# ---- design 1 ----
Fig. 1: design 1, cells coloured by class
Scale: 12 px per µm. Fill, decap, tap and diode cells in grey.
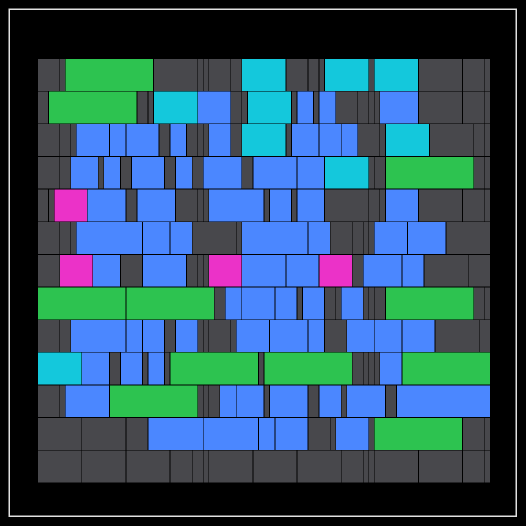

==> config.mk <==
export PLATFORM = sky130hd
export DESIGN_NAME = traffic_control_2
export DESIGN_NICKNAME = d
export VERILOG_FILES = /design/src/rtl/traffic_control_2.sv
export SDC_FILE = /design/constraint.sdc
export NUM_CORES = 1
export LEC_CHECK = 0
export CORE_MARGIN = 2
export CORE_UTILIZATION = 55
export CTS_BUF_LIST = sky130_fd_sc_hd__clkbuf_4
export DETAILED_ROUTE_END_ITERATION = 16
export HOLD_SLACK_MARGIN = 0.15
export PLACE_DENSITY = 0.79
export RECOVER_POWER = 100
export SKIP_LAST_GASP = 1
export SYNTH_ARGS = -nofsm -noshare
export SYNTH_HDL_FRONTEND = slang
export SYNTH_SLANG_ARGS = --single-unit
==> constraint.sdc <==
create_clock -name clk -period 4.8 [get_ports clk]
set_clock_uncertainty 0.1 [all_clocks]
set_input_delay 0.72 -clock clk [delete_from_list [all_inputs] [get_ports clk]]
set_output_delay 0.72 -clock clk [all_outputs]
set_load 0.02 [all_outputs]
==> src/rtl/traffic_control_2.sv <==
// traffic_control_2 -- highway / country-road junction controller.
//
// A six-phase Moore FSM with one phase timer. The highway stays green
// until a country car is waiting and the minimum green has elapsed. The
// country road then gets green until it clears or the maximum green runs
// out. Every handover goes through yellow and then all-red.
//
// Parameters
//   TW            phase timer width in bits
//   Y_TIME        cycles per yellow phase
//   RR_TIME       cycles per all-red clearance phase
//   HW_MIN_GREEN  minimum highway-green cycles before serving the country road
//   CNT_MAX_GREEN maximum country-green cycles
//
// Ports
//   clk      single clock, rising edge
//   reset    synchronous active-high reset (to highway green, timer 0)
//   x        country-road car sensor, sampled at every edge
//   hi_way   highway lamp       (00 red, 01 yellow, 10 green)
//   cnt_way  country-road lamp  (same encoding)
//   state_o  current state code, for debug
module traffic_control_2 #(
  parameter int TW            = 8,
  parameter int Y_TIME        = 3,
  parameter int RR_TIME       = 2,
  parameter int HW_MIN_GREEN  = 8,
  parameter int CNT_MAX_GREEN = 10
) (
  input  logic       clk,
  input  logic       reset,
  input  logic       x,
  output logic [1:0] hi_way,
  output logic [1:0] cnt_way,
  output logic [2:0] state_o
);

  localparam logic [2:0] S0_HWY_GREEN  = 3'd0;
  localparam logic [2:0] S1_HWY_YELLOW = 3'd1;
  localparam logic [2:0] S2_ALL_RED_A  = 3'd2;
  localparam logic [2:0] S3_CNT_GREEN  = 3'd3;
  localparam logic [2:0] S4_CNT_YELLOW = 3'd4;
  localparam logic [2:0] S5_ALL_RED_B  = 3'd5;

  localparam logic [1:0] LAMP_RED    = 2'b00;
  localparam logic [1:0] LAMP_YELLOW = 2'b01;
  localparam logic [1:0] LAMP_GREEN  = 2'b10;

  // Last timer value of each timed phase.
  localparam logic [TW-1:0] HW_LAST  = TW'(HW_MIN_GREEN - 1);
  localparam logic [TW-1:0] Y_LAST   = TW'(Y_TIME - 1);
  localparam logic [TW-1:0] RR_LAST  = TW'(RR_TIME - 1);
  localparam logic [TW-1:0] CNT_LAST = TW'(CNT_MAX_GREEN - 1);

  logic [2:0]    state_reg, state_next;
  logic [TW-1:0] timer_reg, timer_next;

  always_ff @(posedge clk) begin
    if (reset) begin
      state_reg <= S0_HWY_GREEN;
      timer_reg <= '0;
    end else begin
      state_reg <= state_next;
      timer_reg <= timer_next;
    end
  end

  always_comb begin
    state_next = state_reg;
    timer_next = timer_reg + 1'b1;
    case (state_reg)
      S0_HWY_GREEN: begin
        if (timer_reg >= HW_LAST) begin
          // Once the minimum green has elapsed, hold the timer at its last
          // value so an arbitrarily long highway green never wraps it.
          timer_next = HW_LAST;
          if (x) begin
            state_next = S1_HWY_YELLOW;
            timer_next = '0;
          end
        end
      end
      S1_HWY_YELLOW: begin
        if (timer_reg == Y_LAST) begin
          state_next = S2_ALL_RED_A;
          timer_next = '0;
        end
      end
      S2_ALL_RED_A: begin
        if (timer_reg == RR_LAST) begin
          state_next = S3_CNT_GREEN;
          timer_next = '0;
        end
      end
      S3_CNT_GREEN: begin
        // End country green as soon as the road is empty or it has used
        // its maximum share.
        if (!x || (timer_reg == CNT_LAST)) begin
          state_next = S4_CNT_YELLOW;
          timer_next = '0;
        end
      end
      S4_CNT_YELLOW: begin
        if (timer_reg == Y_LAST) begin
          state_next = S5_ALL_RED_B;
          timer_next = '0;
        end
      end
      S5_ALL_RED_B: begin
        if (timer_reg == RR_LAST) begin
          state_next = S0_HWY_GREEN;
          timer_next = '0;
        end
      end
      default: begin
        // Unused codes recover to highway green.
        state_next = S0_HWY_GREEN;
        timer_next = '0;
      end
    endcase
  end

  // Lamps decode the state register only. x has no path to the outputs.
  always_comb begin
    hi_way  = LAMP_RED;
    cnt_way = LAMP_RED;
    case (state_reg)
      S0_HWY_GREEN:  hi_way  = LAMP_GREEN;
      S1_HWY_YELLOW: hi_way  = LAMP_YELLOW;
      S3_CNT_GREEN:  cnt_way = LAMP_GREEN;
      S4_CNT_YELLOW: cnt_way = LAMP_YELLOW;
      default: begin
        hi_way  = LAMP_RED;
        cnt_way = LAMP_RED;
      end
    endcase
  end

  assign state_o = state_reg;

endmodule

# ---- design 2 ----
[src/rtl/spi_pkg.sv]
// Shared definitions for the SPI target blocks: register map, CTRL/STATUS
// bit positions, receive FSM states and the RX FIFO entry layout.
package spi_pkg;

  // Register offsets (address_in[3:0])
  localparam logic [3:0] OFF_DATA   = 4'h0;
  localparam logic [3:0] OFF_CTRL   = 4'h4;
  localparam logic [3:0] OFF_STATUS = 4'h8;
  localparam logic [3:0] OFF_RSVD   = 4'hC;

  // CTRL bits
  localparam int CTRL_ENABLE_BIT = 0;
  localparam int CTRL_CLEAR_BIT  = 1;
  localparam int CTRL_FLUSH_BIT  = 2;

  // STATUS bits
  localparam int STAT_NOT_EMPTY_BIT = 0;
  localparam int STAT_FULL_BIT      = 1;
  localparam int STAT_OVERFLOW_BIT  = 2;
  localparam int STAT_FRAME_ERR_BIT = 3;
  localparam int STAT_ACTIVE_BIT    = 4;
  localparam int STAT_COUNT_LSB     = 8;
  localparam int STAT_COUNT_W       = 4;

  // DATA register layout above the byte
  localparam int DATA_DC_BIT    = 8;
  localparam int DATA_VALID_BIT = 9;

  typedef enum logic {
    ST_IDLE  = 1'b0,
    ST_SHIFT = 1'b1
  } spi_state_e;

  typedef struct packed {
    logic       dc;
    logic [7:0] data;
  } rx_entry_t;

endpackage

[src/rtl/spi_rx_fifo.sv]
// Receive FIFO for the SPI target: power-of-two depth, 9-bit entries
// ({dc, byte}), push/pop/flush. A push while full only lands when a pop
// frees the slot in the same cycle; a pop while empty is ignored.
module spi_rx_fifo
  import spi_pkg::*;
#(
  parameter int FIFO_DEPTH = 4
) (
  input  logic                          clk,
  input  logic                          reset_n,
  input  logic                          push_i,
  input  logic                          pop_i,
  input  logic                          flush_i,
  input  rx_entry_t                     wdata_i,
  output rx_entry_t                     rdata_o,
  output logic                          full_o,
  output logic                          empty_o,
  output logic [$clog2(FIFO_DEPTH):0]   count_o
);

  localparam int AW = $clog2(FIFO_DEPTH);
  localparam int CW = AW + 1;

  rx_entry_t         mem_q [FIFO_DEPTH];
  logic [AW-1:0]     wr_ptr_q, rd_ptr_q;
  logic [CW-1:0]     count_q, count_d;
  logic              do_push, do_pop;

  assign full_o  = (count_q == CW'(FIFO_DEPTH));
  assign empty_o = (count_q == '0);
  assign count_o = count_q;
  assign rdata_o = mem_q[rd_ptr_q];

  assign do_push = push_i && (!full_o || pop_i);
  assign do_pop  = pop_i && !empty_o;

  // Occupancy follows the accepted push/pop pair
  always_comb begin
    count_d = count_q;
    if (do_push && !do_pop) begin
      count_d = count_q + 1'b1;
    end else if (do_pop && !do_push) begin
      count_d = count_q - 1'b1;
    end
  end

  // Pointer and occupancy state; flush empties the queue
  always_ff @(posedge clk or negedge reset_n) begin
    if (!reset_n) begin
      wr_ptr_q <= '0;
      rd_ptr_q <= '0;
      count_q  <= '0;
    end else if (flush_i) begin
      wr_ptr_q <= '0;
      rd_ptr_q <= '0;
      count_q  <= '0;
    end else begin
      if (do_push) wr_ptr_q <= wr_ptr_q + 1'b1;
      if (do_pop)  rd_ptr_q <= rd_ptr_q + 1'b1;
      count_q <= count_d;
    end
  end

  // Entry storage; contents are meaningless while not counted
  always_ff @(posedge clk) begin
    if (do_push && !flush_i) begin
      mem_q[wr_ptr_q] <= wdata_i;
    end
  end

endmodule

[src/rtl/spi_target_rx.sv]
// SPI target receiver with bus-readable RX FIFO. SPI pins are synchronized
// into clk, rising spi_clk edges shift MOSI MSB-first, each completed byte
// is queued with the lcd_dc level seen on its 8th edge.
module spi_target_rx
  import spi_pkg::*;
#(
  parameter int FIFO_DEPTH  = 4,
  parameter int SYNC_STAGES = 2
) (
  input  logic        clk,
  input  logic        reset_n,
  input  logic [31:0] address_in,
  input  logic        sel_in,
  input  logic        read_in,
  input  logic [3:0]  write_mask_in,
  input  logic [31:0] write_value_in,
  output logic [31:0] read_value_out,
  output logic        ready_out,
  input  logic        spi_clk,
  input  logic        spi_mosi,
  input  logic        spi_cs_n,
  input  logic        lcd_dc,
  output logic        irq_out
);

  logic [SYNC_STAGES-1:0] sclk_sync_q, mosi_sync_q, csn_sync_q, dc_sync_q, warm_q;
  logic       sclk_s, mosi_s, csn_s, dc_s, sync_warm;
  logic       sclk_prev_q, sclk_rise;
  logic       armed_q, armed_d;
  spi_state_e state_q, state_d;
  logic       frame_active, shift_en, abort_err;
  logic [2:0] bit_cnt_q, bit_cnt_d;
  logic [7:0] shift_q;
  logic       push_q;
  rx_entry_t  push_data_q;
  logic       enable_q, ovf_q, ferr_q, irq_q;
  logic       rd_req, wr_req, rd_prev_q, ctrl_wr, clr, flush, pop, ovf_evt;
  logic [3:0] offset;
  rx_entry_t  rd_entry;
  logic       fifo_full, fifo_empty;
  logic [$clog2(FIFO_DEPTH):0] fifo_count;
  logic       unused_ok;

  assign unused_ok = ^{address_in[31:4], write_value_in[31:3]};

  assign sclk_s    = sclk_sync_q[SYNC_STAGES-1];
  assign mosi_s    = mosi_sync_q[SYNC_STAGES-1];
  assign csn_s     = csn_sync_q[SYNC_STAGES-1];
  assign dc_s      = dc_sync_q[SYNC_STAGES-1];
  assign sync_warm = warm_q[SYNC_STAGES-1];
  assign sclk_rise = sclk_s && !sclk_prev_q;

  // Pin synchronizers, reset to the idle bus levels; warm_q marks when the
  // chains hold real pin samples rather than reset values
  always_ff @(posedge clk or negedge reset_n) begin
    if (!reset_n) begin
      sclk_sync_q <= '0;
      mosi_sync_q <= '0;
      csn_sync_q  <= '1;
      dc_sync_q   <= '0;
      warm_q      <= '0;
      sclk_prev_q <= 1'b0;
    end else begin
      sclk_sync_q <= {sclk_sync_q[SYNC_STAGES-2:0], spi_clk};
      mosi_sync_q <= {mosi_sync_q[SYNC_STAGES-2:0], spi_mosi};
      csn_sync_q  <= {csn_sync_q[SYNC_STAGES-2:0], spi_cs_n};
      dc_sync_q   <= {dc_sync_q[SYNC_STAGES-2:0], lcd_dc};
      warm_q      <= {warm_q[SYNC_STAGES-2:0], 1'b1};
      sclk_prev_q <= sclk_s;
    end
  end

  // A frame may only start after cs_n has really been seen high, so a frame
  // interrupted by reset (or by disabling) is never picked up mid-way
  always_comb begin
    armed_d = armed_q;
    if (csn_s && sync_warm) begin
      armed_d = 1'b1;
    end else if (state_q == ST_SHIFT) begin
      armed_d = 1'b0;
    end
  end

  // FSM state register
  always_ff @(posedge clk or negedge reset_n) begin
    if (!reset_n) begin
      state_q <= ST_IDLE;
      armed_q <= 1'b0;
    end else begin
      state_q <= state_d;
      armed_q <= armed_d;
    end
  end

  // FSM next-state
  always_comb begin
    state_d = state_q;
    case (state_q)
      ST_IDLE:  if (!csn_s && enable_q && armed_q) state_d = ST_SHIFT;
      ST_SHIFT: if (csn_s || !enable_q)            state_d = ST_IDLE;
      default:  state_d = ST_IDLE;
    endcase
  end

  // FSM outputs: shift strobe and partial-byte abort detection
  always_comb begin
    frame_active = (state_q == ST_SHIFT);
    shift_en     = frame_active && !csn_s && enable_q && sclk_rise;
    abort_err    = frame_active && csn_s && (bit_cnt_q != 3'd0);
  end

  // Bit counter clears whenever the frame ends; the 3-bit wrap restarts
  // each back-to-back byte
  always_comb begin
    bit_cnt_d = bit_cnt_q;
    if (state_d != ST_SHIFT || state_q != ST_SHIFT) begin
      bit_cnt_d = 3'd0;
    end else if (shift_en) begin
      bit_cnt_d = bit_cnt_q + 3'd1;
    end
  end

  // Bit counter and one-cycle push strobe for a completed byte
  always_ff @(posedge clk or negedge reset_n) begin
    if (!reset_n) begin
      bit_cnt_q <= 3'd0;
      push_q    <= 1'b0;
    end else begin
      bit_cnt_q <= bit_cnt_d;
      push_q    <= shift_en && (bit_cnt_q == 3'd7);
    end
  end

  // Shift register and the completed entry waiting for its push cycle
  always_ff @(posedge clk) begin
    if (shift_en) begin
      shift_q <= {shift_q[6:0], mosi_s};
      if (bit_cnt_q == 3'd7) begin
        push_data_q <= '{dc: dc_s, data: {shift_q[6:0], mosi_s}};
      end
    end
  end

  // Bus decode; DATA pops only on the first cycle of a read
  assign offset    = address_in[3:0];
  assign ready_out = sel_in;
  assign rd_req    = sel_in && read_in;
  assign wr_req    = sel_in && (|write_mask_in);
  assign ctrl_wr   = wr_req && (offset == OFF_CTRL);
  assign clr       = ctrl_wr && write_value_in[CTRL_CLEAR_BIT];
  assign flush     = ctrl_wr && write_value_in[CTRL_FLUSH_BIT];
  assign pop       = rd_req && !rd_prev_q && (offset == OFF_DATA) && !fifo_empty;
  assign ovf_evt   = push_q && fifo_full && !pop;

  spi_rx_fifo #(
    .FIFO_DEPTH(FIFO_DEPTH)
  ) u_fifo (
    .clk     (clk),
    .reset_n (reset_n),
    .push_i  (push_q),
    .pop_i   (pop),
    .flush_i (flush),
    .wdata_i (push_data_q),
    .rdata_o (rd_entry),
    .full_o  (fifo_full),
    .empty_o (fifo_empty),
    .count_o (fifo_count)
  );

  // Control register, sticky flags (a new event beats a clear) and irq
  always_ff @(posedge clk or negedge reset_n) begin
    if (!reset_n) begin
      enable_q  <= 1'b0;
      ovf_q     <= 1'b0;
      ferr_q    <= 1'b0;
      irq_q     <= 1'b0;
      rd_prev_q <= 1'b0;
    end else begin
      if (ctrl_wr) enable_q <= write_value_in[CTRL_ENABLE_BIT];
      ovf_q     <= (ovf_q && !clr) || ovf_evt;
      ferr_q    <= (ferr_q && !clr) || abort_err;
      irq_q     <= enable_q && (!fifo_empty || ovf_q || ferr_q);
      rd_prev_q <= rd_req;
    end
  end

  assign irq_out = irq_q;

  // Combinational read mux, zero unless a read is in progress
  always_comb begin
    read_value_out = '0;
    if (rd_req) begin
      case (offset)
        OFF_DATA: begin
          if (!fifo_empty) begin
            read_value_out[7:0]            = rd_entry.data;
            read_value_out[DATA_DC_BIT]    = rd_entry.dc;
            read_value_out[DATA_VALID_BIT] = 1'b1;
          end
        end
        OFF_CTRL: read_value_out[CTRL_ENABLE_BIT] = enable_q;
        OFF_STATUS: begin
          read_value_out[STAT_NOT_EMPTY_BIT] = !fifo_empty;
          read_value_out[STAT_FULL_BIT]      = fifo_full;
          read_value_out[STAT_OVERFLOW_BIT]  = ovf_q;
          read_value_out[STAT_FRAME_ERR_BIT] = ferr_q;
          read_value_out[STAT_ACTIVE_BIT]    = frame_active;
          read_value_out[STAT_COUNT_LSB +: STAT_COUNT_W] = STAT_COUNT_W'(fifo_count);
        end
        default: read_value_out = '0;
      endcase
    end
  end

endmodule

[config.mk]
export PLATFORM = sky130hd
export DESIGN_NAME = spi_target_rx
export DESIGN_NICKNAME = d
export VERILOG_FILES = /design/src/rtl/spi_pkg.sv /design/src/rtl/spi_rx_fifo.sv /design/src/rtl/spi_target_rx.sv
export SDC_FILE = /design/constraint.sdc
export NUM_CORES = 1
export LEC_CHECK = 0
export CAP_MARGIN = 40
export CORE_MARGIN = 2
export CORE_UTILIZATION = 50
export CTS_CLUSTER_DIAMETER = 60
export DETAILED_ROUTE_END_ITERATION = 10
export PLACE_DENSITY = 0.91
export SYNTH_ARGS = -nofsm -noshare
export SYNTH_HDL_FRONTEND = slang
export SYNTH_SLANG_ARGS = --single-unit
[constraint.sdc]
create_clock -name clk -period 3.9 [get_ports clk]
set_clock_uncertainty 0.1 [all_clocks]
set_input_delay 0.39 -clock clk [delete_from_list [all_inputs] [get_ports clk]]
set_output_delay 0.39 -clock clk [all_outputs]
set_load 0.005 [all_outputs]
Fig. 2: design 1, PDN straps and rails
Scale: 12 px per µm. Pins as bars on the die edge. Tap cells in grey.
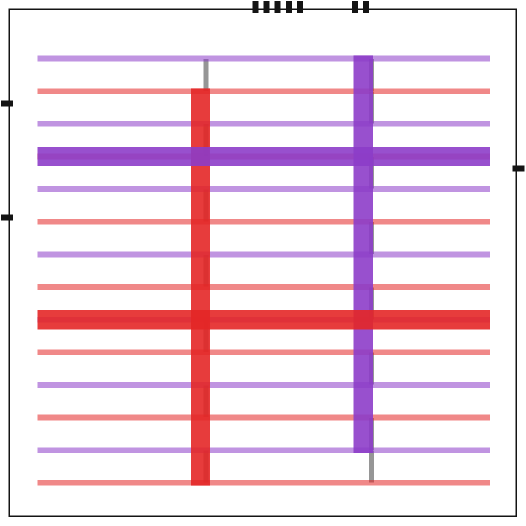
| colour | net |
|---|---|
| red | VSS |
| purple | VDD |
met1 rails: 14
met5 straps: 2
met4 straps: 2
tap cells: 15
signal pins: 10
VDD IR-drop max: 0.000184 V
Die Wd: 42.1 µm
Die Y: 42.1 µm

## Picture notes: Fig. 1
| colour | class | cells |
|---|---|---|
| cyan | other buffers and delay cells | 9 |
| magenta | clock drivers and dummy loads | 4 |
| green | flops | 11 |
| blue | combinational and other logic | 69 |
Rows: 13
Final Util: 0.638
Seq area share: 0.259
floorplan core area: 1330 µm²
post-route cell area: 851 µm²

==> impl_metrics.yaml, design 1 <==
# flow metrics
outcome:
  outcome: "finished clean"
yosys:
  ys_cells: 86
  syn_inst: 86
  synth-async-reset-ratio: 0
  top_cells_by_count: "dfxtp_1 (11), nor2_1 (9)"
clock_network:
  clk-insertion-delay-late_ns: 0.27
power:
  power_density_nw_per_um2: 216
setup_path:
  crit_type: "reg2out"
  regToRegSetupSlack_ns: 2.48
  worstSetupEndpoint: "cnt_way[1]"
routing:
  route.antenna.remaining_nets: 0
  vias_per_cell: 5.90
  drc_errors: 0
final_layout:
  area_growth_syn_to_layout_pct: 6.42
  drive_gt1_frac: 0.118
  clock_area_frac: 0.0353
global_route:
  antenna_found_initial: 0
place:
  place_congestion: 0.790
[design 1: metal layers]
metal,part of all wire,track usage,vias to the layer above
met5,0,0,-
met4,0.011,0.0500,0
met3,0.040,0.0647,2
met2,0.49,0.328,8
met1,0.46,0.214,297
li1,-,-,330
[design 1: cells by family after synthesis]
family                     synth area share
muxes                                0.0125
xor gates and xnor gates             0.0548
buffers and inverters                0.0923
AOI/OAI and AO/OA                     0.241
and+or+nand+nor                       0.277
adders and majority gates            0.0470
DFF                                   0.275
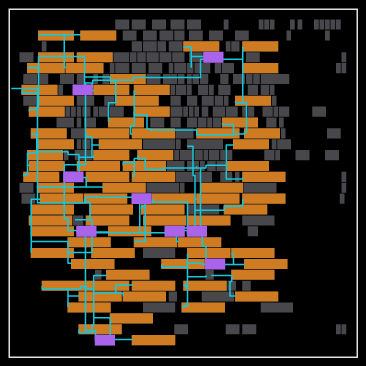
Fig. 3. Clock network drawn from the DEF (design 2).
Scale: 4 px per µm.
[purple] clock drivers | count: 9
[cyan] clock wires | length: 816 µm
[orange] flip-flops | count: 81
routed clock nets: 10
later-pin clock latency in the skew report: 0.35 ns
Clock Power: 0.558 mW

==> impl_metrics.yaml, design 2 <==
# flow metrics
power:
  power_density_nw_per_um2: 451
  swShare: 0.243
  totalPowerFinal_mw: 1.77
  internal-power_mw: 1.34
  comb_power_mw: 0.217
  peakVddDrop_v: 0.000347
clock_network:
  clk_path_buf_depth: 2
  cts_root_buffer: "clkbuf_8"
  cts_resized: 0
setup_path:
  r2r-start: "u_fifo.count_o[1]$_DFFE_PN0P_"
  critPathLaunchType: "input port"
  worst-path-buf-inv: 3
  cp_max_fo: 9
  crit_start: "address_in[3]"
global_route:
  grt_max_degree: 30
  antenna_found_initial: 0
  grt_use_met1: 0.206
  busiest_layer: "met2"
yosys:
  yosysUniqueCellTypes: 45
  edf_count: 52
  syn_area_per_cell_um2: 15.1
  top_cells_by_count: "edfxtp_1 (52), dfrtp_1 (27), buf_4 (22)"
routing:
  post_drt_wl_per_cell_um: 16.1
  drc_errors: 0
  vias: 1906
  routed-wl-met3_um: 275
  route.antenna.remaining_nets: 0
  vias_per_cell: 5.45
final_timing:
  slew_headroom: 0.523
  drv_slew: 0
  grt_setup_unrepaired: "no"
final_layout:
  flop_area_um2: 2290
  inverters: 9
  buffer_area_frac: 0.0850
  largest_reg_flops: 36
outcome:
  outcome: "finished clean"
place:
  dp_cells: 334
die:
  die_x_um: 86.6
## design 2: metrics by stage
stage	worst slack, ns	hold WS (ns)	cell area [µm²]
2_1_floorplan	1.42	-0.00559	3490
3_3_place_gp	0.836	0.233	3730
3_5_place_dp	0.757	0.241	3730
4_1_cts	0.876	0.258	3910
5_1_grt	0.721	0.263	3910
6_report	0.841	0.255	3910
## design 2: cell families after synthesis
family          Yosys count  synth area share
buf+inv                  35            0.0660
other cells               2           0.00220
flops                    81             0.671
simple gates             62            0.0986
compound gates           20            0.0455
mux                      15            0.0774
fa+ha+maj                 8            0.0315
xor+xnor                  3           0.00770

==> gallery <==
Wiring by layer.
Plate I
Scale: 12 px per µm.
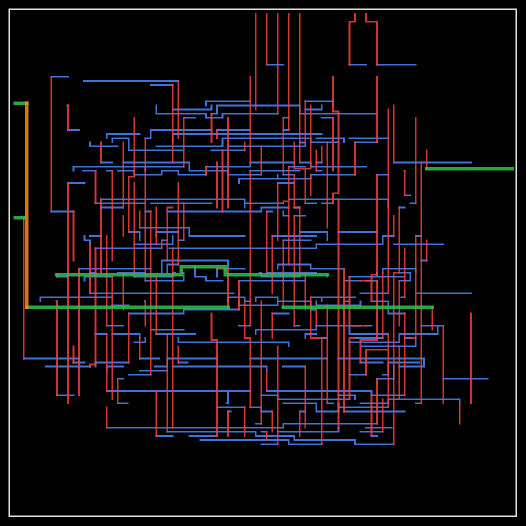
Plate II
Scale: 6 px per µm.
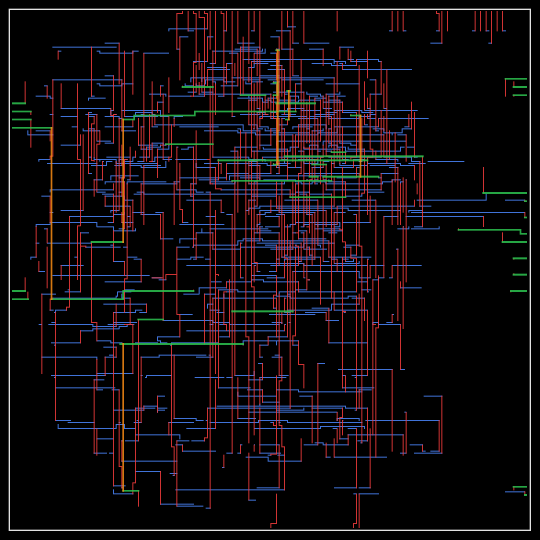
- largest die: Plate II
- most wire: Plate II
Plate II is design 2.
Plate I is design 1.


# ---- design 3 ----
Fig. 4: design 3, clock network drawn from the DEF
Scale: 2 px per µm.
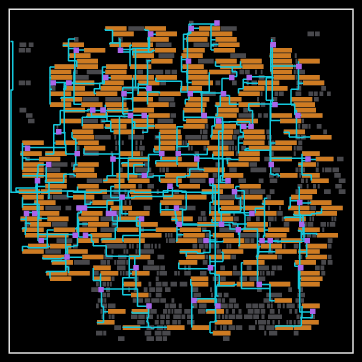

$ cat src/rtl/frame_reorder.sv
// Ping-pong frame buffer: fills one bank while draining the other, emitting
// each frame either in arrival order or time-reversed.
//
// bank state | meaning
// EMPTY      | bank may be written; wr_cnt indexes the next free slot
// FULL       | complete frame held with its latched length and mode; awaiting drain
module frame_reorder #(
   parameter int BITS  = 8,
   parameter int MAX_N = 16,
   parameter int LW    = $clog2(MAX_N + 1)
) (
   input  logic            clk,
   input  logic            rst_n,
   input  logic [LW-1:0]   frame_len,
   input  logic            mode,
   input  logic            flush,
   input  logic            in_valid,
   output logic            in_ready,
   input  logic [BITS-1:0] in_data,
   output logic            out_valid,
   input  logic            out_ready,
   output logic [BITS-1:0] out_data,
   output logic            out_last
);

   localparam int AW = (MAX_N > 1) ? $clog2(MAX_N) : 1;
   localparam logic [LW-1:0] ONE   = LW'(1);
   localparam logic [LW-1:0] LEN_MAX = LW'(MAX_N);

   typedef enum logic {EMPTY = 1'b0, FULL = 1'b1} bank_st_t;

   bank_st_t        bank_st   [2];
   logic [LW-1:0]   bank_len  [2];
   logic            bank_mode [2];
   logic [BITS-1:0] mem       [2][MAX_N];

   logic            wr_bank;
   logic            rd_bank;
   logic [LW-1:0]   wr_cnt;
   logic [LW-1:0]   rd_cnt;

   logic [LW-1:0]   eff_len;
   logic [LW-1:0]   cur_len;
   logic [LW-1:0]   rd_len;
   logic [LW-1:0]   rd_addr;
   logic            accept;
   logic            wr_last;
   logic            rd_last;
   logic            load;

   assign in_ready = (bank_st[wr_bank] == EMPTY);
   assign eff_len  = ((frame_len == '0) || (frame_len > LEN_MAX)) ? LEN_MAX : frame_len;

   // The first sample of a frame completes against the live length, since
   // the bank's latched length is only being written in that same cycle.
   assign cur_len  = (wr_cnt == '0) ? eff_len : bank_len[wr_bank];
   assign accept   = in_valid & in_ready & ~flush;
   assign wr_last  = (wr_cnt == cur_len - ONE);

   assign rd_len   = bank_len[rd_bank];
   assign rd_last  = (rd_cnt == rd_len - ONE);
   assign rd_addr  = bank_mode[rd_bank] ? (rd_len - ONE - rd_cnt) : rd_cnt;
   assign load     = (bank_st[rd_bank] == FULL) & (~out_valid | out_ready);

   always_ff @(posedge clk) begin
      if (accept)
         mem[wr_bank][wr_cnt[AW-1:0]] <= in_data;
   end

   always_ff @(posedge clk or negedge rst_n) begin
      if (!rst_n) begin
         for (int i = 0; i < 2; i++) begin
            bank_st[i]   <= EMPTY;
            bank_len[i]  <= LEN_MAX;
            bank_mode[i] <= 1'b0;
         end
         wr_bank   <= 1'b0;
         rd_bank   <= 1'b0;
         wr_cnt    <= '0;
         rd_cnt    <= '0;
         out_valid <= 1'b0;
         out_data  <= '0;
         out_last  <= 1'b0;
      end else begin
         if (flush) begin
            wr_cnt <= '0;
         end else if (accept) begin
            if (wr_cnt == '0) begin
               bank_len[wr_bank]  <= eff_len;
               bank_mode[wr_bank] <= mode;
            end
            if (wr_last) begin
               bank_st[wr_bank] <= FULL;
               wr_cnt           <= '0;
               wr_bank          <= ~wr_bank;
            end else begin
               wr_cnt <= wr_cnt + ONE;
            end
         end

         // Write and read never target the same bank: one needs EMPTY, the other FULL.
         if (load) begin
            out_data  <= mem[rd_bank][rd_addr[AW-1:0]];
            out_valid <= 1'b1;
            out_last  <= rd_last;
            if (rd_last) begin
               bank_st[rd_bank] <= EMPTY;
               rd_cnt           <= '0;
               rd_bank          <= ~rd_bank;
            end else begin
               rd_cnt <= rd_cnt + ONE;
            end
         end else if (out_valid && out_ready) begin
            out_valid <= 1'b0;
            out_last  <= 1'b0;
         end
      end
   end

endmodule

$ cat config.mk
export PLATFORM = sky130hd
export DESIGN_NAME = frame_reorder
export DESIGN_NICKNAME = d
export VERILOG_FILES = /design/src/rtl/frame_reorder.sv
export SDC_FILE = /design/constraint.sdc
export NUM_CORES = 1
export LEC_CHECK = 0
export ABC_CLOCK_PERIOD_IN_PS = 8150
export CORE_MARGIN = 3
export CORE_UTILIZATION = 45
export CTS_BUF_LIST = sky130_fd_sc_hd__clkbuf_4
export DETAILED_ROUTE_END_ITERATION = 12
export GPL_ROUTABILITY_DRIVEN = 0
export SYNTH_ARGS = -nofsm -noshare
export SYNTH_HDL_FRONTEND = slang
export SYNTH_SLANG_ARGS = --single-unit
$ cat constraint.sdc
create_clock -name clk -period 8.15 [get_ports clk]
set_clock_uncertainty 0.05 [all_clocks]
set_input_delay 2.445 -clock clk [delete_from_list [all_inputs] [get_ports clk]]
set_output_delay 2.445 -clock clk [all_outputs]
set_load 0.01 [all_outputs]
# ---- design 4 ----
`src/rtl/lsu_pkg.sv`:
```
// -----------------------------------------------------------------------------
// lsu_pkg
// Shared definitions for the load/store unit: funct3 size codes, FSM state
// enum and small decode helpers used by mem_access_unit and lsu_align.
// Configuration: MISALIGN_TRAP_EN (used by mem_access_unit) selects whether
// misaligned H/HU/W accesses trap or are forced to alignment.
// -----------------------------------------------------------------------------
package lsu_pkg;

    // funct3 size codes
    localparam logic [2:0] F3_B  = 3'b000;
    localparam logic [2:0] F3_H  = 3'b001;
    localparam logic [2:0] F3_W  = 3'b010;
    localparam logic [2:0] F3_BU = 3'b100;
    localparam logic [2:0] F3_HU = 3'b101;

    typedef enum logic [1:0] {
        ST_IDLE   = 2'd0,
        ST_ACCESS = 2'd1,
        ST_WAIT   = 2'd2,
        ST_RESP   = 2'd3
    } lsu_state_e;

    // Reserved size codes, and unsigned variants on a store, have no meaning.
    function automatic logic funct3_illegal(input logic we, input logic [2:0] funct3);
        return (funct3 == 3'b011) || (funct3 == 3'b110) || (funct3 == 3'b111) ||
               (we && funct3[2]);
    endfunction

    // Half accesses on odd bytes and word accesses off a word boundary.
    function automatic logic misaligned(input logic [2:0] funct3, input logic [1:0] addr_lo);
        return ((funct3[1:0] == 2'b01) && addr_lo[0]) ||
               ((funct3 == F3_W) && (addr_lo != 2'b00));
    endfunction

    // Byte enables for a legal store; half/word are forced to alignment.
    function automatic logic [3:0] store_byteena(input logic [2:0] funct3, input logic [1:0] addr_lo);
        case (funct3[1:0])
            2'b00:   return 4'b0001 << addr_lo;
            2'b01:   return 4'b0011 << {addr_lo[1], 1'b0};
            default: return 4'b1111;
        endcase
    endfunction

    // Store data replicated across lanes so the byte enables pick the right one.
    function automatic logic [31:0] store_data(input logic [2:0] funct3, input logic [31:0] wdata);
        case (funct3[1:0])
            2'b00:   return {4{wdata[7:0]}};
            2'b01:   return {2{wdata[15:0]}};
            default: return wdata;
        endcase
    endfunction

endpackage

```
`src/rtl/lsu_align.sv`:
```
// -----------------------------------------------------------------------------
// lsu_align
// Combinational load-data alignment: picks the addressed byte/half lane out of
// a memory word and sign- or zero-extends it according to funct3.
// Ports:
//   mem_q_i    [31:0] word read from data memory
//   addr_i     [1:0]  byte offset within the word
//   funct3_i   [2:0]  size code (B, H, W, BU, HU)
//   result_o   [31:0] aligned, extended load result (0 for reserved codes)
// -----------------------------------------------------------------------------
module lsu_align
    import lsu_pkg::*;
(
    input  logic [31:0] mem_q_i,
    input  logic [1:0]  addr_i,
    input  logic [2:0]  funct3_i,
    output logic [31:0] result_o
);

    logic [7:0]  byte_lane;
    logic [15:0] half_lane;

    // NOTE: every signal written here gets a default first, so no path leaves
    // it unassigned and no latch is inferred.
    always_comb begin
        byte_lane = mem_q_i[7:0];
        case (addr_i)
            2'd0:    byte_lane = mem_q_i[7:0];
            2'd1:    byte_lane = mem_q_i[15:8];
            2'd2:    byte_lane = mem_q_i[23:16];
            default: byte_lane = mem_q_i[31:24];
        endcase

        // Half lane uses addr[1] only: alignment is forced on halves.
        half_lane = addr_i[1] ? mem_q_i[31:16] : mem_q_i[15:0];

        result_o = '0;
        case (funct3_i)
            F3_B:    result_o = {{24{byte_lane[7]}}, byte_lane};
            F3_H:    result_o = {{16{half_lane[15]}}, half_lane};
            F3_W:    result_o = mem_q_i;
            F3_BU:   result_o = {24'h0, byte_lane};
            F3_HU:   result_o = {16'h0, half_lane};
            default: result_o = '0;
        endcase
    end

endmodule

```
`src/rtl/mem_access_unit.sv`:
```
// -----------------------------------------------------------------------------
// mem_access_unit
// Single-outstanding load/store unit between a valid/ready request channel and
// a word-addressed synchronous data memory (read data valid one cycle after
// the read address). Loads take three cycles to a response, stores two and
// illegal requests one. Responses are held until accepted.
//
// Ports:
//   clk, rst                      clock, synchronous active-high reset
//   req_valid/req_ready           request handshake (ready only when idle)
//   req_we, req_funct3            store(1)/load(0), size code
//   req_addr, req_wdata           byte address, store data
//   resp_valid/resp_ready         response handshake
//   resp_rdata, resp_err          load result, access fault
//   mem_rdaddress, mem_wraddress  word address (addr[16:2])
//   mem_byteena, mem_data         store byte enables and lane-replicated data
//   mem_wren, mem_q               write strobe, registered read data
//
// Configuration macro MISALIGN_TRAP_EN: when defined, misaligned H/HU/W
// accesses fault without touching memory; otherwise alignment is forced.
// -----------------------------------------------------------------------------
module mem_access_unit
    import lsu_pkg::*;
(
    input  logic        clk,
    input  logic        rst,

    input  logic        req_valid,
    output logic        req_ready,
    input  logic        req_we,
    input  logic [2:0]  req_funct3,
    input  logic [31:0] req_addr,
    input  logic [31:0] req_wdata,

    output logic        resp_valid,
    input  logic        resp_ready,
    output logic [31:0] resp_rdata,
    output logic        resp_err,

    output logic [14:0] mem_rdaddress,
    output logic [14:0] mem_wraddress,
    output logic [3:0]  mem_byteena,
    output logic [31:0] mem_data,
    output logic        mem_wren,
    input  logic [31:0] mem_q
);

    lsu_state_e  state_q, state_d;

    // Captured request; only the address bits that reach memory are kept.
    logic        we_q;
    logic [2:0]  funct3_q;
    logic [16:0] addr_q;
    logic [31:0] wdata_q;

    logic [31:0] resp_rdata_q;
    logic        resp_err_q;

    logic        accept;
    logic        req_illegal;
    logic [31:0] align_result;
    logic        unused_addr_hi;

    assign unused_addr_hi = ^req_addr[31:17];

    assign accept = (state_q == ST_IDLE) && req_valid;

    always_comb begin
        req_illegal = funct3_illegal(req_we, req_funct3);
`ifdef MISALIGN_TRAP_EN
        req_illegal = req_illegal || misaligned(req_funct3, req_addr[1:0]);
`endif
    end

    // Next-state logic
    always_comb begin
        state_d = state_q;
        case (state_q)
            ST_IDLE: begin
                if (req_valid) begin
                    state_d = req_illegal ? ST_RESP : ST_ACCESS;
                end
            end
            ST_ACCESS: state_d = we_q ? ST_RESP : ST_WAIT;
            ST_WAIT:   state_d = ST_RESP;
            ST_RESP: begin
                if (resp_ready) begin
                    state_d = ST_IDLE;
                end
            end
            default:   state_d = ST_IDLE;
        endcase
    end

    // NOTE: sequential state uses non-blocking assignments so every register
    // samples pre-edge values regardless of block evaluation order.
    always_ff @(posedge clk) begin
        if (rst) begin
            state_q      <= ST_IDLE;
            we_q         <= 1'b0;
            funct3_q     <= 3'b000;
            addr_q       <= '0;
            wdata_q      <= '0;
            resp_rdata_q <= '0;
            resp_err_q   <= 1'b0;
        end else begin
            state_q <= state_d;
            if (accept) begin
                we_q         <= req_we;
                funct3_q     <= req_funct3;
                addr_q       <= req_addr[16:0];
                wdata_q      <= req_wdata;
                // Stores and faults respond with zero data; loads overwrite in WAIT.
                resp_rdata_q <= '0;
                resp_err_q   <= req_illegal;
            end
            if (state_q == ST_WAIT) begin
                resp_rdata_q <= align_result;
            end
        end
    end

    lsu_align u_align (
        .mem_q_i  (mem_q),
        .addr_i   (addr_q[1:0]),
        .funct3_i (funct3_q),
        .result_o (align_result)
    );

    assign req_ready  = (state_q == ST_IDLE);
    assign resp_valid = (state_q == ST_RESP);
    assign resp_rdata = resp_rdata_q;
    assign resp_err   = resp_err_q;

    assign mem_rdaddress = addr_q[16:2];
    assign mem_wraddress = addr_q[16:2];
    assign mem_data      = store_data(funct3_q, wdata_q);

    // Reset is folded into the strobe so a store caught in ACCESS by reset
    // never commits at the reset edge.
    assign mem_wren    = (state_q == ST_ACCESS) && we_q && !rst;
    assign mem_byteena = mem_wren ? store_byteena(funct3_q, addr_q[1:0]) : 4'b0000;

endmodule

```
`config.mk`:
```
export PLATFORM = sky130hd
export DESIGN_NAME = mem_access_unit
export DESIGN_NICKNAME = d
export VERILOG_FILES = /design/src/rtl/lsu_pkg.sv /design/src/rtl/lsu_align.sv /design/src/rtl/mem_access_unit.sv
export SDC_FILE = /design/constraint.sdc
export NUM_CORES = 1
export LEC_CHECK = 0
export CAP_MARGIN = 20
export CORE_ASPECT_RATIO = 0.6
export CORE_UTILIZATION = 42
export CTS_CLUSTER_SIZE = 40
export DETAILED_ROUTE_END_ITERATION = 10
export HOLD_SLACK_MARGIN = 0.1
export PLACE_DENSITY = 0.81
export SYNTH_ARGS = -nofsm -noshare
export SYNTH_HDL_FRONTEND = slang
export SYNTH_SLANG_ARGS = --single-unit
```
`constraint.sdc`:
```
create_clock -name clk -period 2.2 [get_ports clk]
set_clock_uncertainty 0.2 [all_clocks]
set_input_delay 0.44 -clock clk [delete_from_list [all_inputs] [get_ports clk]]
set_output_delay 0.44 -clock clk [all_outputs]
set_load 0.01 [all_outputs]
```
# ---- design 5 ----
`config.mk`:
```
export PLATFORM = sky130hd
export DESIGN_NAME = awgn_channel_multi
export DESIGN_NICKNAME = d
export VERILOG_FILES = /design/src/rtl/awgn_channel_multi.sv
export SDC_FILE = /design/constraint.sdc
export NUM_CORES = 2
export LEC_CHECK = 0
export CAP_MARGIN = 10
export CELL_PAD_IN_SITES_DETAIL_PLACEMENT = 1
export CELL_PAD_IN_SITES_GLOBAL_PLACEMENT = 1
export CORE_MARGIN = 5
export CORE_UTILIZATION = 52
export DETAILED_ROUTE_END_ITERATION = 10
export HOLD_SLACK_MARGIN = 0.02
export PLACE_DENSITY_LB_ADDON = 0.1
export SETUP_SLACK_MARGIN = 0.5
export SLEW_MARGIN = 25
export SYNTH_ARGS = -nofsm -noshare
export SYNTH_HDL_FRONTEND = slang
export SYNTH_SLANG_ARGS = --single-unit
export TNS_END_PERCENT = 5
```
`constraint.sdc`:
```
create_clock -name clk -period 10.4 [get_ports clk]
set_clock_uncertainty 0.2 [all_clocks]
set_input_delay 1.56 -clock clk [delete_from_list [all_inputs] [get_ports clk]]
set_output_delay 1.56 -clock clk [all_outputs]
set_load 0.005 [all_outputs]
```
`src/rtl/awgn_channel_multi.sv`:
```
// Multi-channel AWGN injector: one Galois LFSR per channel feeds an Irwin-Hall(3) noise
// sample that is scaled, optionally added to the input, and saturated over a 3-stage pipeline.
module awgn_channel_multi #(
  parameter int unsigned DATA_W    = 18,
  parameter int unsigned NUM_CH    = 2,
  parameter int unsigned GAIN_W    = 16,
  parameter int unsigned GAIN_FRAC = 8,
  parameter logic [31:0] RST_SEED  = 32'hACE1_2468
) (
  input  logic                     clk,
  input  logic                     rst,
  input  logic                     in_valid,
  input  logic [NUM_CH*DATA_W-1:0] in_data,
  input  logic [1:0]               mode,
  input  logic [GAIN_W-1:0]        noise_gain,
  input  logic                     seed_load,
  input  logic [31:0]              seed,
  output logic                     out_valid,
  output logic [NUM_CH*DATA_W-1:0] out_data,
  output logic [15:0]              sat_count
);

  localparam int unsigned NoiseW = 12;
  localparam int unsigned ProdW  = NoiseW + GAIN_W + 1;
  localparam int unsigned ScW    = ProdW - GAIN_FRAC;
  localparam int unsigned SumW   = ((ScW > DATA_W) ? ScW : DATA_W) + 1;
  localparam logic [31:0] LfsrMask = 32'h8020_0003;
  localparam logic signed [SumW-1:0] SatMax = SumW'((2 ** (DATA_W - 1)) - 1);
  localparam logic signed [SumW-1:0] SatMin = ~SatMax;

  typedef enum logic [1:0] {
    ModeBypass = 2'b00,
    ModeAdd    = 2'b01,
    ModeNoise  = 2'b10,
    ModeAddAlt = 2'b11
  } mode_e;

  function automatic logic [31:0] chan_seed(input logic [31:0] base, input int unsigned ch);
    logic [63:0] dbl;
    logic [31:0] rot;
    dbl = {base, base} << ((7 * ch) % 32);
    rot = dbl[63:32];
    return (rot == 32'h0) ? 32'h0000_0001 : rot;
  endfunction

  function automatic logic [31:0] lfsr_step(input logic [31:0] s);
    return (s >> 1) ^ (s[0] ? LfsrMask : 32'h0);
  endfunction

  // Sum of three centred 10-bit uniforms; range -1536..+1533 fits 12 bits signed.
  function automatic logic signed [NoiseW-1:0] noise_of(input logic [31:0] s);
    logic signed [NoiseW-1:0] a, b, c;
    a = $signed({2'b00, s[9:0]})   - 12'sd512;
    b = $signed({2'b00, s[19:10]}) - 12'sd512;
    c = $signed({2'b00, s[29:20]}) - 12'sd512;
    return a + b + c;
  endfunction

  logic [NUM_CH-1:0][DATA_W-1:0] in_ch;
  assign in_ch = in_data;

  // LFSR bank
  logic [NUM_CH-1:0][31:0] lfsr_q, lfsr_d;

  always_comb begin
    lfsr_d = lfsr_q;
    for (int unsigned c = 0; c < NUM_CH; c++) begin
      if (seed_load) begin
        lfsr_d[c] = chan_seed(seed, c);
      end else if (in_valid) begin
        lfsr_d[c] = lfsr_step(lfsr_q[c]);
      end
    end
  end

  always_ff @(posedge clk) begin
    if (rst) begin
      for (int unsigned c = 0; c < NUM_CH; c++) begin
        lfsr_q[c] <= chan_seed(RST_SEED, c);
      end
    end else begin
      lfsr_q <= lfsr_d;
    end
  end

  // Stage 1: capture data, raw noise, mode and gain
  logic                          v1_q;
  logic [NUM_CH-1:0][DATA_W-1:0] data1_q;
  logic [NUM_CH-1:0][NoiseW-1:0] noise1_q, noise1_d;
  mode_e                         mode1_q;
  logic [GAIN_W-1:0]             gain1_q;

  always_comb begin
    noise1_d = '0;
    for (int unsigned c = 0; c < NUM_CH; c++) begin
      noise1_d[c] = noise_of(lfsr_q[c]);
    end
  end

  always_ff @(posedge clk) begin
    if (rst) begin
      v1_q     <= 1'b0;
      data1_q  <= '0;
      noise1_q <= '0;
      mode1_q  <= ModeBypass;
      gain1_q  <= '0;
    end else begin
      v1_q <= in_valid;
      if (in_valid) begin
        data1_q  <= in_ch;
        noise1_q <= noise1_d;
        mode1_q  <= mode_e'(mode);
        gain1_q  <= noise_gain;
      end
    end
  end

  // Stage 2: full-precision scaling, floor shift
  logic                          v2_q;
  logic [NUM_CH-1:0][DATA_W-1:0] data2_q;
  logic [NUM_CH-1:0][ScW-1:0]    scaled2_q, scaled2_d;
  mode_e                         mode2_q;

  always_comb begin
    logic signed [ProdW-1:0] n_ext, g_ext, prod;
    scaled2_d = '0;
    n_ext     = '0;
    g_ext     = '0;
    prod      = '0;
    for (int unsigned c = 0; c < NUM_CH; c++) begin
      n_ext        = ProdW'($signed(noise1_q[c]));
      g_ext        = ProdW'({1'b0, gain1_q});
      prod         = n_ext * g_ext;
      scaled2_d[c] = ScW'(prod >>> GAIN_FRAC);
    end
  end

  always_ff @(posedge clk) begin
    if (rst) begin
      v2_q      <= 1'b0;
      data2_q   <= '0;
      scaled2_q <= '0;
      mode2_q   <= ModeBypass;
    end else begin
      v2_q <= v1_q;
      if (v1_q) begin
        data2_q   <= data1_q;
        scaled2_q <= scaled2_d;
        mode2_q   <= mode1_q;
      end
    end
  end

  // Stage 3: select, add, saturate
  logic [NUM_CH-1:0][DATA_W-1:0] res;
  logic                          any_clip;
  logic                          v3_q;
  logic [NUM_CH-1:0][DATA_W-1:0] out_q;
  logic [15:0]                   sat_q;

  always_comb begin
    logic signed [SumW-1:0] d_ext, s_ext, sum;
    res      = '0;
    any_clip = 1'b0;
    d_ext    = '0;
    s_ext    = '0;
    sum      = '0;
    for (int unsigned c = 0; c < NUM_CH; c++) begin
      d_ext = SumW'($signed(data2_q[c]));
      s_ext = SumW'($signed(scaled2_q[c]));
      case (mode2_q)
        ModeBypass: sum = d_ext;
        ModeNoise:  sum = s_ext;
        default:    sum = d_ext + s_ext;
      endcase
      if (sum > SatMax) begin
        res[c]   = SatMax[DATA_W-1:0];
        any_clip = 1'b1;
      end else if (sum < SatMin) begin
        res[c]   = SatMin[DATA_W-1:0];
        any_clip = 1'b1;
      end else begin
        res[c] = sum[DATA_W-1:0];
      end
    end
  end

  always_ff @(posedge clk) begin
    if (rst) begin
      v3_q  <= 1'b0;
      out_q <= '0;
      sat_q <= '0;
    end else begin
      v3_q <= v2_q;
      if (v2_q) begin
        out_q <= res;
        if (any_clip && (sat_q != 16'hFFFF)) begin
          sat_q <= sat_q + 16'd1;
        end
      end
    end
  end

  assign out_valid = v3_q;
  assign out_data  = out_q;
  assign sat_count = sat_q;

endmodule

```
# ---- design 6 ----
--- config.mk ---
export PLATFORM = sky130hd
export DESIGN_NAME = colour_arbiter
export DESIGN_NICKNAME = d
export VERILOG_FILES = /design/src/rtl/colour_arbiter.sv
export SDC_FILE = /design/constraint.sdc
export NUM_CORES = 1
export LEC_CHECK = 0
export ABC_AREA = 1
export CAP_MARGIN = 20
export CORE_MARGIN = 1
export CORE_UTILIZATION = 42
export CTS_BUF_LIST = sky130_fd_sc_hd__clkbuf_8
export CTS_CLUSTER_DIAMETER = 60
export CTS_CLUSTER_SIZE = 10
export DETAILED_ROUTE_END_ITERATION = 6
export GPL_TIMING_DRIVEN = 0
export PLACE_DENSITY = 0.8
export SLEW_MARGIN = 40
export SYNTH_ARGS = -nofsm -noshare
export SYNTH_HDL_FRONTEND = slang
export SYNTH_SLANG_ARGS = --single-unit
--- constraint.sdc ---
create_clock -name clk -period 1.7 [get_ports clk]
set_input_delay 0.255 -clock clk [delete_from_list [all_inputs] [get_ports clk]]
set_output_delay 0.255 -clock clk [all_outputs]
set_load 0.03 [all_outputs]
--- src/rtl/colour_arbiter.sv ---
// colour_arbiter: round-robin sequencer sharing one registered RGB converter
// between N_REQ requesters. Issues the winning colour, waits out the
// converter latency, captures the result and pulses a one-hot grant.
module colour_arbiter #(
  parameter int N_REQ    = 4,
  parameter int CONV_LAT = 1
) (
  input  logic                 clk,
  input  logic                 rst,
  input  logic [N_REQ-1:0]     req,
  input  logic [3*N_REQ-1:0]   colour_in,
  output logic [N_REQ-1:0]     grant,
  output logic [23:0]          rgb_out,
  output logic                 busy,
  output logic                 conv_enable,
  output logic [2:0]           conv_colour,
  input  logic [23:0]          conv_rgb
);

  localparam int SEL_W = $clog2(N_REQ);
  localparam logic [3:0] CNT_INIT = 4'(CONV_LAT);
  localparam logic [SEL_W-1:0] LAST_IDX = SEL_W'(N_REQ - 1);

  typedef enum logic [1:0] {
    IDLE = 2'd0,
    WAIT = 2'd1,
    DONE = 2'd2
  } state_t;

  state_t              state_r, state_nx_s;
  logic [SEL_W-1:0]    sel_r, sel_nx_s;
  logic [SEL_W-1:0]    ptr_r, ptr_nx_s;
  logic [SEL_W-1:0]    win_s;
  logic [3:0]          cnt_r, cnt_nx_s;
  logic [N_REQ-1:0]    grant_r, grant_nx_s;
  logic [23:0]         rgb_r, rgb_nx_s;
  logic                busy_r, busy_nx_s;
  logic                en_r, en_nx_s;
  logic [2:0]          colour_r, colour_nx_s;

  // First set request bit searching from p upward, wrapping mod N_REQ.
  function automatic logic [SEL_W-1:0] rr_pick(input logic [N_REQ-1:0] r,
                                               input logic [SEL_W-1:0] p);
    logic [SEL_W-1:0] w;
    logic             found;
    int               idx;
    w     = p;
    found = 1'b0;
    for (int k = 0; k < N_REQ; k++) begin
      idx = (int'(p) + k) % N_REQ;
      if (!found && r[idx]) begin
        w     = SEL_W'(idx);
        found = 1'b1;
      end else begin
        found = found;
      end
    end
    return w;
  endfunction

  // One-hot decode of a requester index.
  function automatic logic [N_REQ-1:0] one_hot(input logic [SEL_W-1:0] idx);
    logic [N_REQ-1:0] v;
    v      = {N_REQ{1'b0}};
    v[idx] = 1'b1;
    return v;
  endfunction

  // Successor index mod N_REQ, so the served requester drops to lowest priority.
  function automatic logic [SEL_W-1:0] next_idx(input logic [SEL_W-1:0] s);
    if (s == LAST_IDX) begin
      return {SEL_W{1'b0}};
    end else begin
      return s + SEL_W'(1);
    end
  endfunction

  assign win_s = rr_pick(req, ptr_r);

  // State register; reset aborts any transaction in flight.
  always_ff @(posedge clk) begin
    if (rst) begin
      state_r <= IDLE;
    end else begin
      state_r <= state_nx_s;
    end
  end

  // Next-state logic: arbitrate in IDLE, count down in WAIT, one DONE cycle.
  always_comb begin
    state_nx_s = state_r;
    case (state_r)
      IDLE: begin
        if (req != {N_REQ{1'b0}}) begin
          state_nx_s = WAIT;
        end else begin
          state_nx_s = IDLE;
        end
      end
      WAIT: begin
        if (cnt_r == 4'd0) begin
          state_nx_s = DONE;
        end else begin
          state_nx_s = WAIT;
        end
      end
      DONE:    state_nx_s = IDLE;
      default: state_nx_s = IDLE;
    endcase
  end

  // Output/datapath next values; colour is latched at issue and held through WAIT.
  always_comb begin
    sel_nx_s    = sel_r;
    ptr_nx_s    = ptr_r;
    cnt_nx_s    = cnt_r;
    grant_nx_s  = grant_r;
    rgb_nx_s    = rgb_r;
    en_nx_s     = en_r;
    colour_nx_s = colour_r;
    busy_nx_s   = (state_nx_s != IDLE);
    case (state_r)
      IDLE: begin
        if (req != {N_REQ{1'b0}}) begin
          sel_nx_s    = win_s;
          colour_nx_s = colour_in[3*win_s +: 3];
          en_nx_s     = 1'b1;
          cnt_nx_s    = CNT_INIT;
        end else begin
          en_nx_s     = 1'b0;
        end
      end
      WAIT: begin
        if (cnt_r == 4'd0) begin
          rgb_nx_s   = conv_rgb;
          grant_nx_s = one_hot(sel_r);
          en_nx_s    = 1'b0;
        end else begin
          cnt_nx_s   = cnt_r - 4'd1;
        end
      end
      DONE: begin
        grant_nx_s = {N_REQ{1'b0}};
        ptr_nx_s   = next_idx(sel_r);
      end
      default: begin
        grant_nx_s = {N_REQ{1'b0}};
        en_nx_s    = 1'b0;
      end
    endcase
  end

  // Datapath and output registers.
  always_ff @(posedge clk) begin
    if (rst) begin
      sel_r    <= {SEL_W{1'b0}};
      ptr_r    <= {SEL_W{1'b0}};
      cnt_r    <= 4'd0;
      grant_r  <= {N_REQ{1'b0}};
      rgb_r    <= 24'd0;
      busy_r   <= 1'b0;
      en_r     <= 1'b0;
      colour_r <= 3'd0;
    end else begin
      sel_r    <= sel_nx_s;
      ptr_r    <= ptr_nx_s;
      cnt_r    <= cnt_nx_s;
      grant_r  <= grant_nx_s;
      rgb_r    <= rgb_nx_s;
      busy_r   <= busy_nx_s;
      en_r     <= en_nx_s;
      colour_r <= colour_nx_s;
    end
  end

  assign grant       = grant_r;
  assign rgb_out     = rgb_r;
  assign busy        = busy_r;
  assign conv_enable = en_r;
  assign conv_colour = colour_r;

endmodule
Fig. 5: design 5, wiring by layer
Scale: 2 px per µm.
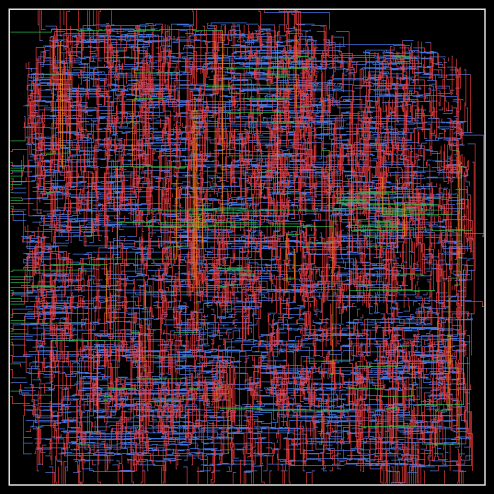
| colour | layer | wire length |
|---|---|---|
| blue | metal 1 | 32.5 mm |
| orange | metal 4 | 2180 µm |
| green | metal 3 | 2970 µm |
| red | metal 2 | 38.2 mm |
per-cell routed wire length: 20.0 µm
GRT Total Usage: 0.269
Via Count: 21290
wirelength, routed: 75.8 mm

==> impl_metrics.yaml, design 5 <==
# flow metrics
clock_network:
  clk_pin_slew_worst_paths_ns: 0.06
  cts_tree: "done"
  cts_resized: 0
job:
  max-cap-violations: 0
yosys:
  yosys.stat.seqShare: 0.207
  yosys_most_used_dff: "dfxtp_1"
  synth_top_area_share: 0.225
  yosysWarnings: 0
  topCombFamilyByArea: "adder cells"
  yosys-stat-area_um2: 26800
setup_path:
  cpPeakStageDelay_ns: 0.97
  critical_path.top_delay_family: "adder cells"
  cpMostUsedCell: "fa_1"
power:
  pwr-share-seq: 0.325
routing:
  top_layer_used: "met4"
  firstDrtPassIters: 5
  initialDrtViolationCount: 1070
final_layout:
  lay_top_cells: "inv_1 (418), nand2_1 (311), fa_1 (302)"
  n_fill_cell: 5929
  nNonClkBuffers: 160
  logic_area_um2: 19000
final_timing:
  drv_slew: 0
outcome:
  outcome: "finished clean"
design 5: sequential cells by signal, summed over array words and instances (netlist names):
| register | cells |
|---|---|
| v1_q | 1 |
| lfsr_q | 64 |
| sat_count | 16 |
| out_data | 36 |
| mode1_q | 2 |
| noise1_q | 24 |
| gain1_q | 16 |
| out_valid | 1 |
| data1_q | 36 |
| scaled2_q | 42 |
| mode2_q | 2 |
| data2_q | 36 |
| v2_q | 1 |
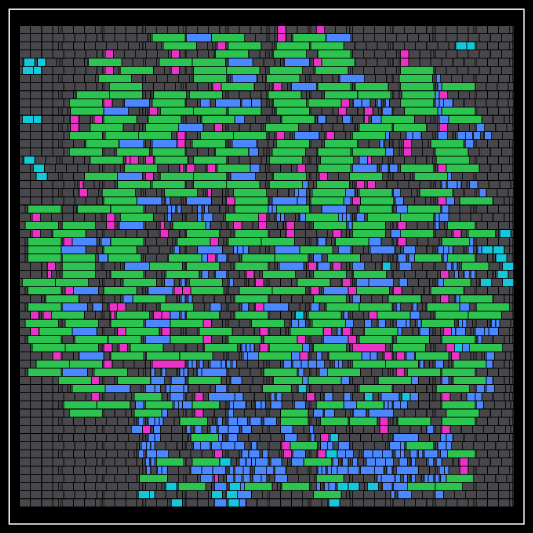
Fig. 6. Cells coloured by class (design 3).
Scale: 3 px per µm. Fill, decap, tap and diode cells in grey.
| colour | class | cells |
|---|---|---|
| magenta | clock drivers and dummy loads | 134 |
| blue | combinational and other logic | 417 |
| green | flops | 292 |
| cyan | other buffers and delay cells | 40 |
Final Util: 0.526
floorplan core area: 26400 µm²
Rows: 59
post-route cell area: 13900 µm²

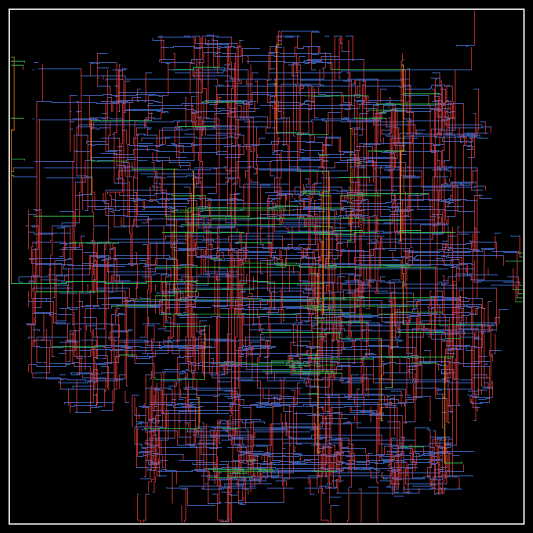
Fig. 7. Wiring by layer (design 3).
Scale: 3 px per µm.
| colour | layer | wire length |
|---|---|---|
| green | metal 3 | 1720 µm |
| red | metal 2 | 12700 µm |
| blue | metal 1 | 12300 µm |
| orange | metal 4 | 581 µm |
Via Count: 6975
wirelength, routed: 27.2 mm
GRT Total Usage: 0.194

About Fig. 4:
[cyan] clock wires | length: 3650 µm
[purple] clock drivers | count: 75
[orange] flip-flops | count: 292
routed clock nets: 76
flops lie: widely spread
later-pin clock latency in the skew report: 0.64 ns
Clock Power: 1.30 mW
Clk pwr share: 0.233

==> impl_metrics.yaml, design 3 <==
# flow metrics
routing:
  drc_errors: 0
  vias_per_cell: 5.72
die:
  chipHeight_um: 171
setup_path:
  critical_path.top_delay_family: "simple AND/OR/NAND/NOR gates"
  cp_max_fo: 9
  timing.rr.end: "out_data[3]$_DFFE_PN0P_"
  end_kind: "flip-flop"
  cp_data_required_time_ns: 8.63
  worstSetupEndpoint: "wr_cnt[3]$_DFFE_PN0P_"
  crit_start: "frame_len[0]"
  r2r-start: "rd_bank$_DFFE_PN0P_"
final_timing:
  grt_setup_unrepaired: "no"
  worst_slew_pin_slew_ns: 1.27
  tns_ns: 0
  period_needed_ns: 5.38
final_layout:
  nets: 857
yosys:
  yosysUniqueCellTypes: 51
  synthXorXnorAreaFrac: 0.0114
  synth_top_area_share: 0.627
  yosysWarnings: 0
  ys_sh_adder: 0.0129
  ys_cells: 746
  area_leaders: "edfxtp_1 (63%), mux4_2 (8.1%), dfrtp_1 (6.9%)"
  yosysTopAreaCell: "edfxtp_1"
  syn_inst: 746
hold_path:
  holdPathEnd: "out_data[6]$_DFFE_PN0P_"
clock_network:
  cts_buffers: 75
job:
  max-cap-violations: 0
place:
  portBuffers: 29
power:
  power_density_nw_per_um2: 401
outcome:
  outcome: "finished clean"
==> design 3: final cells by class <==
type / instances / area [µm²] / share of cell area
diodes: 1 / 2.50 / 0.000180
clock buffers: 122 / 916 / 0.0659
clock inverters: 12 / 97.6 / 0.00703
inverters: 15 / 56.3 / 0.00405
multi-input cells: 402 / 3440 / 0.248
flip-flops and latches: 292 / 8590 / 0.619
well taps: 335 / 419 / 0.0302
repair buffers: 40 / 368 / 0.0265
==> design 3: power by group <==
group | internal [mW] | switching, mW
clock network | 0.737 | 0.558
registers | 1.71 | 0.0862
logic | 1.06 | 1.41
total | 3.51 | 2.05
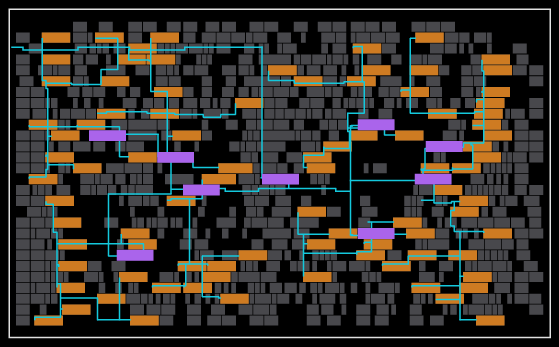
Fig. 8. Clock network drawn from the DEF (design 4).
Scale: 4 px per µm.
[orange] flip-flops | count: 88
[purple] clock drivers | count: 9
[cyan] clock wires | length: 1020 µm
flops lie: widely spread
routed clock nets: 10
Clock Power: 1.42 mW
Clk pwr share: 0.206
later-pin clock latency in the skew report: 0.33 ns

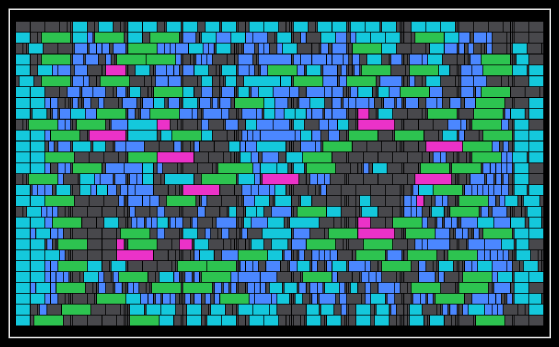
Fig. 9. Cells coloured by class (design 4).
Scale: 4 px per µm. Fill, decap, tap and diode cells in grey.
| colour | class | cells |
|---|---|---|
| green | flops | 88 |
| cyan | other buffers and delay cells | 235 |
| magenta | clock drivers and dummy loads | 16 |
| blue | combinational and other logic | 388 |
Rows: 28
floorplan core area: 10100 µm²
post-route cell area: 6820 µm²
Seq area share: 0.260

==> impl_metrics.yaml, design 4 <==
# flow metrics
outcome:
  outcome: "finished clean"
final_layout:
  layout_top_cell: "clkdlybuf4s50_1"
  lay_top_cells: "clkdlybuf4s50_1 (158), nand2_1 (151), dfxtp_1 (86)"
  comb_share: 0.332
  flop_area_um2: 1770
  diodes: 0
  drive_gt1_frac: 0.153
  clock_area_frac: 0.0415
power:
  power_density_nw_per_um2: 1010
  p_leak_nw: 2.62
final_timing:
  fmax_mhz: 459
routing:
  post_drt_wl_per_cell_um: 16.7
  top_layer_used: "met4"
global_route:
  grt_max_degree: 54
  gr-total-overflow: 0
  grt_use_met1: 0.348
  grt_pass1_vias: 4196
  antenna_found_initial: 0
setup_path:
  r2r_cells: 5
  path_depth: 7
  crit_start: "funct3_q[0]$_SDFFE_PP0P_"
  crit_slowest_cell: "dfxtp_4"
clock_network:
  cts_root_buffer: "clkbuf_16"
hold_path:
  hold_path_class: "reg2reg"
yosys:
  edf_count: 0
die:
  die_x_um: 135
  pin_count: 206
place:
  dpl.hpwl_mm: 10.4
## design 4: metrics by stage
step | setup TNS [ns] | std cells
after floorplan | 0 | 555
after global placement | -0.615 | 835
after detailed placement | -1.12 | 835
after CTS | -0.137 | 857
after global routing | -0.0754 | 862
final | 0 | 862
## design 4: power by group
| part | switching [mW] | internal [mW] |
|---|---|---|
| Clock | 0.625 | 0.799 |
| Combinational | 1.70 | 1.61 |
| Sequential | 0.251 | 1.92 |
## design 4: sequential cells by signal, indices dropped and copies added, names as in the netlist
name / cells
wdata_q: 32
resp_rdata: 32
we_q: 1
state_q: 2
addr_q: 17
funct3_q: 3
resp_err: 1
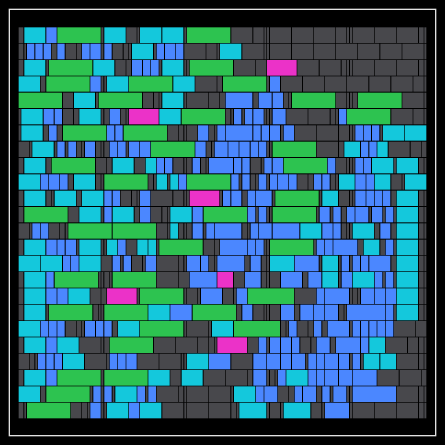
Fig. 10. Cells coloured by class (design 6).
Scale: 6 px per µm. Fill, decap, tap and diode cells in grey.
| colour | class | cells |
|---|---|---|
| cyan | other buffers and delay cells | 92 |
| blue | combinational and other logic | 223 |
| green | flops | 43 |
| magenta | clock drivers and dummy loads | 6 |
Final Util: 0.678
post-route cell area: 3010 µm²
floorplan core area: 4440 µm²

==> impl_metrics.yaml, design 6 <==
# flow metrics
outcome:
  outcome: "complete, but fails checks"
  violations: "DRC, setup timing"
routing:
  routed-wl-met3_um: 484
  post_drt_wl_per_cell_um: 11.8
  initialDrtViolationCount: 39
  drc_errors: 10
  vias_per_cell: 4.86
  route.antenna.remaining_nets: 0
yosys:
  syn_inst: 274
  yosysWarnings: 0
  ys_ff: 43
  synth-async-reset-ratio: 0
  yosys.area_share.simple: 0.344
  synthXorXnorAreaFrac: 0
  yosysUniqueCellTypes: 26
global_route:
  met3_usage: 0.0897
  antenna_found_initial: 0
  track_usage: 0.196
  met2_usage: 0.327
  grt_pass1_vias: 1874
final_timing:
  post-route-period-util: 1.01
  fin_ws_ns: -0.0199
  tns_ns: -0.0245
  drv_slew: 0
  slew_headroom: 0.667
  finalSetupViolations: 2
setup_path:
  r2r_cells: 17
  crit_slowest_cell: "dfxtp_2"
  timing.rr.end: "conv_colour[2]$_SDFFE_PP0N_"
  end_kind: "flip-flop"
  cp_data_required_time_ns: 1.90
  cp_cell_sequence: "buf_6, inv_8, nand2_1, nand2_2, nand2_4, nand2_4, nand2_1, nand2_1, nand2_2, nand2_4, nand2_4, nand2_1, nand2_1, nand2_1, nand3_1, nand2_1, inv_1"
  path_depth: 17
final_layout:
  diodes: 0
  largest_reg_flops: 24
place:
  place_congestion: 0.781
die:
  pin_count: 75
  die_x_um: 70.8
  dieArea_um2: 5020
clock_network:
  cts_root_buffer: "clkbuf_8"
  clk_pin_slew_worst_paths_ns: 0.08
  clk-insertion-delay-late_ns: 0.29
power:
  switchingPower_mw: 1.34
  powerClk_mw: 0.603
==> design 6: area by class of cell <==
type                       instances  area (µm²)
clock buffer                       5        68.8
inverter                          23        93.8
fill                             379        1430
tap                               52        65.1
timing repair buffer              83         811
buffer                             9        47.5
sequential                        43         863
clock inverter                     1        7.51
multi-input combinational        200        1060
==> design 6: per-stage QoR <==
step	worst slack, ns	std cells
5_1_grt	-0.142	416
3_3_place_gp	-0.258	399
3_5_place_dp	-0.282	399
2_1_floorplan	0.150	274
6_report	-0.0199	416
4_1_cts	0.00193	405

## Gallery

Congestion heat map.
image #1
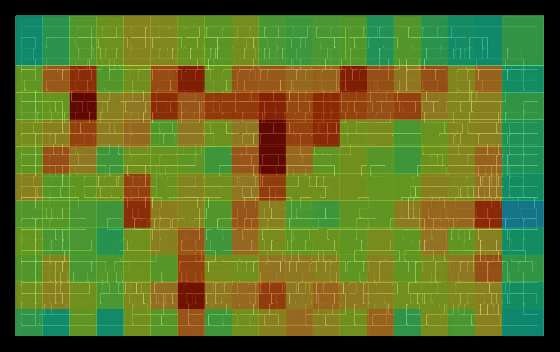
image #2
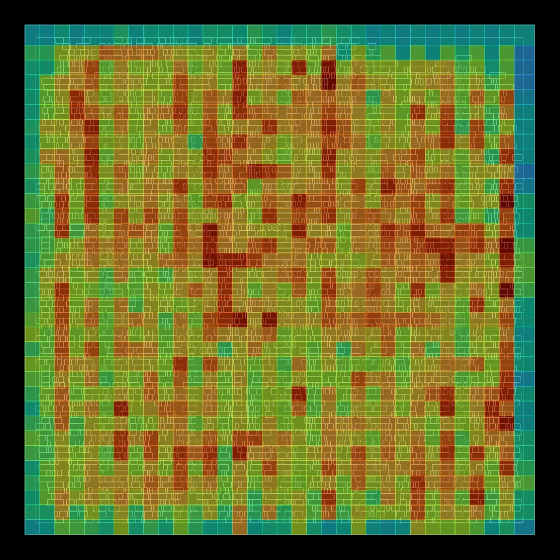
image #3
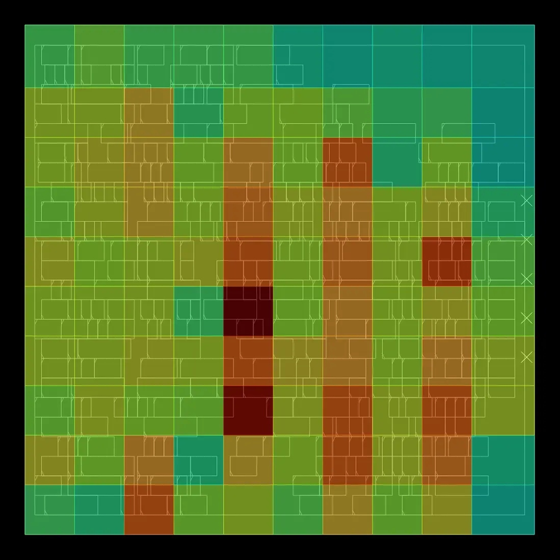
image #4
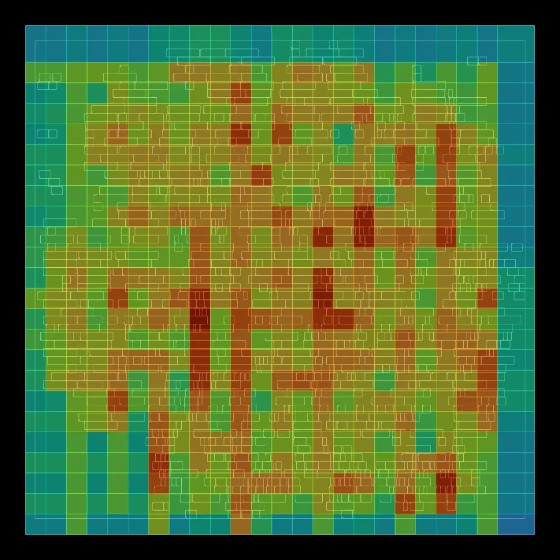
image #3: design 6
image #2: design 5
image #1: design 4
image #4: design 3
The one with the least wire per cell is image #3.



==> gallery <==
PDN straps and rails.
shot_01.png
Scale: 2 px per µm. Pins as bars on the die edge. Tap cells in grey.
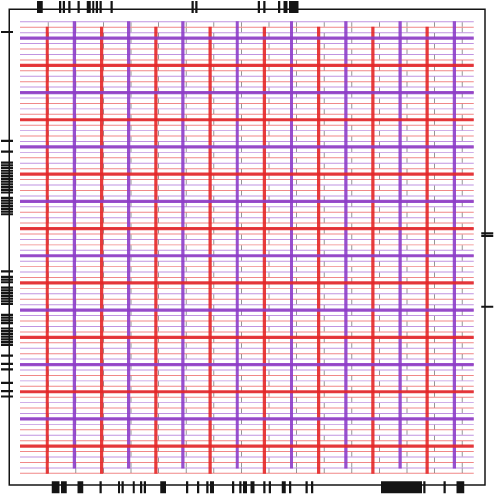
shot_02.png
Scale: 6 px per µm. Pins as bars on the die edge. Tap cells in grey.
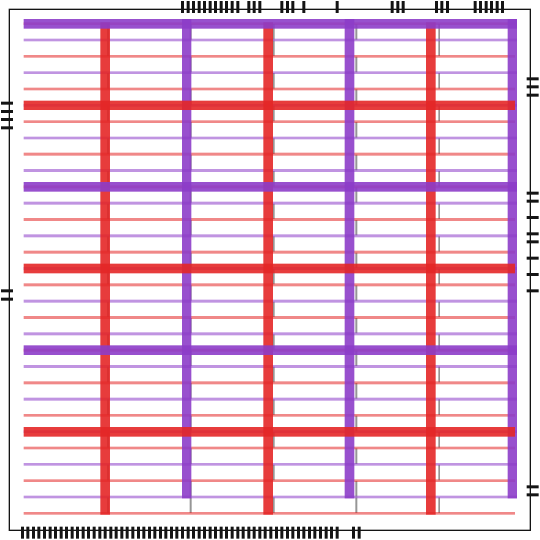
shot_03.png
Scale: 6 px per µm. Pins as bars on the die edge. Tap cells in grey.
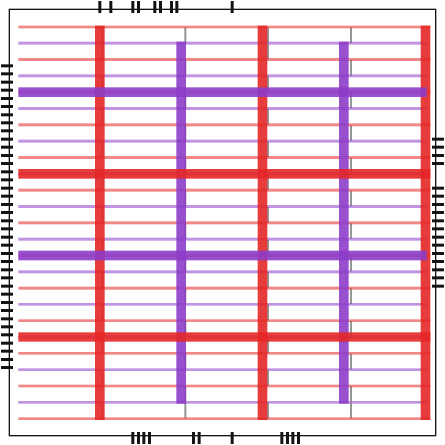
shot_04.png
Scale: 4 px per µm. Pins as bars on the die edge. Tap cells in grey.
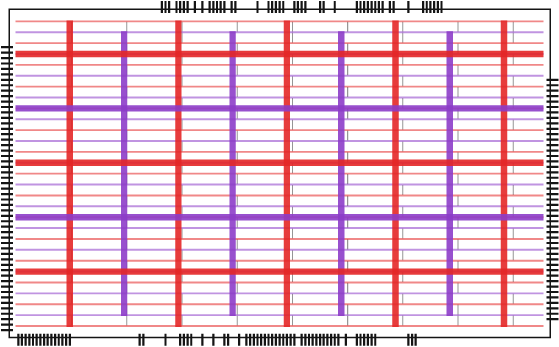
shot_05.png
Scale: 3 px per µm. Pins as bars on the die edge. Tap cells in grey.
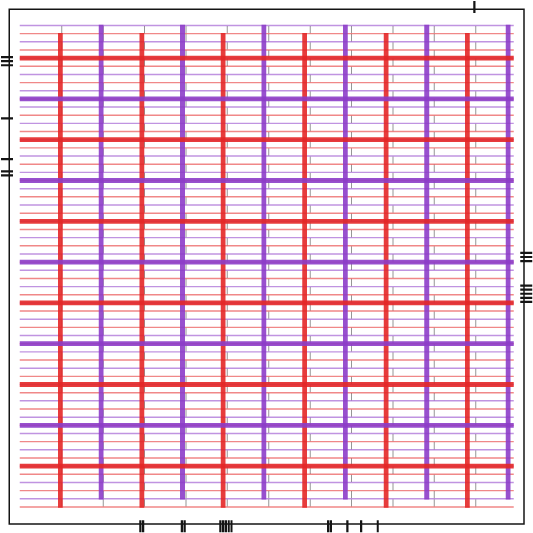
- fewest pins: shot_05.png
For design 3, see shot_05.png.
For design 6, see shot_03.png.
For design 2, see shot_02.png.
For design 5, see shot_01.png.
For design 4, see shot_04.png.

Key to shot_04.png:
| colour | net |
|---|---|
| red | VSS |
| purple | VDD |
rows: 28
met5 straps: 5
met1 rails: 29


==> notes/layouts.md <==
Pictures saved along the way, in no particular order.

Clock network drawn from the DEF.
picture 1
Scale: 1.5 px per µm.
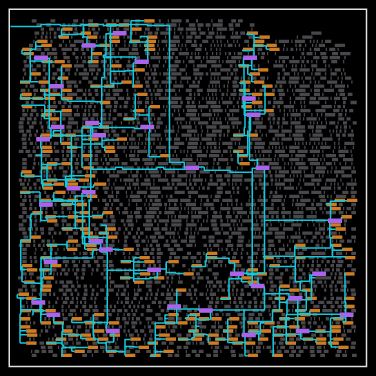
picture 2
Scale: 6 px per µm.
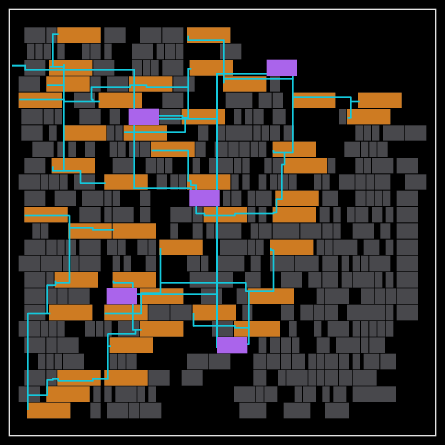
picture 3
Scale: 10 px per µm.
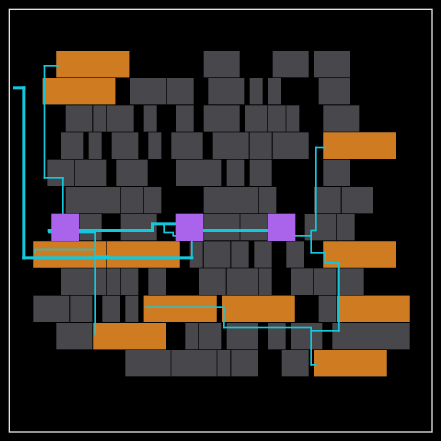
| picture | from |
|---|---|
| picture 3 | design 1 |
| picture 2 | design 6 |
| picture 1 | design 5 |
- largest die: picture 1

Key to picture 3:
[cyan] clock wires | length: 158 µm
[orange] flip-flops | count: 11
[purple] clock drivers | count: 3
routed clock nets: 4

No activity file was given, so power comes from the tool's default toggle rates.
